######## design 1 ########
Fig. 1: design 1, cells coloured by class
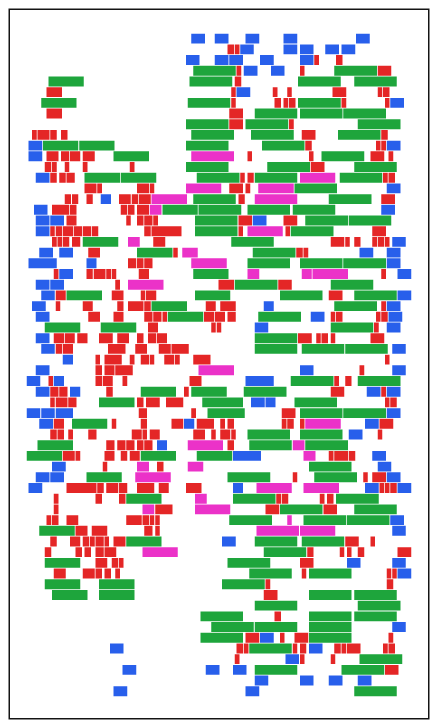

## src/rtl/bram_stream_reader.sv

```systemverilog
// bram_stream_reader: read-side sequencer for a simple dual-port BRAM.
// A start command walks a wrap-around address range on the BRAM read port.
// Each returned word is presented on a valid/ready stream. A 3-entry FIFO
// absorbs the one-cycle BRAM latency, so the block sustains one beat per
// cycle and loses nothing under backpressure.
//
// Ports:
//   clk, rst              clock, asynchronous active-high reset
//   start, base_addr,     command strobe plus its first address and word
//   count                 count (0..BRAM_DEPTH), sampled only in idle
//   busy, done            command in progress; one-cycle completion pulse
//   re, addrout, dout     BRAM read port (dout valid the cycle after re)
//   out_data, out_valid,  output stream; out_last marks the final beat
//   out_ready, out_last
module bram_stream_reader #(
  parameter int unsigned BRAM_WIDTH = 32,
  parameter int unsigned BRAM_DEPTH = 256,
  localparam int unsigned AW = $clog2(BRAM_DEPTH)
) (
  input  logic                  clk,
  input  logic                  rst,
  input  logic                  start,
  input  logic [AW-1:0]         base_addr,
  input  logic [AW:0]           count,
  output logic                  busy,
  output logic                  done,
  output logic                  re,
  output logic [AW-1:0]         addrout,
  input  logic [BRAM_WIDTH-1:0] dout,
  output logic [BRAM_WIDTH-1:0] out_data,
  output logic                  out_valid,
  input  logic                  out_ready,
  output logic                  out_last
);

  typedef enum logic [1:0] {StIdle, StRead, StDrain} state_e;

  state_e          state_q, state_d;
  logic [AW-1:0]   rd_addr_q, rd_addr_d;
  logic [AW:0]     issue_left_q, issue_left_d;
  logic [AW:0]     beat_left_q, beat_left_d;
  logic            done_q, done_d;
  logic            re_d_q;  // read issued last cycle; its data is on dout now

  logic [BRAM_WIDTH-1:0] mem_q [3];
  logic [1:0]            wr_ptr_q, rd_ptr_q;
  logic [1:0]            fifo_cnt_q;

  logic push, pop;

  function automatic logic [1:0] ptr_inc(input logic [1:0] p);
    return (p == 2'd2) ? 2'd0 : p + 2'd1;
  endfunction

  // Issue only while the FIFO plus the in-flight read leaves room for one more
  // word; this uses registered state only, so re never depends on out_ready.
  assign re = (state_q == StRead) && (issue_left_q != '0) &&
              ((3'(fifo_cnt_q) + 3'(re_d_q)) <= 3'd2);
  assign addrout = rd_addr_q;

  assign push      = re_d_q;
  assign out_valid = (fifo_cnt_q != 2'd0);
  assign pop       = out_valid && out_ready;
  assign out_data  = out_valid ? mem_q[rd_ptr_q] : '0;
  assign out_last  = out_valid && (beat_left_q == (AW+1)'(1));

  assign busy = (state_q != StIdle);
  assign done = done_q;

  always_comb begin
    state_d      = state_q;
    rd_addr_d    = rd_addr_q;
    issue_left_d = issue_left_q;
    beat_left_d  = beat_left_q;
    done_d       = 1'b0;

    if (pop) begin
      beat_left_d = beat_left_q - (AW+1)'(1);
    end

    case (state_q)
      StIdle: begin
        if (start) begin
          rd_addr_d    = base_addr;
          issue_left_d = count;
          beat_left_d  = count;
          if (count == '0) begin
            done_d = 1'b1;
          end else begin
            state_d = StRead;
          end
        end
      end
      StRead: begin
        if (re) begin
          rd_addr_d    = (rd_addr_q == AW'(BRAM_DEPTH - 1)) ? '0 : rd_addr_q + AW'(1);
          issue_left_d = issue_left_q - (AW+1)'(1);
          if (issue_left_q == (AW+1)'(1)) begin
            state_d = StDrain;
          end
        end
      end
      StDrain: begin
        if (pop && (beat_left_q == (AW+1)'(1))) begin
          state_d = StIdle;
          done_d  = 1'b1;
        end
      end
      default: state_d = StIdle;
    endcase
  end

  always_ff @(posedge clk or posedge rst) begin
    if (rst) begin
      state_q      <= StIdle;
      rd_addr_q    <= '0;
      issue_left_q <= '0;
      beat_left_q  <= '0;
      done_q       <= 1'b0;
      re_d_q       <= 1'b0;
    end else begin
      state_q      <= state_d;
      rd_addr_q    <= rd_addr_d;
      issue_left_q <= issue_left_d;
      beat_left_q  <= beat_left_d;
      done_q       <= done_d;
      re_d_q       <= re;
    end
  end

  always_ff @(posedge clk or posedge rst) begin
    if (rst) begin
      wr_ptr_q   <= 2'd0;
      rd_ptr_q   <= 2'd0;
      fifo_cnt_q <= 2'd0;
    end else begin
      if (push) wr_ptr_q <= ptr_inc(wr_ptr_q);
      if (pop)  rd_ptr_q <= ptr_inc(rd_ptr_q);
      case ({push, pop})
        2'b10:   fifo_cnt_q <= fifo_cnt_q + 2'd1;
        2'b01:   fifo_cnt_q <= fifo_cnt_q - 2'd1;
        default: fifo_cnt_q <= fifo_cnt_q;
      endcase
    end
  end

  // Storage needs no reset: out_data is gated by occupancy.
  always_ff @(posedge clk) begin
    if (push) mem_q[wr_ptr_q] <= dout;
  end

endmodule

```

## config.mk

```make
export PLATFORM = sky130hd
export DESIGN_NAME = bram_stream_reader
export DESIGN_NICKNAME = d
export VERILOG_FILES = /design/src/rtl/bram_stream_reader.sv
export SDC_FILE = /design/constraint.sdc
export NUM_CORES = 1
export LEC_CHECK = 0
export CAP_MARGIN = 20
export CORE_ASPECT_RATIO = 1.75
export CORE_MARGIN = 4
export CORE_UTILIZATION = 35
export CTS_CLUSTER_DIAMETER = 60
export DETAILED_ROUTE_END_ITERATION = 16
export GPL_ROUTABILITY_DRIVEN = 0
export PLACE_DENSITY = 0.53
export SLEW_MARGIN = 0
export SYNTH_ARGS = -nofsm -noshare
export SYNTH_HDL_FRONTEND = slang
export SYNTH_SLANG_ARGS = --single-unit
```

## constraint.sdc

```tcl
create_clock -name clk -period 3.2 [get_ports clk]
set_clock_uncertainty 0.1 [all_clocks]
set_input_delay 0.48 -clock clk [delete_from_list [all_inputs] [get_ports clk]]
set_output_delay 0.48 -clock clk [all_outputs]
set_load 0.05 [all_outputs]
```

######## design 2 ########
## src/rtl/btn_pkg.sv

```systemverilog
// Shared types and default timing constants for the button conditioner.
// Optional auto-repeat on the increment key is enabled by defining BTN_AUTOREPEAT_EN.
package btn_pkg;

    typedef enum logic [1:0] {
        ST_IDLE       = 2'd0,
        ST_DB_PRESS   = 2'd1,
        ST_PRESSED    = 2'd2,
        ST_DB_RELEASE = 2'd3
    } btn_state_e;

    localparam int DEF_DEBOUNCE_CYCLES = 16;
    localparam int DEF_REPEAT_DELAY    = 1000;
    localparam int DEF_REPEAT_RATE     = 250;

    function automatic int max3(input int a, input int b, input int c);
        int m;
        m = (a > b) ? a : b;
        return (m > c) ? m : c;
    endfunction

endpackage

```

## src/rtl/btn_debounce.sv

```systemverilog
// Per-key conditioner: 2-flop synchronizer, debounce FSM with saturating counter,
// and a single-cycle pulse on each accepted press.
module btn_debounce
    import btn_pkg::*;
#(
    parameter int DEBOUNCE_CYCLES = DEF_DEBOUNCE_CYCLES,
    parameter int CNT_W           = $clog2(DEF_DEBOUNCE_CYCLES) + 1
) (
    input  logic       clock,
    input  logic       reset,
    input  logic       raw_n,
    output logic       pulse,
    output logic [1:0] state
);

    localparam logic [CNT_W-1:0] DB_LAST = CNT_W'(DEBOUNCE_CYCLES - 1);

    logic             sync1_q, sync1_d;
    logic             sync2_q, sync2_d;
    btn_state_e       state_q, state_d;
    logic [CNT_W-1:0] cnt_q, cnt_d;
    logic             pulse_q, pulse_d;
    logic             pressed;

    assign pressed = ~sync2_q;

    always_comb begin
        sync1_d = raw_n;
        sync2_d = sync1_q;
        state_d = state_q;
        cnt_d   = cnt_q;
        pulse_d = 1'b0;
        unique case (state_q)
            ST_IDLE: begin
                if (pressed) begin
                    state_d = ST_DB_PRESS;
                    cnt_d   = '0;
                end
            end
            ST_DB_PRESS: begin
                if (!pressed) begin
                    state_d = ST_IDLE;
                    cnt_d   = '0;
                end else if (cnt_q == DB_LAST) begin
                    state_d = ST_PRESSED;
                    cnt_d   = '0;
                    pulse_d = 1'b1;
                end else if (cnt_q != '1) begin
                    cnt_d = cnt_q + 1'b1;
                end
            end
            ST_PRESSED: begin
                if (!pressed) begin
                    state_d = ST_DB_RELEASE;
                    cnt_d   = '0;
                end
            end
            ST_DB_RELEASE: begin
                // A pressed sample here is treated as release bounce: no new pulse.
                if (pressed) begin
                    state_d = ST_PRESSED;
                    cnt_d   = '0;
                end else if (cnt_q == DB_LAST) begin
                    state_d = ST_IDLE;
                    cnt_d   = '0;
                end else if (cnt_q != '1) begin
                    cnt_d = cnt_q + 1'b1;
                end
            end
            default: begin
                state_d = ST_IDLE;
                cnt_d   = '0;
            end
        endcase
    end

    always_ff @(posedge clock) begin
        if (reset) begin
            sync1_q <= 1'b1;
            sync2_q <= 1'b1;
            state_q <= ST_IDLE;
            cnt_q   <= '0;
            pulse_q <= 1'b0;
        end else begin
            sync1_q <= sync1_d;
            sync2_q <= sync2_d;
            state_q <= state_d;
            cnt_q   <= cnt_d;
            pulse_q <= pulse_d;
        end
    end

    assign pulse = pulse_q;
    assign state = state_q;

endmodule

```

## src/rtl/button_conditioner.sv

```systemverilog
// Two-key front end: debounced advance/increment pulses with advance-wins priority.
// Define BTN_AUTOREPEAT_EN to add hold-to-repeat on the increment key.
module button_conditioner
    import btn_pkg::*;
#(
    parameter int DEBOUNCE_CYCLES = DEF_DEBOUNCE_CYCLES,
    parameter int REPEAT_DELAY    = DEF_REPEAT_DELAY,
    parameter int REPEAT_RATE     = DEF_REPEAT_RATE
) (
    input  logic       clock,
    input  logic       reset,
    input  logic       raw_btn0,
    input  logic       raw_btn1,
    output logic       advanceState,
    output logic       incrementBtn,
    output logic [1:0] debugState0,
    output logic [1:0] debugState1
);

    localparam int CNT_W = $clog2(max3(DEBOUNCE_CYCLES, REPEAT_DELAY, REPEAT_RATE)) + 1;

    logic pulse0, pulse1;
    logic rep_pulse;

    btn_debounce #(
        .DEBOUNCE_CYCLES (DEBOUNCE_CYCLES),
        .CNT_W           (CNT_W)
    ) u_key0 (
        .clock (clock),
        .reset (reset),
        .raw_n (raw_btn0),
        .pulse (pulse0),
        .state (debugState0)
    );

    btn_debounce #(
        .DEBOUNCE_CYCLES (DEBOUNCE_CYCLES),
        .CNT_W           (CNT_W)
    ) u_key1 (
        .clock (clock),
        .reset (reset),
        .raw_n (raw_btn1),
        .pulse (pulse1),
        .state (debugState1)
    );

`ifdef BTN_AUTOREPEAT_EN
    localparam logic [CNT_W-1:0] DELAY_LAST = CNT_W'(REPEAT_DELAY - 1);
    localparam logic [CNT_W-1:0] RATE_LAST  = CNT_W'(REPEAT_RATE - 1);

    logic [CNT_W-1:0] rep_cnt_q, rep_cnt_d;
    logic             rep_phase_q, rep_phase_d;
    logic             rep_pulse_q, rep_pulse_d;
    logic             inhibit;
    logic [CNT_W-1:0] rep_limit;

    // Repeat pauses (counter held) while the advance key is down or settling.
    assign inhibit   = (debugState0 == ST_PRESSED) || (debugState0 == ST_DB_RELEASE);
    assign rep_limit = rep_phase_q ? RATE_LAST : DELAY_LAST;

    always_comb begin
        rep_cnt_d   = rep_cnt_q;
        rep_phase_d = rep_phase_q;
        rep_pulse_d = 1'b0;
        if (debugState1 != ST_PRESSED) begin
            rep_cnt_d   = '0;
            rep_phase_d = 1'b0;
        end else if (!inhibit) begin
            if (rep_cnt_q >= rep_limit) begin
                rep_cnt_d   = '0;
                rep_phase_d = 1'b1;
                rep_pulse_d = 1'b1;
            end else if (rep_cnt_q != '1) begin
                rep_cnt_d = rep_cnt_q + 1'b1;
            end
        end
    end

    always_ff @(posedge clock) begin
        if (reset) begin
            rep_cnt_q   <= '0;
            rep_phase_q <= 1'b0;
            rep_pulse_q <= 1'b0;
        end else begin
            rep_cnt_q   <= rep_cnt_d;
            rep_phase_q <= rep_phase_d;
            rep_pulse_q <= rep_pulse_d;
        end
    end

    assign rep_pulse = rep_pulse_q;
`else
    assign rep_pulse = 1'b0;
`endif

    assign advanceState = pulse0;
    assign incrementBtn = (pulse1 | rep_pulse) & ~pulse0;

endmodule

```

## config.mk

```make
export PLATFORM = sky130hd
export DESIGN_NAME = button_conditioner
export DESIGN_NICKNAME = d
export VERILOG_FILES = /design/src/rtl/btn_pkg.sv /design/src/rtl/btn_debounce.sv /design/src/rtl/button_conditioner.sv
export SDC_FILE = /design/constraint.sdc
export NUM_CORES = 1
export LEC_CHECK = 0
export CAP_MARGIN = 10
export CORE_MARGIN = 10
export CORE_UTILIZATION = 45
export CTS_BUF_LIST = sky130_fd_sc_hd__clkbuf_16
export DETAILED_ROUTE_END_ITERATION = 7
export GPL_TIMING_DRIVEN = 0
export SYNTH_ARGS = -nofsm -noshare
export SYNTH_HDL_FRONTEND = slang
export SYNTH_HIERARCHICAL = 1
export SYNTH_SLANG_ARGS = --single-unit
```

## constraint.sdc

```tcl
create_clock -name clock -period 2.5 [get_ports clock]
set_clock_uncertainty 0.2 [all_clocks]
set_input_delay 0.75 -clock clock [delete_from_list [all_inputs] [get_ports clock]]
set_output_delay 0.75 -clock clock [all_outputs]
set_load 0.005 [all_outputs]
```

Fig. 2: design 2, cells by drive strength
Scale bar: 20 µm.
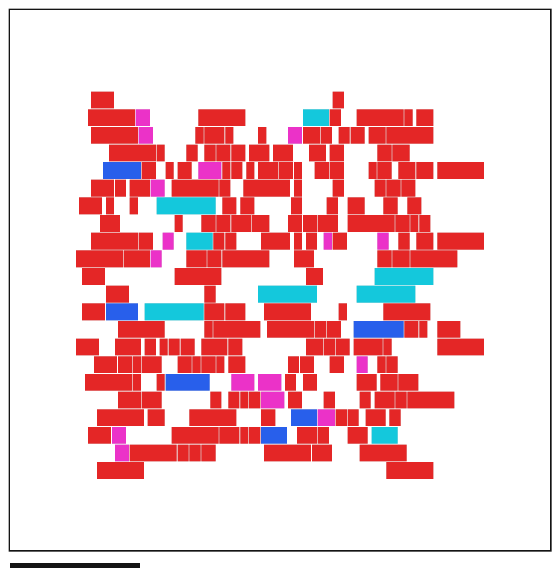
[_3 and _4 cells] blue | cells: 6 | share: 2.7%
[_0 and _1 cells] red | cells: 194 | share: 87%
[_2 cells] magenta | cells: 16 | share: 7.1%
[_6 and larger] cyan | cells: 8 | share: 3.6%
final worst slack: 0.08524 ns
Area Overhead vs Synth: 16.55%

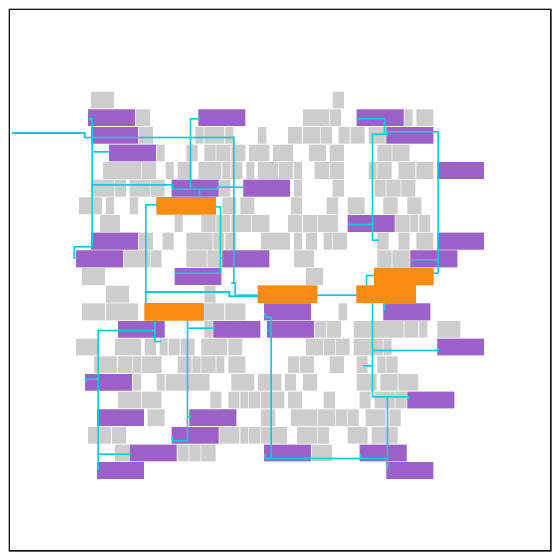
Fig. 3. Clock distribution (design 2).
[flip-flops] purple | count: 32
[clock drivers] orange | count: 5
[clock wires] cyan | length: 446 µm
routed clock nets: 6
Worst-Skew Late Latency: 0.27 ns
clock share of power: 49.3%
clock group power: 0.567 mW

==> out/metrics.cfg, design 2 <==
[outcome]
status=finished clean

[cells_and_area]
top_regs=u_key0/cnt_q: 11 flops, u_key1/cnt_q: 11 flops
instances_no_fill=272
antenna_cells=0

[final_timing]
period_needed_ns=2.415
hold_violations=0
holdWs_ns=0.2093

[logic_synthesis]
topCellsByArea=dfxtp_1 36%, nand3_1 5.0%, a31oi_1 3.5%
yosysUniqueCellTypes=54

[placement]
post_dp_cell_area_mm2=0.001949

[setup_path]
crit_type=input port to register
rrSetupSlack_ns=0.19
cp.depth=4
slowest_stage=nor3_1

[power]
p_seq_mw=0.520
p_seq_share_pct=45.2

[floorplanning]
die-area_mm2=0.006927

[min_path]
worstHoldEndpoint=u_key0/sync2_q
hold_depth=1

design 2: cells in the final DEF (no fill, tap or decap), types with 7 or more instances in the layout:
master / Yosys / layout
a31oi_1: 10 / 10
clkdlybuf4s50_1: 0 / 9
dfxtp_1: 32 / 32
inv_1: 8 / 8
nand2_1: 8 / 8
nand3_1: 18 / 18
nand4_1: 7 / 7
nor2_1: 7 / 7
nor3_1: 12 / 12
o211ai_1: 8 / 8
design 2: metal layers:
metal	vias up	share of wire (%)	global-route usage (%)
met1	821	49	16.65
met5	-	0	0
met2	64	43	16.34
li1	839	-	-
met3	4	7.1	4.395
met4	0	0.67	3.692
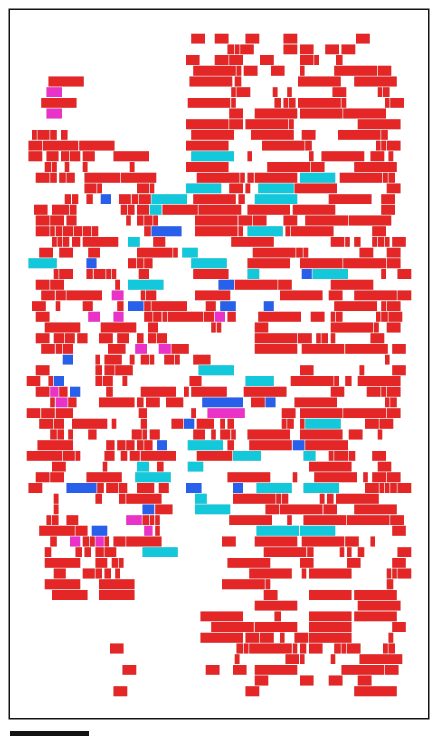
Fig. 4. Cells by drive strength (design 1).
Scale bar: 20 µm.
[_0 and _1 cells] red | cells: 537 | share: 89%
[_3 and _4 cells] blue | cells: 21 | share: 3.5%
[_2 cells] magenta | cells: 15 | share: 2.5%
[_6 and larger] cyan | cells: 31 | share: 5.1%
final worst slack: 0.2052 ns
Non-clock buffers: 109
Area Overhead vs Synth: 32.50%
post-route cell area: 0.007840 mm²

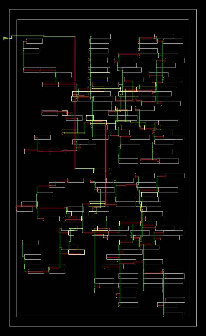
Fig. 5. The clock network (design 1).
total CTS buffers: 17
clock group power: 2.02 mW
clkbuf count: 18
seq_cells: 132
# clock sinks: 132

Notes on Fig. 1 above:
[clock drivers and dummy loads] magenta | cells: 32
[other buffers and delay cells] blue | cells: 109
[flops] green | cells: 132
[combinational and other logic] red | cells: 331
post-layout util: 47.45%
flop share of the area: 48.32%
placement row count: 62

==> out/metrics.cfg, design 1 <==
[outcome]
status=finished clean

[cells_and_area]
nMultiInputCombCells=313
comb_area_share_pct=25.33

[global_routing]
grt_pass1_vias=4387

[logic_synthesis]
yosysUniqueCellTypes=56
adder_share_pct=2.115
synth_area_mm2=0.005917
top_cell_area_share_pct=48.72
synth-edff-count=96
synth.most_common_cell=edfxtp_1
async_flop_share_pct=27.27
synth-seq-cells=132

[setup_path]
crit_buf_inv=2
worstPathArrival_ns=2.41
worst_setup_path_start_kind=register
rrSetupSlack_ns=0.91
rr_endpoint=addrout[5]

[job]
warnings=30

[placement]
placedCellCount=796

[min_path]
worstHoldEndpoint=wr_ptr_q[1]

[final_timing]
rsz0062_at_grt=false
hold_violations=0

[floorplanning]
coreArea_mm2=0.01652

[design 1: power by group]
| group | internal (mW) | switching (mW) | leakage, nW | total [mW] |
|---|---|---|---|---|
| sequential | 2.40 | 0.311 | 1.30 | 2.71 |
| clock | 1.25 | 0.765 | 0.301 | 2.02 |
| combinational | 1.45 | 2.68 | 1.33 | 4.13 |
| total | 5.10 | 3.76 | 2.94 | 8.86 |
[design 1: layer usage]
metal	global-route usage [%]	wire length (µm)	vias up
li1	-	-	2004
met1	16.35	5372	2012
met2	27.46	7556	103
met3	3.482	555	15
met4	5.913	299	0
met5	0	0	-

######## design 3 ########
$ cat config.mk
export PLATFORM = sky130hd
export DESIGN_NAME = nec_transmitter
export DESIGN_NICKNAME = d
export VERILOG_FILES = /design/src/rtl/nec_pkg.sv /design/src/rtl/ir_carrier_gen.sv /design/src/rtl/nec_transmitter.sv
export SDC_FILE = /design/constraint.sdc
export NUM_CORES = 1
export LEC_CHECK = 0
export ABC_AREA = 1
export CAP_MARGIN = 15
export CORE_MARGIN = 2
export CORE_UTILIZATION = 48
export DETAILED_ROUTE_END_ITERATION = 8
export PLACE_DENSITY_LB_ADDON = 0.1
export SLEW_MARGIN = 20
export SYNTH_ARGS = -nofsm -noshare
export SYNTH_HDL_FRONTEND = slang
export SYNTH_SLANG_ARGS = --single-unit
$ cat constraint.sdc
create_clock -name clk -period 14.49 [get_ports clk]
set_input_delay 3.6225 -clock clk [delete_from_list [all_inputs] [get_ports clk]]
set_output_delay 3.6225 -clock clk [all_outputs]
set_load 0.02 [all_outputs]
$ cat src/rtl/nec_pkg.sv
// NEC IR protocol shared definitions: FSM state encoding, per-state unit
// counts, timing helper and the remote-control button codes used across
// the codebase.
package nec_pkg;

  typedef enum logic [2:0] {
    IDLE         = 3'd0,
    LEADER_MARK  = 3'd1,
    LEADER_SPACE = 3'd2,
    BIT_MARK     = 3'd3,
    BIT_SPACE    = 3'd4,
    STOP_MARK    = 3'd5,
    GUARD        = 3'd6
  } nec_state_e;

  // Durations of each state in units of T (562.5 us)
  localparam logic [4:0] LEADER_MARK_UNITS  = 5'd16;
  localparam logic [4:0] LEADER_SPACE_UNITS = 5'd8;
  localparam logic [4:0] REPEAT_SPACE_UNITS = 5'd4;
  localparam logic [4:0] BIT_MARK_UNITS     = 5'd1;
  localparam logic [4:0] ZERO_SPACE_UNITS   = 5'd1;
  localparam logic [4:0] ONE_SPACE_UNITS    = 5'd3;
  localparam logic [4:0] STOP_MARK_UNITS    = 5'd1;
  localparam logic [4:0] GUARD_UNITS        = 5'd16;

  // Button codes, sent MSB first so a receiver rebuilds the same value
  localparam logic [31:0] NEC_UP    = 32'h20DF02FD;
  localparam logic [31:0] NEC_DOWN  = 32'h20DF827D;
  localparam logic [31:0] NEC_LEFT  = 32'h20DFE01F;
  localparam logic [31:0] NEC_RIGHT = 32'h20DF609F;
  localparam logic [31:0] NEC_ENTER = 32'h20DF5AA5;
  localparam logic [31:0] NEC_MENU  = 32'h20DFC23D;
  localparam logic [31:0] NEC_DIGIT [10] = '{
    32'h20DF08F7, 32'h20DF8877, 32'h20DF48B7, 32'h20DFC837, 32'h20DF28D7,
    32'h20DFA857, 32'h20DF6897, 32'h20DFE817, 32'h20DF18E7, 32'h20DF9867
  };

  // Clocks per unit T = clk_freq * 9 / 16000, widened to avoid overflow
  function automatic int unit_cycles(input int clk_freq);
    longint v;
    v = (longint'(clk_freq) * 64'sd9) / 64'sd16000;
    return int'(v);
  endfunction

  // True for states during which the emitter is driven
  function automatic logic is_mark_state(input nec_state_e s);
    logic m;
    case (s)
      LEADER_MARK, BIT_MARK, STOP_MARK: m = 1'b1;
      default:                          m = 1'b0;
    endcase
    return m;
  endfunction

endpackage

$ cat src/rtl/ir_carrier_gen.sv
// IR carrier generator: square wave of PERIOD clocks, high for the first
// PERIOD/3 clocks. The output is registered and describes the cycle that
// follows the edge; restart forces that cycle to be phase 0.
module ir_carrier_gen #(
  parameter int PERIOD = 1315
) (
  input  logic clk,
  input  logic reset,
  input  logic restart,
  input  logic enable,
  output logic carrier
);

  localparam int PW = (PERIOD > 2) ? $clog2(PERIOD) : 1;
  localparam logic [PW-1:0] LAST_PHASE = PW'(PERIOD - 1);
  localparam logic [PW-1:0] HIGH_CYC   = PW'(PERIOD / 3);

  logic [PW-1:0] r_phase;
  logic [PW-1:0] w_phase_next;
  logic          r_carrier;

  // Phase of the upcoming cycle: wrap at the end of a period or on restart
  always_comb begin
    w_phase_next = r_phase;
    if (restart || (r_phase == LAST_PHASE)) begin
      w_phase_next = '0;
    end else begin
      w_phase_next = r_phase + PW'(1);
    end
  end

  // Phase counter and registered carrier level
  always_ff @(posedge clk or posedge reset) begin
    if (reset) begin
      r_phase   <= '0;
      r_carrier <= 1'b0;
    end else begin
      r_phase   <= w_phase_next;
      r_carrier <= enable && (w_phase_next < HIGH_CYC);
    end
  end

  assign carrier = r_carrier;

endmodule

$ cat src/rtl/nec_transmitter.sv
// NEC IR frame transmitter: leader, 32 data bits MSB first, stop mark and
// guard space; repeat frames skip the data bits. Outputs are registered
// from the next state so ir_out/busy/done line up with the state change.
// Build option NEC_TX_CARRIER_EN: modulate marks with the IR carrier
// (sub-module ir_carrier_gen); otherwise marks are a plain envelope.
module nec_transmitter
  import nec_pkg::*;
#(
  parameter int CLK_FREQ     = 50_000_000,
  parameter int CARRIER_FREQ = 38_000
) (
  input  logic        clk,
  input  logic        reset,
  input  logic [31:0] word,
  input  logic        start,
  input  logic        repeat_req,
  output logic        ir_out,
  output logic        busy,
  output logic        done
);

  localparam int          UNIT_CYCLES    = unit_cycles(CLK_FREQ);
  localparam logic [31:0] UNIT_C         = 32'(UNIT_CYCLES);
  localparam int          CARRIER_PERIOD = CLK_FREQ / CARRIER_FREQ;

  // Marker scope: a carrier period under 3 clocks has no high phase
  if (CARRIER_PERIOD < 3) begin : g_carrier_period_short
  end

  nec_state_e  r_state;
  nec_state_e  w_next_state;
  logic [31:0] r_cnt;
  logic [31:0] w_cnt_next;
  logic [4:0]  r_bit_idx;
  logic [4:0]  w_bit_idx_next;
  logic [31:0] r_word;
  logic [31:0] w_word_next;
  logic        r_repeat;
  logic        w_repeat_next;
  logic        r_busy;
  logic        r_done;
  logic [4:0]  w_units;
  logic [31:0] w_dur_m1;
  logic        w_last;
  logic        w_mark_next;

  // Length of the current state in units of T
  always_comb begin
    w_units = 5'd0;
    case (r_state)
      LEADER_MARK:  w_units = LEADER_MARK_UNITS;
      LEADER_SPACE: w_units = r_repeat ? REPEAT_SPACE_UNITS : LEADER_SPACE_UNITS;
      BIT_MARK:     w_units = BIT_MARK_UNITS;
      BIT_SPACE:    w_units = r_word[r_bit_idx] ? ONE_SPACE_UNITS : ZERO_SPACE_UNITS;
      STOP_MARK:    w_units = STOP_MARK_UNITS;
      GUARD:        w_units = GUARD_UNITS;
      default:      w_units = 5'd0;
    endcase
  end

  assign w_dur_m1 = ({27'd0, w_units} * UNIT_C) - 32'd1;
  assign w_last   = (r_cnt == w_dur_m1);

  // Next-state logic: accept requests only in IDLE, walk the frame otherwise
  always_comb begin
    w_next_state   = r_state;
    w_word_next    = r_word;
    w_repeat_next  = r_repeat;
    w_bit_idx_next = r_bit_idx;
    case (r_state)
      IDLE: begin
        if (start) begin
          w_next_state   = LEADER_MARK;
          w_word_next    = word;
          w_repeat_next  = 1'b0;
          w_bit_idx_next = 5'd31;
        end else if (repeat_req) begin
          w_next_state   = LEADER_MARK;
          w_repeat_next  = 1'b1;
          w_bit_idx_next = 5'd31;
        end else begin
          w_next_state = IDLE;
        end
      end
      LEADER_MARK: begin
        if (w_last) begin
          w_next_state = LEADER_SPACE;
        end else begin
          w_next_state = LEADER_MARK;
        end
      end
      LEADER_SPACE: begin
        if (w_last) begin
          w_next_state = r_repeat ? STOP_MARK : BIT_MARK;
        end else begin
          w_next_state = LEADER_SPACE;
        end
      end
      BIT_MARK: begin
        if (w_last) begin
          w_next_state = BIT_SPACE;
        end else begin
          w_next_state = BIT_MARK;
        end
      end
      BIT_SPACE: begin
        if (w_last) begin
          if (r_bit_idx == 5'd0) begin
            w_next_state = STOP_MARK;
          end else begin
            w_next_state   = BIT_MARK;
            w_bit_idx_next = r_bit_idx - 5'd1;
          end
        end else begin
          w_next_state = BIT_SPACE;
        end
      end
      STOP_MARK: begin
        if (w_last) begin
          w_next_state = GUARD;
        end else begin
          w_next_state = STOP_MARK;
        end
      end
      GUARD: begin
        if (w_last) begin
          w_next_state = IDLE;
        end else begin
          w_next_state = GUARD;
        end
      end
      default: begin
        w_next_state = IDLE;
      end
    endcase
  end

  // Cycle counter within a state: restarts on every state change
  always_comb begin
    w_cnt_next = 32'd0;
    if ((r_state == IDLE) || (w_next_state != r_state)) begin
      w_cnt_next = 32'd0;
    end else begin
      w_cnt_next = r_cnt + 32'd1;
    end
  end

  assign w_mark_next = is_mark_state(w_next_state);

  // State, counters, latched payload and status outputs
  always_ff @(posedge clk or posedge reset) begin
    if (reset) begin
      r_state   <= IDLE;
      r_cnt     <= 32'd0;
      r_bit_idx <= 5'd0;
      r_word    <= 32'd0;
      r_repeat  <= 1'b0;
      r_busy    <= 1'b0;
      r_done    <= 1'b0;
    end else begin
      r_state   <= w_next_state;
      r_cnt     <= w_cnt_next;
      r_bit_idx <= w_bit_idx_next;
      r_word    <= w_word_next;
      r_repeat  <= w_repeat_next;
      r_busy    <= (w_next_state != IDLE);
      r_done    <= (r_state != IDLE) && (w_next_state == IDLE);
    end
  end

  assign busy = r_busy;
  assign done = r_done;

`ifdef NEC_TX_CARRIER_EN
  logic w_mark_restart;
  logic w_carrier;

  assign w_mark_restart = w_mark_next && (w_next_state != r_state);

  ir_carrier_gen #(
    .PERIOD (CARRIER_PERIOD)
  ) u_carrier (
    .clk     (clk),
    .reset   (reset),
    .restart (w_mark_restart),
    .enable  (w_mark_next),
    .carrier (w_carrier)
  );

  assign ir_out = w_carrier;
`else
  logic r_ir_out;

  // Envelope drive: emitter on for the whole of every mark state
  always_ff @(posedge clk or posedge reset) begin
    if (reset) begin
      r_ir_out <= 1'b0;
    end else begin
      r_ir_out <= w_mark_next;
    end
  end

  assign ir_out = r_ir_out;
`endif

endmodule

######## design 4 ########
<file path="config.mk">
export PLATFORM = sky130hd
export DESIGN_NAME = calc_unit_seq
export DESIGN_NICKNAME = d
export VERILOG_FILES = /design/src/rtl/calc_pkg.sv /design/src/rtl/shift_add_mul.sv /design/src/rtl/calc_unit_seq.sv
export SDC_FILE = /design/constraint.sdc
export NUM_CORES = 1
export LEC_CHECK = 0
export ABC_AREA = 0
export CAP_MARGIN = 5
export CORE_ASPECT_RATIO = 0.5
export CORE_MARGIN = 2
export CORE_UTILIZATION = 40
export DETAILED_ROUTE_END_ITERATION = 16
export RECOVER_POWER = 100
export SYNTH_ARGS = -nofsm -noshare
export SYNTH_HDL_FRONTEND = slang
export SYNTH_SLANG_ARGS = --single-unit
</file>
<file path="constraint.sdc">
create_clock -name CLK -period 4.18 [get_ports CLK]
set_clock_uncertainty 0.15 [all_clocks]
set_input_delay 1.045 -clock CLK [delete_from_list [all_inputs] [get_ports CLK]]
set_output_delay 1.045 -clock CLK [all_outputs]
set_load 0.005 [all_outputs]
</file>
<file path="src/rtl/calc_pkg.sv">
// Shared types for the sequential calculator: operation encoding and FSM states.
package calc_pkg;

    localparam logic [1:0] OP_ENC_ADD = 2'b00;
    localparam logic [1:0] OP_ENC_SUB = 2'b01;
    localparam logic [1:0] OP_ENC_MUL = 2'b10;
    localparam logic [1:0] OP_ENC_AND = 2'b11;

    typedef enum logic [1:0] {
        OP_ADD = OP_ENC_ADD,
        OP_SUB = OP_ENC_SUB,
        OP_MUL = OP_ENC_MUL,
        OP_AND = OP_ENC_AND
    } op_t;

    typedef enum logic [1:0] {
        S_IDLE,
        S_EXEC,
        S_MUL,
        S_DONE
    } state_t;

endpackage

</file>
<file path="src/rtl/shift_add_mul.sv">
// Radix-2 shift-add unsigned multiplier: go loads operands, then one multiplier bit per edge for W edges.
module shift_add_mul #(
    parameter int W = 8
) (
    input  logic           CLK,
    input  logic           CLR_n,
    input  logic           go,
    input  logic [W-1:0]   a,
    input  logic [W-1:0]   b,
    output logic [2*W-1:0] product,
    output logic           last
);

    localparam int CW = $clog2(W + 1);

    logic [2*W-1:0] acc;
    logic [2*W-1:0] mcand;
    logic [W-1:0]   mplier;
    logic [CW-1:0]  cnt;
    logic           running;

    // product is the accumulator after this edge's step, so on the last step it is the full result
    assign product = mplier[0] ? acc + mcand : acc;
    assign last    = running && (cnt == CW'(W - 1));

    // NOTE: sequential state uses non-blocking assignments so every register samples pre-edge values.
    always_ff @(posedge CLK or negedge CLR_n) begin
        if (!CLR_n) begin
            acc     <= '0;
            mcand   <= '0;
            mplier  <= '0;
            cnt     <= '0;
            running <= 1'b0;
        end else if (go) begin
            acc     <= '0;
            mcand   <= {{W{1'b0}}, a};
            mplier  <= b;
            cnt     <= '0;
            running <= 1'b1;
        end else if (running) begin
            acc     <= product;
            mcand   <= mcand << 1;
            mplier  <= mplier >> 1;
            cnt     <= cnt + 1'b1;
            if (last)
                running <= 1'b0;
        end
    end

endmodule

</file>
<file path="src/rtl/calc_unit_seq.sv">
// Clocked four-function calculator (ADD/SUB/MUL/AND) with start/busy/done handshake.
// Optional macro CALC_SAT_EN clamps ADD/SUB results on signed overflow.
module calc_unit_seq
    import calc_pkg::*;
#(
    parameter int W = 8
) (
    input  logic         CLK,
    input  logic         CLR_n,
    input  logic [W-1:0] in,
    input  logic         loadA,
    input  logic         loadB,
    input  logic [1:0]   op,
    input  logic         C0,
    input  logic         start,
    output logic         busy,
    output logic         done,
    output logic [W-1:0] A,
    output logic [W-1:0] B,
    output logic [W-1:0] Z,
    output logic [W-1:0] Zhi,
    output logic         Cout,
    output logic         ovr,
    output logic         zero
);

    state_t         state;
    op_t            op_q;
    logic [W-1:0]   a_q;
    logic [W-1:0]   b_q;
    logic           c0_q;

    logic [2*W-1:0] mul_product;
    logic           mul_last;
    logic           mul_go;

    logic [W-1:0]   b_eff;
    logic [W:0]     alu_sum;
    logic [W-1:0]   alu_z;
    logic           alu_c;
    logic           alu_v;

    assign mul_go = (state == S_IDLE) && start && (op == OP_ENC_MUL);

    shift_add_mul #(.W(W)) u_mul (
        .CLK     (CLK),
        .CLR_n   (CLR_n),
        .go      (mul_go),
        .a       (A),
        .b       (B),
        .product (mul_product),
        .last    (mul_last)
    );

    // NOTE: every signal written here gets a default first so no latch can be inferred.
    always_comb begin
        b_eff   = (op_q == OP_SUB) ? ~b_q : b_q;
        alu_sum = {1'b0, a_q} + {1'b0, b_eff} + {{W{1'b0}}, (op_q == OP_SUB) ? 1'b1 : c0_q};
        alu_v   = (a_q[W-1] == b_eff[W-1]) && (alu_sum[W-1] != a_q[W-1]);
        alu_z   = alu_sum[W-1:0];
        alu_c   = alu_sum[W];
        if (op_q == OP_AND) begin
            alu_z = a_q & b_q;
            alu_c = 1'b0;
            alu_v = 1'b0;
        end
`ifdef CALC_SAT_EN
        else if (alu_v) begin
            alu_z = a_q[W-1] ? {1'b1, {(W-1){1'b0}}} : {1'b0, {(W-1){1'b1}}};
        end
`endif
    end

    always_ff @(posedge CLK or negedge CLR_n) begin
        if (!CLR_n) begin
            state <= S_IDLE;
            op_q  <= OP_ADD;
            a_q   <= '0;
            b_q   <= '0;
            c0_q  <= 1'b0;
            A     <= '0;
            B     <= '0;
            Z     <= '0;
            Zhi   <= '0;
            Cout  <= 1'b0;
            ovr   <= 1'b0;
            zero  <= 1'b1;
            busy  <= 1'b0;
            done  <= 1'b0;
        end else begin
            case (state)
                S_IDLE: begin
                    done <= 1'b0;
                    if (loadA) A <= in;
                    if (loadB) B <= in;
                    if (start) begin
                        // Captures the pre-edge A/B, so a same-edge load does not affect this operation
                        op_q  <= op_t'(op);
                        a_q   <= A;
                        b_q   <= B;
                        c0_q  <= C0;
                        busy  <= 1'b1;
                        state <= (op == OP_ENC_MUL) ? S_MUL : S_EXEC;
                    end
                end
                S_EXEC: begin
                    Z     <= alu_z;
                    Zhi   <= '0;
                    Cout  <= alu_c;
                    ovr   <= alu_v;
                    zero  <= (alu_z == '0);
                    done  <= 1'b1;
                    state <= S_DONE;
                end
                S_MUL: begin
                    if (mul_last) begin
                        Z     <= mul_product[W-1:0];
                        Zhi   <= mul_product[2*W-1:W];
                        Cout  <= 1'b0;
                        ovr   <= (mul_product[2*W-1:W] != '0);
                        zero  <= (mul_product == '0);
                        done  <= 1'b1;
                        state <= S_DONE;
                    end
                end
                S_DONE: begin
                    done  <= 1'b0;
                    busy  <= 1'b0;
                    state <= S_IDLE;
                end
                default: state <= S_IDLE;
            endcase
        end
    end

endmodule

</file>
######## design 5 ########
[config.mk]
export PLATFORM = sky130hd
export DESIGN_NAME = circle_points_stream
export DESIGN_NICKNAME = d
export VERILOG_FILES = /design/src/rtl/circle_points_stream.sv
export SDC_FILE = /design/constraint.sdc
export NUM_CORES = 1
export LEC_CHECK = 0
export ABC_AREA = 1
export CAP_MARGIN = 5
export CORE_ASPECT_RATIO = 1.4
export CORE_MARGIN = 4
export CORE_UTILIZATION = 60
export CTS_CLUSTER_DIAMETER = 120
export DETAILED_ROUTE_END_ITERATION = 10
export GPL_ROUTABILITY_DRIVEN = 0
export PLACE_DENSITY = 0.88
export SETUP_SLACK_MARGIN = 0.02
export SYNTH_ARGS = -nofsm -noshare
export SYNTH_HDL_FRONTEND = slang
export SYNTH_SLANG_ARGS = --single-unit
[constraint.sdc]
create_clock -name _clock -period 6.8 [get_ports _clock]
set_clock_uncertainty 0.05 [all_clocks]
set_input_delay 1.36 -clock _clock [delete_from_list [all_inputs] [get_ports _clock]]
set_output_delay 1.36 -clock _clock [all_outputs]
set_load 0.02 [all_outputs]
[src/rtl/circle_points_stream.sv]
// Midpoint circle generator: streams the 8 symmetric points of each step around a latched centre.
// Latency: first point one cycle after an accepted _start; one STEP bubble cycle per group.
// Backpressure: a point is held on _out0/_out1 until _valid && _ready; disabled octants cost no cycles.
module circle_points_stream #(
    parameter int WIDTH = 32
) (
    input  logic                    _clock,
    input  logic                    _reset_n,
    input  logic                    _start,
    input  logic signed [WIDTH-1:0] s_x,
    input  logic signed [WIDTH-1:0] s_y,
    input  logic signed [WIDTH-1:0] height,
    input  logic [7:0]              octant_mask,
    output logic signed [WIDTH-1:0] _out0,
    output logic signed [WIDTH-1:0] _out1,
    output logic                    _valid,
    input  logic                    _ready,
    output logic                    _busy,
    output logic                    _done
);

    // Decision variable carries 4 extra bits so 4*(x-y)+10 cannot overflow it.
    localparam int DW = WIDTH + 4;

    typedef enum logic [1:0] {
        S_IDLE,
        S_EMIT,
        S_STEP,
        S_DONE
    } state_t;

    state_t                  state_q, state_d;
    logic signed [WIDTH-1:0] x_q, x_d;
    logic signed [WIDTH-1:0] y_q, y_d;
    logic signed [DW-1:0]    d_q, d_d;
    logic signed [WIDTH-1:0] sx_q, sx_d;
    logic signed [WIDTH-1:0] sy_q, sy_d;
    logic [7:0]              mask_q, mask_d;
    logic [2:0]              p_q, p_d;

    logic [3:0]              start_sel;
    logic [3:0]              first_sel;
    logic [3:0]              next_sel;
    logic signed [DW-1:0]    he, xe, ye;
    logic signed [WIDTH-1:0] pa, pb, px, py;

    // Returns {found, index} of the lowest enabled octant at or above 'from'.
    function automatic logic [3:0] first_enabled(input logic [7:0] m, input logic [3:0] from);
        logic [3:0] r;
        r = 4'b0;
        for (int i = 7; i >= 0; i--) begin
            if (m[i] && (i >= int'(from))) begin
                r = {1'b1, 3'(i)};
            end
        end
        return r;
    endfunction

    assign he        = {{4{height[WIDTH-1]}}, height};
    assign start_sel = first_enabled(octant_mask, 4'd0);
    assign first_sel = first_enabled(mask_q, 4'd0);
    assign next_sel  = first_enabled(mask_q, {1'b0, p_q} + 4'd1);

    // State register and datapath registers.
    always_ff @(posedge _clock or negedge _reset_n) begin
        if (!_reset_n) begin
            state_q <= S_IDLE;
            x_q     <= '0;
            y_q     <= '0;
            d_q     <= '0;
            sx_q    <= '0;
            sy_q    <= '0;
            mask_q  <= '0;
            p_q     <= '0;
        end else begin
            state_q <= state_d;
            x_q     <= x_d;
            y_q     <= y_d;
            d_q     <= d_d;
            sx_q    <= sx_d;
            sy_q    <= sy_d;
            mask_q  <= mask_d;
            p_q     <= p_d;
        end
    end

    // Next-state: command accept, octant walk on handshake, and the midpoint step.
    always_comb begin
        state_d = state_q;
        x_d     = x_q;
        y_d     = y_q;
        d_d     = d_q;
        sx_d    = sx_q;
        sy_d    = sy_q;
        mask_d  = mask_q;
        p_d     = p_q;
        xe      = '0;
        ye      = '0;
        case (state_q)
            S_IDLE, S_DONE: begin
                if (_start) begin
                    sx_d   = s_x;
                    sy_d   = s_y;
                    mask_d = octant_mask;
                    x_d    = '0;
                    y_d    = height;
                    d_d    = DW'(3) - (he <<< 1);
                    p_d    = start_sel[2:0];
                    state_d = start_sel[3] ? S_EMIT : S_STEP;
                end
            end
            S_EMIT: begin
                if (_ready) begin
                    if (next_sel[3]) begin
                        p_d = next_sel[2:0];
                    end else begin
                        state_d = S_STEP;
                    end
                end
            end
            S_STEP: begin
                // Loop test uses the pre-increment coordinates.
                if (!(y_q >= x_q)) begin
                    state_d = S_DONE;
                end else begin
                    x_d = x_q + WIDTH'(1);
                    if (!d_q[DW-1] && (d_q != '0)) begin
                        y_d = y_q - WIDTH'(1);
                    end
                    xe = {{4{x_d[WIDTH-1]}}, x_d};
                    ye = {{4{y_d[WIDTH-1]}}, y_d};
                    if (!d_q[DW-1] && (d_q != '0)) begin
                        d_d = d_q + ((xe - ye) <<< 2) + DW'(10);
                    end else begin
                        d_d = d_q + (xe <<< 2) + DW'(6);
                    end
                    p_d     = first_sel[2:0];
                    state_d = first_sel[3] ? S_EMIT : S_STEP;
                end
            end
            default: state_d = S_IDLE;
        endcase
    end

    // Point select: bit 2 swaps x/y, bit 1 negates the x offset, bit 0 negates the y offset.
    always_comb begin
        pa = p_q[2] ? y_q : x_q;
        pb = p_q[2] ? x_q : y_q;
        px = p_q[1] ? (sx_q - pa) : (sx_q + pa);
        py = p_q[0] ? (sy_q - pb) : (sy_q + pb);
    end

    assign _valid = (state_q == S_EMIT);
    assign _busy  = (state_q == S_EMIT) || (state_q == S_STEP);
    assign _done  = (state_q == S_DONE);
    assign _out0  = _valid ? px : '0;
    assign _out1  = _valid ? py : '0;

endmodule

######## design 6 ########
File: src/rtl/elbeth_fetch_pkg.sv
// Shared constants and types for the elbeth instruction-fetch stage.
package elbeth_fetch_pkg;

    // Exception cause code attached to a fetch from a misaligned PC
    localparam logic [3:0]  ECODE_INST_ADDR_MISALIGNED = 4'd0;

    // addi x0, x0, 0 -- the canonical bubble word
    localparam logic [31:0] NOP_ENCODING = 32'h0000_0013;

    // FETCH may issue, KILL drains a request whose data must be dropped,
    // EXC parks on a misaligned PC until redirected
    typedef enum logic [1:0] {
        StFetch = 2'd0,
        StKill  = 2'd1,
        StExc   = 2'd2
    } fetch_state_e;

    function automatic logic is_misaligned(input logic [31:0] addr);
        return addr[1:0] != 2'b00;
    endfunction

endpackage

File: src/rtl/elbeth_fetch_if.sv
// Instruction-memory request/response channel between fetch and imem.
interface elbeth_fetch_if;
    logic [31:0] imem_addr;
    logic        imem_req;
    logic        imem_ack;
    logic [31:0] imem_rdata;

    modport master (
        output imem_addr,
        output imem_req,
        input  imem_ack,
        input  imem_rdata
    );

    modport slave (
        input  imem_addr,
        input  imem_req,
        output imem_ack,
        output imem_rdata
    );
endinterface

File: src/rtl/elbeth_if_skid.sv
// One-entry skid buffer holding a fetched {pc, inst} while IF/ID is stalled.
module elbeth_if_skid (
    input  logic        clk_i,
    input  logic        rst_i,
    input  logic        push_i,
    input  logic        pop_i,
    input  logic        clear_i,
    input  logic [31:0] push_pc_i,
    input  logic [31:0] push_inst_i,
    output logic [31:0] pc_o,
    output logic [31:0] inst_o,
    output logic        full_o
);

    logic        full_q;
    logic [31:0] pc_q;
    logic [31:0] inst_q;

    // Clear wins over push; push and pop never coincide (stall vs. no stall)
    always_ff @(posedge clk_i) begin
        if (rst_i || clear_i) begin
            full_q <= 1'b0;
        end else if (push_i) begin
            full_q <= 1'b1;
        end else if (pop_i) begin
            full_q <= 1'b0;
        end
    end

    // Payload only moves on push; contents are meaningless while empty
    always_ff @(posedge clk_i) begin
        if (rst_i) begin
            pc_q   <= 32'd0;
            inst_q <= 32'd0;
        end else if (push_i && !clear_i) begin
            pc_q   <= push_pc_i;
            inst_q <= push_inst_i;
        end
    end

    assign pc_o   = pc_q;
    assign inst_o = inst_q;
    assign full_o = full_q;

endmodule

File: src/rtl/elbeth_fetch.sv
// Instruction fetch stage plus IF/ID pipeline register feeding elbeth_decoder.
module elbeth_fetch
    import elbeth_fetch_pkg::*;
#(
    parameter logic [31:0] RESET_PC = 32'h0000_0000,
    parameter logic [31:0] NOP_INST = NOP_ENCODING
) (
    input  logic                  clk,
    input  logic                  rst,
    elbeth_fetch_if.master        imem,
    input  logic                  if_stall,
    input  logic                  if_flush,
    input  logic                  redirect_valid,
    input  logic [31:0]           redirect_pc,
    output logic [31:0]           id_pc,
    output logic                  id_valid,
    output logic [6:0]            id_opcode,
    output logic [4:0]            id_inst_0,
    output logic [2:0]            id_inst_1,
    output logic [4:0]            id_inst_2,
    output logic [4:0]            id_inst_3,
    output logic [6:0]            id_inst_4,
    output logic                  id_except,
    output logic [3:0]            id_except_src
);

    fetch_state_e state_q, state_d;

    logic [31:0] pc_q, pc_d;
    logic [31:0] addr_q, addr_d;
    logic        inflight_q, inflight_d;

    logic [31:0] id_inst_q, id_inst_d;
    logic [31:0] id_pc_q, id_pc_d;
    logic        id_valid_q, id_valid_d;
    logic        id_except_q, id_except_d;

    logic        req;
    logic [31:0] addr_out;
    logic        pc_misaligned;
    logic        ack_fire;
    logic        fetch_accept;
    logic        take_word;
    logic        exc_take;

    logic        skid_push;
    logic        skid_pop;
    logic        skid_clear;
    logic        skid_full;
    logic [31:0] skid_pc;
    logic [31:0] skid_inst;

    assign pc_misaligned = is_misaligned(pc_q);

    // While a request is outstanding the address is frozen, even if pc moves
    assign addr_out = inflight_q ? addr_q : pc_q;

    assign ack_fire     = req && imem.imem_ack;
    // pc advances on any FETCH ack not overridden by redirect
    assign fetch_accept = (state_q == StFetch) && ack_fire && !redirect_valid;
    // a flush drops the word arriving in the same cycle
    assign take_word    = fetch_accept && !if_flush;
    assign exc_take     = (state_q == StFetch) && pc_misaligned && !inflight_q && !skid_full &&
                          !if_stall && !if_flush && !redirect_valid;

    assign skid_push  = take_word && if_stall;
    assign skid_pop   = skid_full && !if_stall && !if_flush && !redirect_valid;
    assign skid_clear = redirect_valid || if_flush;

    elbeth_if_skid u_skid (
        .clk_i       (clk),
        .rst_i       (rst),
        .push_i      (skid_push),
        .pop_i       (skid_pop),
        .clear_i     (skid_clear),
        .push_pc_i   (addr_out),
        .push_inst_i (imem.imem_rdata),
        .pc_o        (skid_pc),
        .inst_o      (skid_inst),
        .full_o      (skid_full)
    );

    // FSM state register
    always_ff @(posedge clk) begin
        if (rst) begin
            state_q <= StFetch;
        end else begin
            state_q <= state_d;
        end
    end

    // FSM next state; redirect beats everything else
    always_comb begin
        state_d = state_q;
        unique case (state_q)
            StFetch: begin
                if (redirect_valid) begin
                    state_d = (req && !imem.imem_ack) ? StKill : StFetch;
                end else if (exc_take) begin
                    state_d = StExc;
                end
            end
            StKill: begin
                if (imem.imem_ack) begin
                    state_d = StFetch;
                end
            end
            StExc: begin
                if (redirect_valid) begin
                    state_d = StFetch;
                end
            end
            default: state_d = StFetch;
        endcase
    end

    // FSM outputs: request enable per state, forced low during reset
    always_comb begin
        req = 1'b0;
        unique case (state_q)
            StFetch: req = inflight_q || (!skid_full && !pc_misaligned);
            StKill:  req = 1'b1;
            default: req = 1'b0;
        endcase
        if (rst) begin
            req = 1'b0;
        end
    end

    assign imem.imem_req  = req;
    assign imem.imem_addr = addr_out;

    // Next PC, outstanding-request tracking and IF/ID contents
    always_comb begin
        pc_d        = pc_q;
        addr_d      = addr_q;
        inflight_d  = req && !imem.imem_ack;
        id_inst_d   = id_inst_q;
        id_pc_d     = id_pc_q;
        id_valid_d  = id_valid_q;
        id_except_d = id_except_q;

        if (req && !inflight_q) begin
            addr_d = addr_out;
        end

        if (redirect_valid) begin
            pc_d = redirect_pc;
        end else if (fetch_accept) begin
            pc_d = pc_q + 32'd4;
        end

        if (redirect_valid || if_flush) begin
            id_inst_d   = NOP_INST;
            id_pc_d     = 32'd0;
            id_valid_d  = 1'b0;
            id_except_d = 1'b0;
        end else if (if_stall) begin
            // hold IF/ID
        end else if (skid_full) begin
            id_inst_d   = skid_inst;
            id_pc_d     = skid_pc;
            id_valid_d  = 1'b1;
            id_except_d = 1'b0;
        end else if (take_word) begin
            id_inst_d   = imem.imem_rdata;
            id_pc_d     = addr_out;
            id_valid_d  = 1'b1;
            id_except_d = 1'b0;
        end else if (exc_take) begin
            id_inst_d   = NOP_INST;
            id_pc_d     = pc_q;
            id_valid_d  = 1'b1;
            id_except_d = 1'b1;
        end else begin
            id_inst_d   = NOP_INST;
            id_pc_d     = 32'd0;
            id_valid_d  = 1'b0;
            id_except_d = 1'b0;
        end
    end

    // Datapath and IF/ID registers
    always_ff @(posedge clk) begin
        if (rst) begin
            pc_q        <= RESET_PC;
            addr_q      <= RESET_PC;
            inflight_q  <= 1'b0;
            id_inst_q   <= NOP_INST;
            id_pc_q     <= 32'd0;
            id_valid_q  <= 1'b0;
            id_except_q <= 1'b0;
        end else begin
            pc_q        <= pc_d;
            addr_q      <= addr_d;
            inflight_q  <= inflight_d;
            id_inst_q   <= id_inst_d;
            id_pc_q     <= id_pc_d;
            id_valid_q  <= id_valid_d;
            id_except_q <= id_except_d;
        end
    end

    assign id_pc         = id_pc_q;
    assign id_valid      = id_valid_q;
    assign id_opcode     = id_inst_q[6:0];
    assign id_inst_0     = id_inst_q[11:7];
    assign id_inst_1     = id_inst_q[14:12];
    assign id_inst_2     = id_inst_q[19:15];
    assign id_inst_3     = id_inst_q[24:20];
    assign id_inst_4     = id_inst_q[31:25];
    assign id_except     = id_except_q;
    assign id_except_src = id_except_q ? ECODE_INST_ADDR_MISALIGNED : 4'd0;

endmodule
File: src/flat_wrapper.sv
// flat-port wrapper written by rule: the top's interface ports become plain ports
module elbeth_fetch_flat import elbeth_fetch_pkg::*;
#(
    parameter logic [31:0] RESET_PC = 32'h0000_0000,
    parameter logic [31:0] NOP_INST = NOP_ENCODING
)
  (clk, rst, if_stall, if_flush, redirect_valid, redirect_pc, id_pc, id_valid, id_opcode, id_inst_0, id_inst_1, id_inst_2, id_inst_3, id_inst_4, id_except, id_except_src, imem_imem_addr, imem_imem_req, imem_imem_ack, imem_imem_rdata);
  elbeth_fetch_if imem_i ();
  input  logic clk;
  input  logic rst;
  input  logic if_stall;
  input  logic if_flush;
  input  logic redirect_valid;
  input  logic [31:0] redirect_pc;
  output logic [31:0] id_pc;
  output logic id_valid;
  output logic [6:0] id_opcode;
  output logic [4:0] id_inst_0;
  output logic [2:0] id_inst_1;
  output logic [4:0] id_inst_2;
  output logic [4:0] id_inst_3;
  output logic [6:0] id_inst_4;
  output logic id_except;
  output logic [3:0] id_except_src;
  output wire logic [$bits(imem_i.imem_addr)-1:0] imem_imem_addr;
  output wire logic [$bits(imem_i.imem_req)-1:0] imem_imem_req;
  input wire logic [$bits(imem_i.imem_ack)-1:0] imem_imem_ack;
  input wire logic [$bits(imem_i.imem_rdata)-1:0] imem_imem_rdata;
  assign imem_imem_addr = imem_i.imem_addr;
  assign imem_imem_req = imem_i.imem_req;
  assign imem_i.imem_ack = imem_imem_ack;
  assign imem_i.imem_rdata = imem_imem_rdata;
  elbeth_fetch #(.RESET_PC(RESET_PC), .NOP_INST(NOP_INST)) u_core (.clk(clk), .rst(rst), .imem(imem_i), .if_stall(if_stall), .if_flush(if_flush), .redirect_valid(redirect_valid), .redirect_pc(redirect_pc), .id_pc(id_pc), .id_valid(id_valid), .id_opcode(id_opcode), .id_inst_0(id_inst_0), .id_inst_1(id_inst_1), .id_inst_2(id_inst_2), .id_inst_3(id_inst_3), .id_inst_4(id_inst_4), .id_except(id_except), .id_except_src(id_except_src));
endmodule
File: config.mk
export PLATFORM = sky130hd
export DESIGN_NAME = elbeth_fetch_flat
export DESIGN_NICKNAME = d
export VERILOG_FILES = /design/src/rtl/elbeth_fetch_pkg.sv /design/src/rtl/elbeth_fetch_if.sv /design/src/rtl/elbeth_if_skid.sv /design/src/rtl/elbeth_fetch.sv /design/src/flat_wrapper.sv
export SDC_FILE = /design/constraint.sdc
export NUM_CORES = 1
export LEC_CHECK = 0
export CAP_MARGIN = 20
export CORE_MARGIN = 5
export CORE_UTILIZATION = 33
export DETAILED_ROUTE_END_ITERATION = 16
export DONT_BUFFER_PORTS = 1
export MAX_ROUTING_LAYER = met4
export PLACE_DENSITY = 0.57
export REMOVE_ABC_BUFFERS = 1
export SLEW_MARGIN = 20
export SYNTH_ARGS = -nofsm -noshare
export SYNTH_HDL_FRONTEND = slang
export SYNTH_SLANG_ARGS = --single-unit
File: constraint.sdc
create_clock -name clk -period 2.1 [get_ports clk]
set_input_delay 0.42 -clock clk [delete_from_list [all_inputs] [get_ports clk]]
set_output_delay 0.42 -clock clk [all_outputs]
set_load 0.02 [all_outputs]
Fig. 6: design 5, where the registers sit
Scale bar: 50 µm. Other sequential cells in the stronger grey, the rest of the logic in the fainter grey.
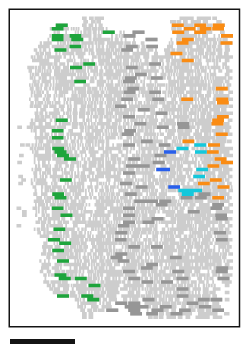
[mask_q] cyan | flops: 8 | where: middle right
[sy_q] orange | flops: 32
[p_q] blue | flops: 3
[d_q] green | flops: 36 | where: a vertical strip on the left
not coloured: 98
Register Area: 0.004433 mm²
flop share of the area: 16.42%
post-layout util: 68.54%

==> out/metrics.cfg, design 5 <==
[floorplanning]
die-area_mm2=0.04323
fp-utilization_pct=60.83

[min_path]
hold_path_startpoint=d_q[0]
worstHoldEndpoint=d_q[0]

[final_timing]
drv_slew=0
setup_slack_ns=0.1099

[logic_synthesis]
ys_top_cells_by_count=895 x nand2_1, 463 x inv_1, 395 x nor2_1, 357 x o21ai_0, 292 x a21oi_1

[outcome]
status=finished clean

[cells_and_area]
antenna_cells=1
flops=177

[cts]
clk_pin_slew_ns=0.08

[route]
vias_per_cell=6.108

[placement]
dpl.hpwl_um=65760

[global_routing]
antenna_found_initial=0

[setup_path]
worstPathArrival_ns=5.28

-- design 5: state kept, by name, indices dropped and copies added, names as in the netlist --
name	count
x_q	32
state_q	2
p_q	3
mask_q	8
sx_q	32
sy_q	32
y_q	32
d_q	36
-- design 5: worst min-delay path, delay by kind of cell (launching register included) --
family          cells  cell delay (ns)
flops               1             0.32
compound gates      1             0.07
buf+inv             1             0.05
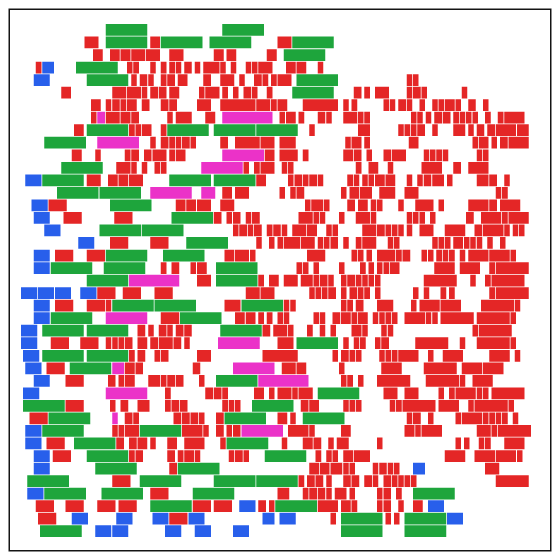
Fig. 7. Cells coloured by class (design 3).
[other buffers and delay cells] blue | cells: 41
[clock drivers and dummy loads] magenta | cells: 16
[flops] green | cells: 76
[combinational and other logic] red | cells: 687
post-layout util: 56.06%
Core ar.: 0.01257 mm²
flop share of the area: 26.99%

==> out/metrics.cfg, design 3 <==
[setup_path]
cpMostUsedCell=nand2_1
worstPathArrival_ns=6.60
crit_required_ns=14.66
worst_setup_path_end_kind=register
rrSetupSlack_ns=8.05
cp.depth=28
rr_endpoint=r_cnt[31]
max_stage_delay_ns=0.70

[floorplanning]
fp-utilization_pct=48.95

[cells_and_area]
drive_above_1_share_pct=14.63
lay_top_cells=154 x nand2_1, 123 x inv_1, 76 x dfrtp_1, 62 x nor2_1, 48 x nand3_1
fin_nets=905

[route]
highest_layer=met4
firstDrtPassIters=6
route.detailed.drc=0
vias_per_cell=5.090

[logic_synthesis]
topCellsByArea=dfrtp_1 31%, nand2_1 9.4%, inv_1 7.6%
synth-xor-area-share_pct=6.406

[outcome]
status=finished clean

[global_routing]
use_met1_pct=30.83
grt.total_usage_pct=22.42

[cts]
clock_latency_ns=0.33

[design 3: worst max-delay path by stage]
stage / slack (ns) / endpoint
floorplan: 8.93 / busy
global placement: 8.33 / r_cnt[31]
detailed placement: 8.13 / r_cnt[31]
CTS: 8.06 / r_cnt[31]
global route: 7.42 / r_cnt[31]
finish: 8.05 / r_cnt[31]
[design 3: cell type report]
cell class | count | area, µm²
Fill cell | 1185 | 5523
Multi-Input combinational cell | 558 | 3701
Sequential cell | 76 | 1902
Inverter | 129 | 484.2
Timing Repair Buffer | 41 | 402.9
Clock buffer | 10 | 229.0
Tap cell | 172 | 215.2
Clock inverter | 6 | 111.4
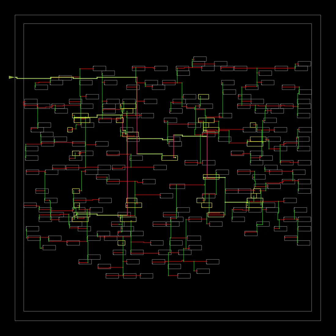
Fig. 8. The clock network (design 6).
Worst-Skew Late Latency: 0.44 ns
# clock sinks: 198
clkbuf count: 17

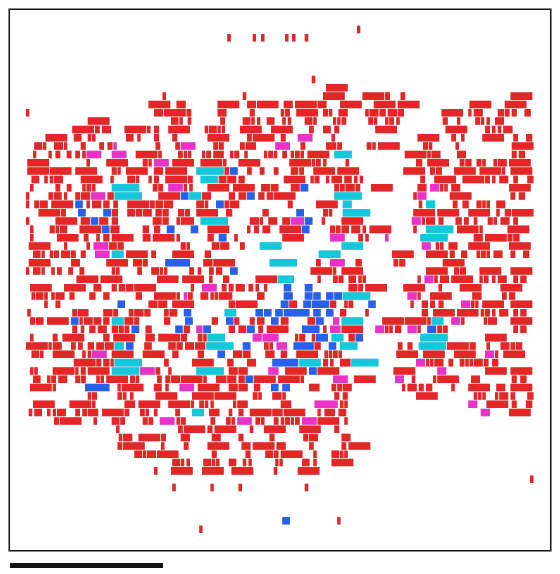
Fig. 9. Cells by drive strength (design 6).
Scale bar: 50 µm.
[_6 and larger] cyan | cells: 37 | share: 3.4%
[_0 and _1 cells] red | cells: 937 | share: 86%
[_3 and _4 cells] blue | cells: 62 | share: 5.7%
[_2 cells] magenta | cells: 48 | share: 4.4%
post-route cell area: 0.01029 mm²
Area Overhead vs Synth: 12.67%
final worst slack: 0.09695 ns
Non-clock buffers: 58

==> out/metrics.cfg, design 6 <==
[setup_path]
max_stage_delay_ns=0.35
critPathMaxFanout=8
crit_type=register to output pin
rrSetupSlack_ns=0.22
reg2reg_depth=7
cp.depth=4
path_delay_family=simple AND/OR/NAND/NOR gates

[cells_and_area]
lay_top_cells=195 x dfxtp_1, 136 x nand2_1, 133 x a21oi_1, 79 x inv_1, 51 x buf_4
instances_no_fill=1465
fin_nets=1142

[logic_synthesis]
ys_top_cells_by_count=198 x dfxtp_1, 136 x nand2_1, 133 x a21oi_1, 82 x inv_1, 58 x clkbuf_1
topCellsByArea=dfxtp_1 43%, a21oi_1 7.3%, nand2_1 5.6%
ys_seq_share_pct=43.40

[outcome]
status=finished clean

[route]
drt-total-wl_um=26100
vias_per_cell=5.141
wl_met3_um=2214

[global_routing]
overflow=0
grt_pass1_vias=6832

[min_path]
hp-class=input port to register
hold_depth=1

[placement]
post_dp_cell_area_mm2=0.009529

[floorplanning]
coreArea_mm2=0.02755

[design 6: cell type report]
| type | instances | area, µm² | share of cell area (%) |
|---|---|---|---|
| inverter | 82 | 307.8 | 2.991 |
| sequential | 198 | 3973 | 38.60 |
| clock inverter | 15 | 175.2 | 1.702 |
| clock buffer | 17 | 425.4 | 4.134 |
| antenna | 3 | 7.507 | 0.07295 |
| multi-input combinational | 714 | 4420 | 42.95 |
| timing repair buffer | 58 | 509.2 | 4.948 |
| tap | 378 | 473.0 | 4.596 |
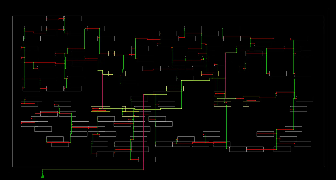
Fig. 10. The clock network (design 4).
Worst-Skew Late Latency: 0.35 ns
seq_cells: 103
total CTS buffers: 9

==> out/metrics.cfg, design 4 <==
[logic_synthesis]
synth-seq-cells=103
ys_cells=547
ys_sh_simple_pct=11.65
mux_area_share_pct=13.78
synth_cells=547
synth_area_mm2=0.005702

[route]
firstDrtPassIters=4
num_vias=4192
wl_per_cell_um=16.96
route.detailed.drc=0

[cells_and_area]
n_all_buffers=60
final-clk-cell-share_pct=4.281
fillCellCount=1304
seq_area_mm2=0.002580

[outcome]
status=complete, but fails checks
violations=max-capacitance violations, max-slew violations

[floorplanning]
io_pins=53

[job]
max_cap_viol_count=1

[final_timing]
drv_slew=48

==> design 4: worst max-delay path by stage <==
stage,from,to,slack [ns]
final,op_q[1],zero,0.74
after global placement,op_q[1],zero,0.92
after CTS,op_q[1],zero,0.76
after global routing,CLR_n,Zhi[7],0.25
after detailed placement,op_q[1],zero,0.80
after floorplan,op_q[0],zero,1.03

######## design 7 ########
[config.mk]
export PLATFORM = sky130hd
export DESIGN_NAME = hazard_ctrl_dc
export DESIGN_NICKNAME = d
export VERILOG_FILES = /design/src/rtl/definitions_pkg.sv /design/src/rtl/reg_scoreboard.sv /design/src/rtl/hazard_ctrl_dc.sv
export SDC_FILE = /design/constraint.sdc
export NUM_CORES = 1
export LEC_CHECK = 0
export CAP_MARGIN = 5
export CELL_PAD_IN_SITES_DETAIL_PLACEMENT = 1
export CELL_PAD_IN_SITES_GLOBAL_PLACEMENT = 2
export CORE_ASPECT_RATIO = 0.8
export CORE_MARGIN = 2
export CORE_UTILIZATION = 32
export CTS_CLUSTER_SIZE = 24
export DETAILED_ROUTE_END_ITERATION = 10
export PLACE_DENSITY_LB_ADDON = 0.1
export REMOVE_ABC_BUFFERS = 1
export SYNTH_ARGS = -nofsm -noshare
export SYNTH_HDL_FRONTEND = slang
export SYNTH_HIERARCHICAL = 1
export SYNTH_SLANG_ARGS = --single-unit
export TNS_END_PERCENT = 20
[constraint.sdc]
create_clock -name clk_i -period 2.7 [get_ports clk_i]
set_input_delay 0.405 -clock clk_i [delete_from_list [all_inputs] [get_ports clk_i]]
set_output_delay 0.405 -clock clk_i [all_outputs]
set_load 0.05 [all_outputs]
[src/rtl/definitions_pkg.sv]
// Shared pipeline definitions: register names, scoreboard width and decode hazard FSM states.
package definitions_pkg;

    typedef enum logic [4:0] {
        X0,  X1,  X2,  X3,  X4,  X5,  X6,  X7,
        X8,  X9,  X10, X11, X12, X13, X14, X15,
        X16, X17, X18, X19, X20, X21, X22, X23,
        X24, X25, X26, X27, X28, X29, X30, X31
    } reg_e;

    localparam reg_e REG_ZERO = X0;

    localparam int unsigned SCOREBOARD_W = 32;

    typedef enum logic [1:0] {
        HZ_RUN,
        HZ_STALL,
        HZ_FLUSH
    } hazard_state_e;

endpackage

[src/rtl/reg_scoreboard.sv]
// Busy-bit scoreboard of registers with an outstanding long-latency write.
// Set beats clear on the same register; x0 can never become busy.
module reg_scoreboard
    import definitions_pkg::*;
(
    input  logic                    clk_i,
    input  logic                    rst_ni,
    input  logic                    set_i,
    input  logic [4:0]              set_a_i,
    input  logic                    clr_i,
    input  logic [4:0]              clr_a_i,
    output logic [SCOREBOARD_W-1:0] busy_o
);

    logic [SCOREBOARD_W-1:0] busy_q;
    logic [SCOREBOARD_W-1:0] busy_d;

    // Clear first so a simultaneous set on the same register wins.
    always_comb begin
        busy_d = busy_q;
        if (clr_i) begin
            busy_d[clr_a_i] = 1'b0;
        end
        if (set_i) begin
            busy_d[set_a_i] = 1'b1;
        end
        busy_d[REG_ZERO] = 1'b0;
    end

    always_ff @(posedge clk_i or negedge rst_ni) begin
        if (!rst_ni) begin
            busy_q <= '0;
        end else begin
            busy_q <= busy_d;
        end
    end

    assign busy_o = busy_q;

endmodule

[src/rtl/hazard_ctrl_dc.sv]
// Decode-stage stall/flush sequencer: RAW/WAW hazard detection against the busy
// scoreboard, redirect flush sequencing, stall statistics and a sticky stall timeout.
module hazard_ctrl_dc
    import definitions_pkg::*;
#(
    parameter int unsigned FLUSH_CYCLES  = 1,
    parameter int unsigned STALL_TIMEOUT = 64,
    parameter int unsigned CNT_W         = 32
) (
    input  logic                    clk_i,
    input  logic                    rst_ni,
    input  logic                    instr_valid_dc_i,
    input  logic [4:0]              rs1_a_dc_i,
    input  logic                    rs1_used_dc_i,
    input  logic [4:0]              rs2_a_dc_i,
    input  logic                    rs2_used_dc_i,
    input  logic [4:0]              rd_a_dc_i,
    input  logic                    rd_long_dc_i,
    input  logic                    wb_valid_i,
    input  logic [4:0]              wb_rd_a_i,
    input  logic                    redirect_i,
    output logic                    issue_dc_o,
    output logic                    stall_dc_o,
    output logic                    flush_s3_o,
    output logic [SCOREBOARD_W-1:0] busy_o,
    output logic [CNT_W-1:0]        stall_cnt_o,
    output logic                    timeout_o
);

    localparam int unsigned FCNT_W = (FLUSH_CYCLES > 1) ? $clog2(FLUSH_CYCLES) : 1;
    localparam int unsigned TCNT_W = $clog2(STALL_TIMEOUT + 1);

    hazard_state_e           state_q;
    hazard_state_e           state_d;
    logic [FCNT_W-1:0]       fcnt_q;
    logic [FCNT_W-1:0]       fcnt_d;
    logic [CNT_W-1:0]        stall_cnt_q;
    logic [CNT_W-1:0]        stall_cnt_d;
    logic [TCNT_W-1:0]       consec_q;
    logic [TCNT_W-1:0]       consec_d;
    logic                    timeout_q;
    logic                    timeout_d;
    logic [SCOREBOARD_W-1:0] busy;
    logic                    hazard_c;
    logic                    flush_c;
    logic                    stall_c;
    logic                    issue_c;
    logic                    sb_set_c;

    reg_scoreboard u_scoreboard (
        .clk_i   (clk_i),
        .rst_ni  (rst_ni),
        .set_i   (sb_set_c),
        .set_a_i (rd_a_dc_i),
        .clr_i   (wb_valid_i),
        .clr_a_i (wb_rd_a_i),
        .busy_o  (busy)
    );

    // Registered busy only: a write-back releases the stall one cycle later.
    assign hazard_c = instr_valid_dc_i &
                      ((rs1_used_dc_i & busy[rs1_a_dc_i]) |
                       (rs2_used_dc_i & busy[rs2_a_dc_i]) |
                       (rd_long_dc_i  & busy[rd_a_dc_i]));

    assign flush_c  = redirect_i | (state_q == HZ_FLUSH);
    assign stall_c  = hazard_c & ~flush_c;
    assign issue_c  = instr_valid_dc_i & ~hazard_c & ~flush_c;
    assign sb_set_c = issue_c & rd_long_dc_i & (rd_a_dc_i != REG_ZERO);

    // Redirect owns the cycle and (re)starts the flush window.
    always_comb begin
        state_d = state_q;
        fcnt_d  = fcnt_q;
        if (redirect_i) begin
            if (FLUSH_CYCLES > 1) begin
                state_d = HZ_FLUSH;
                fcnt_d  = FCNT_W'(1);
            end else begin
                state_d = HZ_RUN;
                fcnt_d  = '0;
            end
        end else begin
            case (state_q)
                HZ_FLUSH: begin
                    if (fcnt_q == FCNT_W'(FLUSH_CYCLES - 1)) begin
                        state_d = HZ_RUN;
                        fcnt_d  = '0;
                    end else begin
                        fcnt_d  = fcnt_q + FCNT_W'(1);
                    end
                end
                default: begin
                    state_d = hazard_c ? HZ_STALL : HZ_RUN;
                end
            endcase
        end
    end

    // Stall statistics: saturating total plus consecutive run for the timeout.
    always_comb begin
        stall_cnt_d = stall_cnt_q;
        consec_d    = '0;
        timeout_d   = timeout_q;
        if (stall_c) begin
            if (stall_cnt_q != '1) begin
                stall_cnt_d = stall_cnt_q + CNT_W'(1);
            end
            consec_d = (consec_q == TCNT_W'(STALL_TIMEOUT)) ? consec_q : consec_q + TCNT_W'(1);
            if (consec_q == TCNT_W'(STALL_TIMEOUT - 1)) begin
                timeout_d = 1'b1;
            end
        end
    end

    always_ff @(posedge clk_i or negedge rst_ni) begin
        if (!rst_ni) begin
            state_q     <= HZ_RUN;
            fcnt_q      <= '0;
            stall_cnt_q <= '0;
            consec_q    <= '0;
            timeout_q   <= 1'b0;
        end else begin
            state_q     <= state_d;
            fcnt_q      <= fcnt_d;
            stall_cnt_q <= stall_cnt_d;
            consec_q    <= consec_d;
            timeout_q   <= timeout_d;
        end
    end

    assign issue_dc_o  = issue_c;
    assign stall_dc_o  = stall_c;
    assign flush_s3_o  = flush_c;
    assign busy_o      = busy;
    assign stall_cnt_o = stall_cnt_q;
    assign timeout_o   = timeout_q;

endmodule

######## design 8 ########
--- config.mk ---
export PLATFORM = sky130hd
export DESIGN_NAME = multicycle_control
export DESIGN_NICKNAME = d
export VERILOG_FILES = /design/src/rtl/multicycle_pkg.sv /design/src/rtl/mem_wait_timer.sv /design/src/rtl/multicycle_control.sv
export SDC_FILE = /design/constraint.sdc
export NUM_CORES = 1
export LEC_CHECK = 0
export CAP_MARGIN = 10
export CORE_MARGIN = 1
export CORE_UTILIZATION = 40
export CTS_BUF_LIST = sky130_fd_sc_hd__clkbuf_2 sky130_fd_sc_hd__clkbuf_4 sky130_fd_sc_hd__clkbuf_8
export DETAILED_ROUTE_END_ITERATION = 10
export GPL_ROUTABILITY_DRIVEN = 0
export GPL_TIMING_DRIVEN = 1
export PLACE_DENSITY = 0.94
export SYNTH_ARGS = -nofsm -noshare
export SYNTH_HDL_FRONTEND = slang
export SYNTH_HIERARCHICAL = 1
export SYNTH_SLANG_ARGS = --single-unit
--- constraint.sdc ---
create_clock -name clk -period 7.25 [get_ports clk]
set_input_delay 1.45 -clock clk [delete_from_list [all_inputs] [get_ports clk]]
set_output_delay 1.45 -clock clk [all_outputs]
set_load 0.1 [all_outputs]
--- src/rtl/multicycle_pkg.sv ---
// Shared types and encodings for the multi-cycle RV32I-subset sequencer.
package multicycle_pkg;

  typedef enum logic [3:0] {
    FETCH,
    DECODE,
    EXEC_R,
    EXEC_I,
    ADDR,
    MEM_RD,
    MEM_WR,
    WB_ALU,
    WB_MEM,
    BRANCH,
    TRAP
  } state_t;

  localparam logic [6:0] OP_R   = 7'd51;
  localparam logic [6:0] OP_I   = 7'd19;
  localparam logic [6:0] OP_LW  = 7'd3;
  localparam logic [6:0] OP_SW  = 7'd35;
  localparam logic [6:0] OP_BEQ = 7'd99;

  localparam logic [1:0] ALU_ADD = 2'd0;
  localparam logic [1:0] ALU_SUB = 2'd1;
  localparam logic [1:0] ALU_RF  = 2'd2;
  localparam logic [1:0] ALU_IF  = 2'd3;

  localparam logic [1:0] SRC_A_PC    = 2'd0;
  localparam logic [1:0] SRC_A_REG   = 2'd1;
  localparam logic [1:0] SRC_A_OLDPC = 2'd2;

  localparam logic [1:0] SRC_B_REG  = 2'd0;
  localparam logic [1:0] SRC_B_FOUR = 2'd1;
  localparam logic [1:0] SRC_B_IMM  = 2'd2;

  localparam logic [1:0] CAUSE_NONE    = 2'b00;
  localparam logic [1:0] CAUSE_ILLEGAL = 2'b01;
  localparam logic [1:0] CAUSE_TIMEOUT = 2'b10;

endpackage

--- src/rtl/mem_wait_timer.sv ---
// Counts consecutive memory stall cycles; flags timeout on the last one.
module mem_wait_timer #(
  parameter int TIMEOUT = 64
) (
  input  logic clk,
  input  logic rst,
  input  logic req,
  input  logic ready,
  output logic timeout
);

  localparam int CW = (TIMEOUT > 1) ? $clog2(TIMEOUT) : 1;

  logic [CW-1:0] count;

  always_ff @(posedge clk) begin
    if (rst) begin
      count <= '0;
    end else if (req && ready) begin
      count <= '0;
    end else if (req) begin
      count <= count + 1'b1;
    end
  end

  // A ready in the final stall cycle still completes the transfer.
  assign timeout = (TIMEOUT != 0) && req && !ready
                   && (count == CW'(TIMEOUT - 1));

endmodule

--- src/rtl/multicycle_control.sv ---
// Multi-cycle control FSM over a shared instruction/data memory.
// Optional perf counters build with PERF_COUNTERS_EN.
module multicycle_control
  import multicycle_pkg::*;
#(
  parameter int MEM_TIMEOUT = 64,
  parameter int CNT_W       = 32
) (
  input  logic             clk,
  input  logic             rst,
  input  logic [6:0]       opcode,
  input  logic             zero,
  input  logic             mem_ready,
  output logic             mem_req,
  output logic             mem_we,
  output logic             iord,
  output logic             ir_write,
  output logic             pc_en,
  output logic             pc_src,
  output logic [1:0]       alu_src_a,
  output logic [1:0]       alu_src_b,
  output logic [1:0]       alu_op,
  output logic             reg_write,
  output logic             mem_to_reg,
  output logic             retire,
  output logic             trap,
  output logic [1:0]       trap_cause,
  output logic [CNT_W-1:0] cycle_cnt,
  output logic [CNT_W-1:0] instret_cnt
);

  state_t     state, state_n;
  logic       trap_q;
  logic [1:0] cause_q, cause_n;
  logic       timeout;

  mem_wait_timer #(
    .TIMEOUT(MEM_TIMEOUT)
  ) u_timer (
    .clk    (clk),
    .rst    (rst),
    .req    (mem_req),
    .ready  (mem_ready),
    .timeout(timeout)
  );

  always_ff @(posedge clk) begin
    if (rst) begin
      state   <= FETCH;
      trap_q  <= 1'b0;
      cause_q <= CAUSE_NONE;
    end else begin
      state <= state_n;
      if (state_n == TRAP && state != TRAP) begin
        trap_q  <= 1'b1;
        cause_q <= cause_n;
      end
    end
  end

  always_comb begin
    state_n    = state;
    cause_n    = CAUSE_NONE;
    mem_req    = 1'b0;
    mem_we     = 1'b0;
    iord       = 1'b0;
    ir_write   = 1'b0;
    pc_en      = 1'b0;
    pc_src     = 1'b0;
    alu_src_a  = SRC_A_PC;
    alu_src_b  = SRC_B_REG;
    alu_op     = ALU_ADD;
    reg_write  = 1'b0;
    mem_to_reg = 1'b0;
    retire     = 1'b0;
    if (!rst) begin
      unique case (state)
        FETCH: begin
          mem_req = 1'b1;
          if (mem_ready) begin
            ir_write  = 1'b1;
            pc_en     = 1'b1;
            alu_src_b = SRC_B_FOUR;
            state_n   = DECODE;
          end else if (timeout) begin
            state_n = TRAP;
            cause_n = CAUSE_TIMEOUT;
          end
        end
        DECODE: begin
          alu_src_a = SRC_A_OLDPC;
          alu_src_b = SRC_B_IMM;
          if (opcode == OP_R) state_n = EXEC_R;
          else if (opcode == OP_I) state_n = EXEC_I;
          else if (opcode == OP_LW || opcode == OP_SW) state_n = ADDR;
          else if (opcode == OP_BEQ) state_n = BRANCH;
          else begin
            state_n = TRAP;
            cause_n = CAUSE_ILLEGAL;
          end
        end
        EXEC_R: begin
          alu_src_a = SRC_A_REG;
          alu_op    = ALU_RF;
          state_n   = WB_ALU;
        end
        EXEC_I: begin
          alu_src_a = SRC_A_REG;
          alu_src_b = SRC_B_IMM;
          alu_op    = ALU_IF;
          state_n   = WB_ALU;
        end
        ADDR: begin
          alu_src_a = SRC_A_REG;
          alu_src_b = SRC_B_IMM;
          state_n   = (opcode == OP_LW) ? MEM_RD : MEM_WR;
        end
        MEM_RD: begin
          mem_req = 1'b1;
          iord    = 1'b1;
          if (mem_ready) state_n = WB_MEM;
          else if (timeout) begin
            state_n = TRAP;
            cause_n = CAUSE_TIMEOUT;
          end
        end
        MEM_WR: begin
          mem_req = 1'b1;
          mem_we  = 1'b1;
          iord    = 1'b1;
          if (mem_ready) begin
            retire  = 1'b1;
            state_n = FETCH;
          end else if (timeout) begin
            state_n = TRAP;
            cause_n = CAUSE_TIMEOUT;
          end
        end
        WB_ALU: begin
          reg_write = 1'b1;
          retire    = 1'b1;
          state_n   = FETCH;
        end
        WB_MEM: begin
          reg_write  = 1'b1;
          mem_to_reg = 1'b1;
          retire     = 1'b1;
          state_n    = FETCH;
        end
        BRANCH: begin
          alu_src_a = SRC_A_REG;
          alu_op    = ALU_SUB;
          pc_src    = 1'b1;
          pc_en     = zero;
          retire    = 1'b1;
          state_n   = FETCH;
        end
        TRAP: state_n = TRAP;
        default: state_n = FETCH;
      endcase
    end
  end

  assign trap       = trap_q & ~rst;
  assign trap_cause = rst ? CAUSE_NONE : cause_q;

`ifdef PERF_COUNTERS_EN
  always_ff @(posedge clk) begin
    if (rst) begin
      cycle_cnt   <= '0;
      instret_cnt <= '0;
    end else begin
      cycle_cnt <= cycle_cnt + 1'b1;
      if (retire) instret_cnt <= instret_cnt + 1'b1;
    end
  end
`else
  assign cycle_cnt   = '0;
  assign instret_cnt = '0;
`endif

endmodule

######## design 9 ########
==> src/rtl/alu_divider.sv <==
// Multi-cycle restoring divider (divu/div/remu/rem, op codes 20-23), one quotient bit per clock.
// Optional macro ALU_DIVIDER_EARLY_EXIT_EN skips leading-zero iterations of the dividend magnitude.
module alu_divider #(
    parameter int WIDTH = 32
) (
    input  logic             clk,
    input  logic             resetn,
    input  logic             start,
    input  logic [7:0]       op,
    input  logic [WIDTH-1:0] a,
    input  logic [WIDTH-1:0] b,
    output logic             busy,
    output logic             done,
    output logic [WIDTH-1:0] c,
    output logic             is_zero,
    output logic             is_negative,
    output logic             div_by_zero
);
    localparam int CW = $clog2(WIDTH);

    typedef enum logic [1:0] {IDLE, RUN, FIX, DONE} state_t;

    state_t           state_reg, state_next;
    logic [1:0]       op_reg;        // bit0: signed, bit1: remainder select
    logic [WIDTH-1:0] dvd_reg;       // dividend shifts out the top, quotient fills the bottom
    logic [WIDTH-1:0] dsr_reg;
    logic [WIDTH-1:0] rem_reg;
    logic [CW-1:0]    count_reg;
    logic             q_sign_reg, r_sign_reg, dbz_reg;
    logic [WIDTH-1:0] c_reg;
    logic             is_zero_reg, is_negative_reg, div_by_zero_reg;

    logic             accept, op_signed, skip_run;
    logic [WIDTH-1:0] a_mag, b_mag, dvd_init, q_fix, r_fix, result;
    logic [CW-1:0]    count_init;
    logic [WIDTH:0]   trial;
    logic             op_unused;

    assign op_unused = &{1'b0, op[7:5]};

    always_comb begin
        op_signed = op[0];
        accept    = (state_reg == IDLE) && start && (op[4:2] == 3'b101);
        a_mag     = (op_signed && a[WIDTH-1]) ? -a : a;
        b_mag     = (op_signed && b[WIDTH-1]) ? -b : b;
        trial     = {rem_reg, dvd_reg[WIDTH-1]} - {1'b0, dsr_reg};
    end

`ifdef ALU_DIVIDER_EARLY_EXIT_EN
    logic [CW:0] lz;
    logic        found;

    always_comb begin
        lz    = '0;
        found = 1'b0;
        for (int i = WIDTH - 1; i >= 0; i--) begin
            if (!found) begin
                if (a_mag[i]) found = 1'b1;
                else          lz = lz + (CW+1)'(1);
            end
        end
        dvd_init   = a_mag << lz;
        count_init = CW'(WIDTH - 1 - int'(lz));
        skip_run   = (a_mag == '0);
    end
`else
    always_comb begin
        dvd_init   = a_mag;
        count_init = CW'(WIDTH - 1);
        skip_run   = 1'b0;
    end
`endif

    always_ff @(posedge clk) begin
        if (!resetn) state_reg <= IDLE;
        else         state_reg <= state_next;
    end

    always_comb begin
        state_next = state_reg;
        case (state_reg)
            IDLE: if (accept) state_next = ((b == '0) || skip_run) ? FIX : RUN;
            RUN:  if (count_reg == '0) state_next = FIX;
            FIX:  state_next = DONE;
            DONE: state_next = IDLE;
            default: state_next = IDLE;
        endcase
    end

    // Sign fix-up: divide-by-zero quotient stays all ones, remainder keeps a's value.
    always_comb begin
        q_fix = (op_reg[0] && q_sign_reg) ? -dvd_reg : dvd_reg;
        if (dbz_reg) q_fix = '1;
        r_fix  = (op_reg[0] && r_sign_reg) ? -rem_reg : rem_reg;
        result = op_reg[1] ? r_fix : q_fix;
    end

    always_ff @(posedge clk) begin
        if (!resetn) begin
            op_reg          <= '0;
            dvd_reg         <= '0;
            dsr_reg         <= '0;
            rem_reg         <= '0;
            count_reg       <= '0;
            q_sign_reg      <= 1'b0;
            r_sign_reg      <= 1'b0;
            dbz_reg         <= 1'b0;
            c_reg           <= '0;
            is_zero_reg     <= 1'b1;
            is_negative_reg <= 1'b0;
            div_by_zero_reg <= 1'b0;
        end else begin
            case (state_reg)
                IDLE: if (accept) begin
                    op_reg     <= op[1:0];
                    dsr_reg    <= b_mag;
                    q_sign_reg <= a[WIDTH-1] ^ b[WIDTH-1];
                    r_sign_reg <= a[WIDTH-1];
                    dbz_reg    <= (b == '0);
                    count_reg  <= count_init;
                    dvd_reg    <= dvd_init;
                    rem_reg    <= (b == '0) ? a_mag : '0;
                end
                RUN: begin
                    if (!trial[WIDTH]) begin
                        rem_reg <= trial[WIDTH-1:0];
                        dvd_reg <= {dvd_reg[WIDTH-2:0], 1'b1};
                    end else begin
                        rem_reg <= {rem_reg[WIDTH-2:0], dvd_reg[WIDTH-1]};
                        dvd_reg <= {dvd_reg[WIDTH-2:0], 1'b0};
                    end
                    count_reg <= count_reg - CW'(1);
                end
                FIX: begin
                    c_reg           <= result;
                    is_zero_reg     <= (result == '0);
                    is_negative_reg <= result[WIDTH-1];
                    div_by_zero_reg <= dbz_reg;
                end
                default: ;
            endcase
        end
    end

    always_comb begin
        busy        = (state_reg != IDLE);
        done        = (state_reg == DONE);
        c           = c_reg;
        is_zero     = is_zero_reg;
        is_negative = is_negative_reg;
        div_by_zero = div_by_zero_reg;
    end
endmodule

==> config.mk <==
export PLATFORM = sky130hd
export DESIGN_NAME = alu_divider
export DESIGN_NICKNAME = d
export VERILOG_FILES = /design/src/rtl/alu_divider.sv
export SDC_FILE = /design/constraint.sdc
export NUM_CORES = 1
export LEC_CHECK = 0
export CAP_MARGIN = 15
export CORE_UTILIZATION = 63
export CTS_BUF_LIST = sky130_fd_sc_hd__clkbuf_16
export DETAILED_ROUTE_END_ITERATION = 16
export PLACE_DENSITY = 0.95
export SYNTH_ARGS = -nofsm -noshare
export SYNTH_HDL_FRONTEND = slang
export SYNTH_SLANG_ARGS = --single-unit
==> constraint.sdc <==
create_clock -name clk -period 8.9 [get_ports clk]
set_clock_uncertainty 0.05 [all_clocks]
set_input_delay 1.335 -clock clk [delete_from_list [all_inputs] [get_ports clk]]
set_output_delay 1.335 -clock clk [all_outputs]
set_load 0.02 [all_outputs]
######## design 10 ########
`config.mk`:
```
export PLATFORM = sky130hd
export DESIGN_NAME = cmp32_seq
export DESIGN_NICKNAME = d
export VERILOG_FILES = /design/src/rtl/cmp32_seq.sv
export SDC_FILE = /design/constraint.sdc
export NUM_CORES = 1
export LEC_CHECK = 0
export CORE_ASPECT_RATIO = 0.75
export CORE_MARGIN = 5
export CORE_UTILIZATION = 43
export DETAILED_ROUTE_END_ITERATION = 16
export HOLD_SLACK_MARGIN = 0.08
export PLACE_DENSITY = 0.78
export SLEW_MARGIN = 20
export SYNTH_ARGS = -nofsm -noshare
export SYNTH_HDL_FRONTEND = slang
export SYNTH_SLANG_ARGS = --single-unit
```
`constraint.sdc`:
```
create_clock -name clk -period 3.5 [get_ports clk]
set_input_delay 0.35 -clock clk [delete_from_list [all_inputs] [get_ports clk]]
set_output_delay 0.35 -clock clk [all_outputs]
set_load 0.005 [all_outputs]
```
`src/rtl/cmp32_seq.sv`:
```
// Sequences a 2W-bit magnitude compare over an external W-bit comparator:
// high halves first, low halves only when the high halves tie.
module cmp32_seq #(
  parameter int unsigned W      = 16,
  parameter bit          SIGNED = 1'b0
) (
  input  logic             clk,
  input  logic             rst_n,
  input  logic             start,
  input  logic [2*W-1:0]   op_a,
  input  logic [2*W-1:0]   op_b,
  output logic [W-1:0]     cmp_a,
  output logic [W-1:0]     cmp_b,
  input  logic             cmp_gt,
  output logic             ready,
  output logic             busy,
  output logic             done,
  output logic             gt,
  output logic             lt,
  output logic             eq
);

  typedef enum logic [1:0] {IDLE, HI, LO, DONE} state_t;

  state_t         state_q;
  logic [W-1:0]   a_lo_q, b_lo_q;
  logic           sgn_diff_q;
  logic [W-1:0]   cmp_a_q, cmp_b_q;
  logic           gt_q, lt_q, eq_q;

  logic           halves_eq;
  logic           gt_hi;

  // The comparator inputs are registered, so this is the equality of
  // whichever halves are currently presented.
  assign halves_eq = (cmp_a_q == cmp_b_q);
  // Differing sign bits invert the unsigned high-half verdict.
  assign gt_hi     = cmp_gt ^ (SIGNED && sgn_diff_q);

  always_ff @(posedge clk or negedge rst_n) begin
    if (!rst_n) begin
      state_q    <= IDLE;
      a_lo_q     <= '0;
      b_lo_q     <= '0;
      sgn_diff_q <= 1'b0;
      cmp_a_q    <= '0;
      cmp_b_q    <= '0;
      gt_q       <= 1'b0;
      lt_q       <= 1'b0;
      eq_q       <= 1'b0;
    end else begin
      case (state_q)
        IDLE, DONE: begin
          if (start) begin
            a_lo_q     <= op_a[W-1:0];
            b_lo_q     <= op_b[W-1:0];
            sgn_diff_q <= op_a[2*W-1] ^ op_b[2*W-1];
            cmp_a_q    <= op_a[2*W-1:W];
            cmp_b_q    <= op_b[2*W-1:W];
            state_q    <= HI;
          end else begin
            state_q    <= IDLE;
          end
        end
        HI: begin
          if (halves_eq) begin
            cmp_a_q <= a_lo_q;
            cmp_b_q <= b_lo_q;
            state_q <= LO;
          end else begin
            gt_q    <= gt_hi;
            lt_q    <= !gt_hi;
            eq_q    <= 1'b0;
            cmp_a_q <= '0;
            cmp_b_q <= '0;
            state_q <= DONE;
          end
        end
        LO: begin
          gt_q    <= cmp_gt;
          eq_q    <= halves_eq;
          lt_q    <= !cmp_gt && !halves_eq;
          cmp_a_q <= '0;
          cmp_b_q <= '0;
          state_q <= DONE;
        end
        default: state_q <= IDLE;
      endcase
    end
  end

  assign ready = (state_q == IDLE) || (state_q == DONE);
  assign busy  = (state_q == HI)   || (state_q == LO);
  assign done  = (state_q == DONE);
  assign cmp_a = cmp_a_q;
  assign cmp_b = cmp_b_q;
  assign gt    = gt_q;
  assign lt    = lt_q;
  assign eq    = eq_q;

endmodule

```
Fig. 11: design 9, the clock network
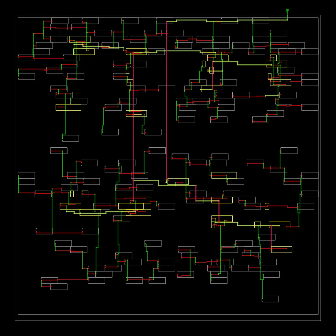
clkbuf count: 17
Worst-Skew Late Latency: 0.44 ns
# clock sinks: 142

==> out/metrics.cfg, design 9 <==
[outcome]
status=finished clean

[power]
cellLeakagePower_nw=4.516
switching_power_mw=1.674

[cells_and_area]
fin_nets=1666
nMultiInputCombCells=1201
design_area_mm2=0.01271
fillCellCount=1257

[logic_synthesis]
yosys.area.top_type=dfxtp_1
yosys_area_mm2=0.01105
adder_share_pct=5.048
synth-seq-cells=142

[placement]
place_congestion=0.9779
io_buffers=108

[cts]
clk_pin_slew_ns=0.06
clock_path_buffers=2
numCtsBuffers=17

[global_routing]
grt_max_degree=92
met2_usage_pct=62.90
grt.total_usage_pct=37.76
antenna_found_initial=0

[final_timing]
period_needed_ns=4.426
hold_violations=0
setup_viol=0

[route]
drt-total-wl_um=33990

[setup_path]
crit_buf_inv=1
rr_endpoint=rem_reg[13]

[floorplanning]
die-area_mm2=0.01808

design 9: tightest hold or removal path, stage by stage, from the launching register on:
cell and delay [ns]:
dfxtp_1 0.31, nand2_1 0.05, a21oi_1 0.05
design 9: logic make-up after synthesis:
kind of cell             after synthesis
XOR/XNOR                             133
multiplexers                          46
buffers and inverters                162
flip-flops                           142
AND/OR/NAND/NOR                      544
AND-OR/OR-AND                        434
adder cells (fa/ha/maj)               44
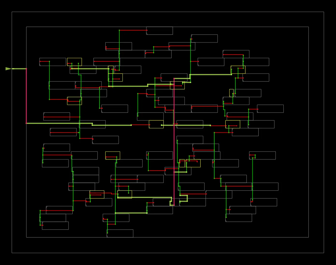
Fig. 12. The clock network (design 10).
seq_cells: 69
clkbuf count: 12
total CTS buffers: 9

==> out/metrics.cfg, design 10 <==
[cells_and_area]
syn2layout_area_growth_pct=41.20
fin_nets=433
final-nonclk-buf-share_pct=24.31
seq_area_mm2=0.001727

[floorplanning]
fp-utilization_pct=43.56
io_pins=106

[logic_synthesis]
ys_sh_aoi_pct=6.635
ys_top_cells_by_count=69 x dfrtp_1, 33 x mux2_2, 32 x mux2i_1, 22 x nand4_1, 20 x o21ai_0
yosys_area_mm2=0.003149
ys_cells=260
ys_seq_share_pct=54.83
synth_cells=260

[global_routing]
grt_pass1_wl_um=12980
overflow=0

[cts]
cts_root_buffer=clkbuf_8
h-tree-depth=3
clk_pin_slew_ns=0.07

[setup_path]
crit_type=register to output pin
crit_end=busy

[outcome]
status=finished clean

[placement]
post_dp_cell_area_mm2=0.004282

[route]
drt-total-wl_um=8258

[final_timing]
max_freq_ghz=0.4063
period_used_pct=70.32

design 10: worst register-to-register path, cell delays in order (launching register included):
cell and delay, ns:
dfrtp_1 0.41, xnor2_1 0.21, nand4_1 0.17, nor4_4 0.70
buf_4 0.31, a21oi_1 0.09, mux2_2 0.28
design 10: routing by layer:
layer,up-vias,wire (µm),global-route usage [%]
met5,-,0,0
met4,0,63,3.784
met3,7,902,9.358
met2,99,3501,25.57
met1,1186,3791,27.24
li1,1141,-,-
design 10: power by group:
part / internal [mW] / switching (mW)
Sequential: 1.20 / 0.307
Combinational: 1.00 / 0.846
Clock: 0.286 / 0.278
Total: 2.49 / 1.43
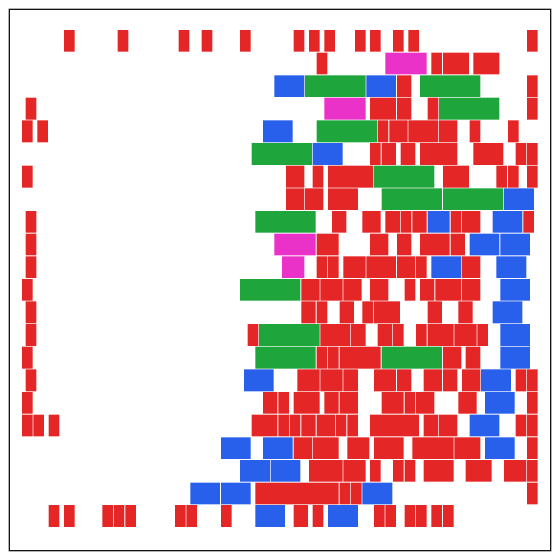
Fig. 13. Cells coloured by class (design 8).
[clock drivers and dummy loads] magenta | cells: 4
[other buffers and delay cells] blue | cells: 29
[combinational and other logic] red | cells: 179
[flops] green | cells: 13
post-route cell area: 0.001653 mm²
post-layout util: 44.48%
Core ar.: 0.003716 mm²
placement row count: 22
flop share of the area: 15.75%

==> out/metrics.cfg, design 8 <==
[logic_synthesis]
yosysWarnings=6
ys_seq_share_pct=16.44
topCellsByArea=buf_4 32%, dfxtp_1 16%, nor2_1 5.0%
synth.most_common_cell=buf_4
ys_top_cells_by_count=67 x buf_4, 21 x nor2_1, 13 x dfxtp_1, 11 x nor3_1, 7 x a21oi_1
avgSynthCellArea_um2=7.683
synth-edff-count=0
mux_area_share_pct=3.478
ys_sh_aoi_pct=14.31
ys_sh_simple_pct=25.93

[cells_and_area]
final-clk-cell-share_pct=2.952

[power]
powerComb_mw=0.490
pwr-share-comb_pct=70.6

[route]
wl_met3_um=214
vias_per_cell=4.465
met2_length_um=1409

[final_timing]
skew_ns=0.0009382
period_needed_ns=5.506

[outcome]
status=finished clean

[floorplanning]
die_w_um=64.91
io_pins=93

[cts]
clk_pin_slew_ns=0.05

[placement]
io_buffers=28

[global_routing]
grt_pass1_wl_um=4319
use_met1_pct=14.95

[min_path]
worstHoldEndpoint=cause_q[0]

## design 8: flip-flops by register name (all words and copies together) (netlist names)
name and flops:
state 4, u_timer/count 6, trap_q 1, cause_q 2
## design 8: through the flow
step / total power [mW] / cells
final: 0.6941 / 273
after global routing: 0.7289 / 273
after CTS: 0.6935 / 273
after detailed placement: 0.6251 / 269
after global placement: 0.6185 / 269
after floorplan: 0.5943 / 269
## design 8: worst max-delay path, stage by stage
cell and delay, ns:
clkdlybuf4s50_1 0.78, nor3_1 0.33, and3_1 0.25, a21o_1 0.11, clkdlybuf4s50_1 1.12
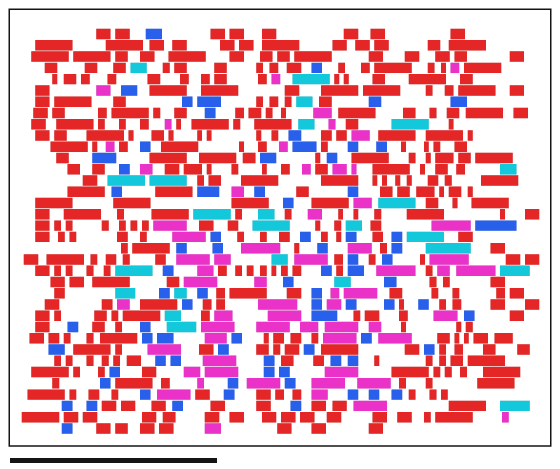
Fig. 14. Cells by drive strength (design 7).
Scale bar: 50 µm.
[_2 cells] magenta | cells: 61 | share: 11%
[_3 and _4 cells] blue | cells: 79 | share: 14%
[_6 and larger] cyan | cells: 24 | share: 4.3%
[_0 and _1 cells] red | cells: 388 | share: 70%
Non-clock buffers: 166
final worst slack: -0.06482 ns
post-route cell area: 0.006221 mm²
Area Overhead vs Synth: 52.19%

==> out/metrics.cfg, design 7 <==
[outcome]
violations=negative setup slack
status=complete, but fails checks

[logic_synthesis]
synth-seq-cells=71
logic_family=simple AND/OR/NAND/NOR gates
synth_cells=385
yosys_area_mm2=0.004088
synth-main-ff-cell=dfrtp_1

[cells_and_area]
seq_area_mm2=0.001784
final-nonclk-buf-share_pct=24.68
nMultiInputCombCells=293
fin_util_pct=50.41
lay_top_cells=81 x clkdlybuf4s50_1, 65 x dfrtp_1, 63 x buf_4, 37 x o21ai_1, 23 x nand3_1

[setup_path]
worst_setup_path_start_kind=register
crit_end=issue_dc_o

[final_timing]
fin_tns_setup_ns=-0.1576
drv_slew=0
setup_viol=3
setup_slack_ns=-0.06482
holdWs_ns=0.06027
period_used_pct=102.4

[global_routing]
grt_pass1_vias=4094

[route]
route.detailed.drc=0
drt-total-wl_um=15090

[cts]
cts_hold_buf=0

## design 7: power by group through the flow
stage               sequential, mW  clock (mW)  combinational, mW
finish                        1.29        1.21               1.09
global route                  1.31        1.28               1.15
CTS                           1.29        1.24               1.05
detailed placement            1.31           0               1.02
global placement              1.30           0               1.00
floorplan                     1.59           0              0.235
## design 7: routing by layer
metal,vias up,wire length (µm),share of wire [%]
met5,-,0,0
met4,0,73,0.48
met3,7,725,4.8
met2,103,6790,45
met1,2024,7501,50
li1,1756,-,-


==> screenshots <==
Where the registers sit.
shot_01.png
Scale bar: 50 µm. Other sequential cells in the stronger grey, the rest of the logic in the fainter grey.
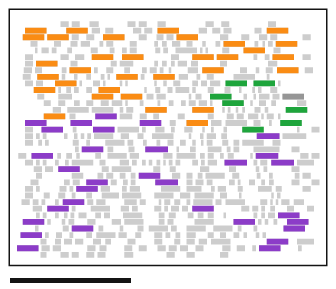
shot_02.png
Scale bar: 20 µm. Other sequential cells in the stronger grey, the rest of the logic in the fainter grey.
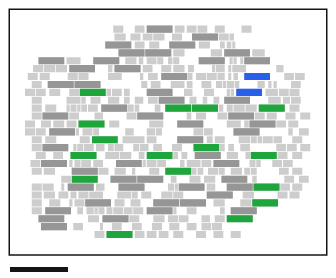
shot_03.png
Scale bar: 50 µm. Other sequential cells in the stronger grey, the rest of the logic in the fainter grey.
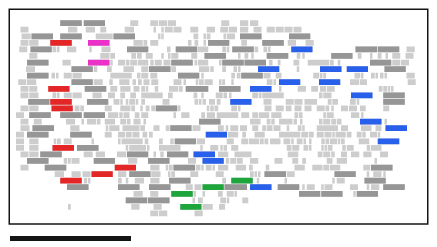
shot_04.png
Scale bar: 50 µm. Other sequential cells in the stronger grey, the rest of the logic in the fainter grey.
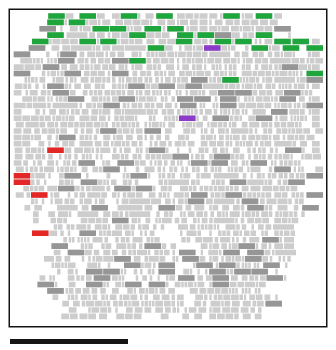
shot_05.png
Scale bar: 20 µm. Other sequential cells in the stronger grey, the rest of the logic in the fainter grey.
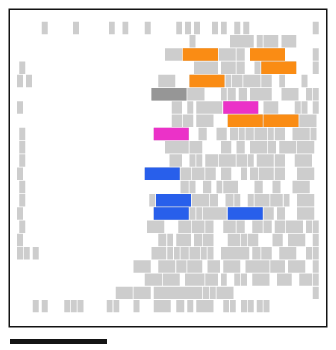
shot_06.png
Scale bar: 20 µm. Other sequential cells in the stronger grey, the rest of the logic in the fainter grey.
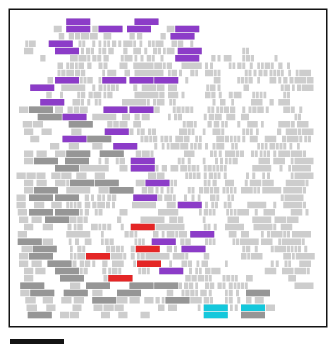
Of these, most sequential cells: shot_04.png
Of these, smallest die: shot_05.png
- design 4 = shot_03.png
- design 8 = shot_05.png
- design 3 = shot_06.png
- design 7 = shot_01.png
- design 10 = shot_02.png
- design 9 = shot_04.png

Key to shot_02.png:
[cmp_b] green | flops: 16
[state_q] blue | flops: 2
not coloured: 51


==> gallery <==
Cells coloured by class.
(a)
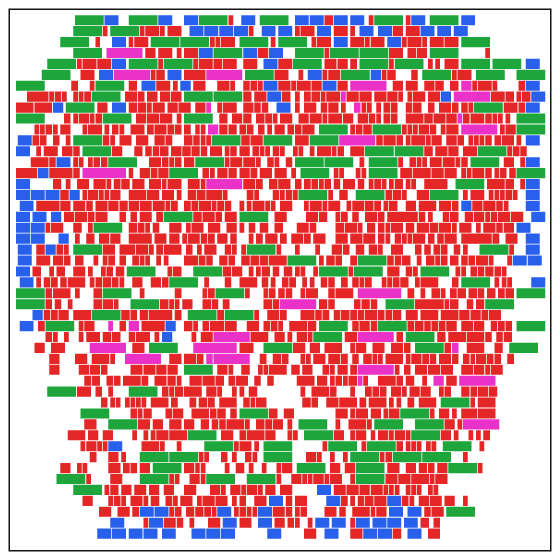
(b)
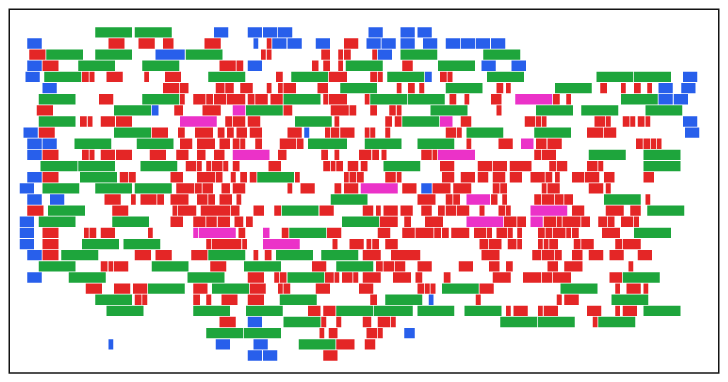
(c)
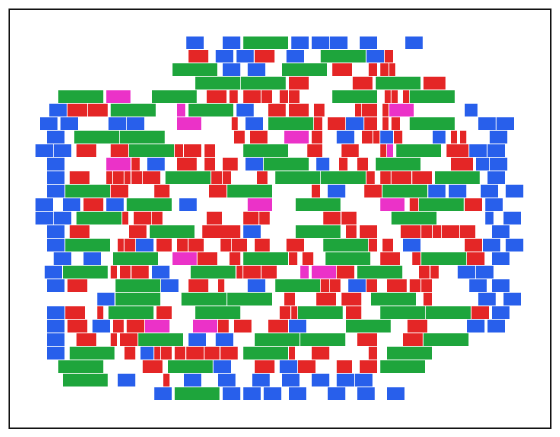
(d)
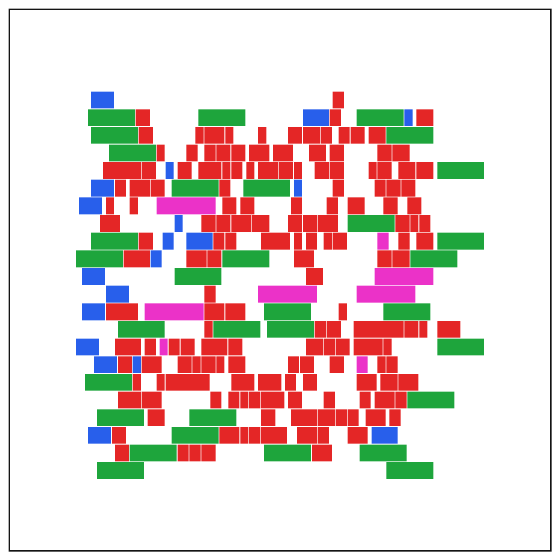
(e)
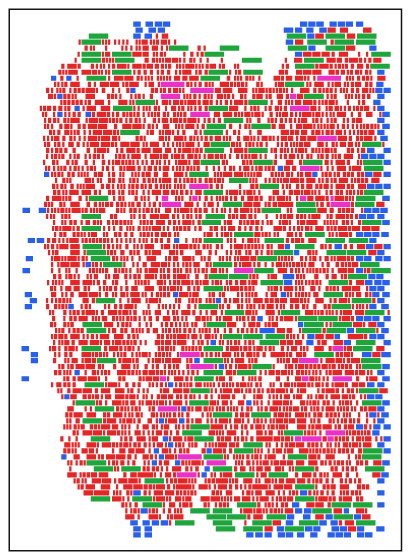
(f)
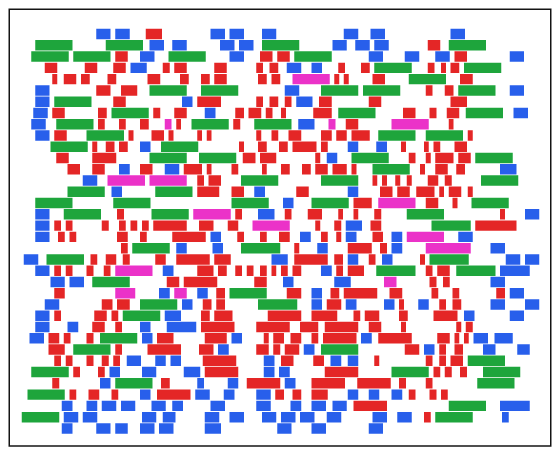
Design 2 is (d).
Design 5 is (e).
Design 4 is (b).
Design 10 is (c).
Design 7 is (f).
Design 9 is (a).

Power and IR drop assume default switching activity.
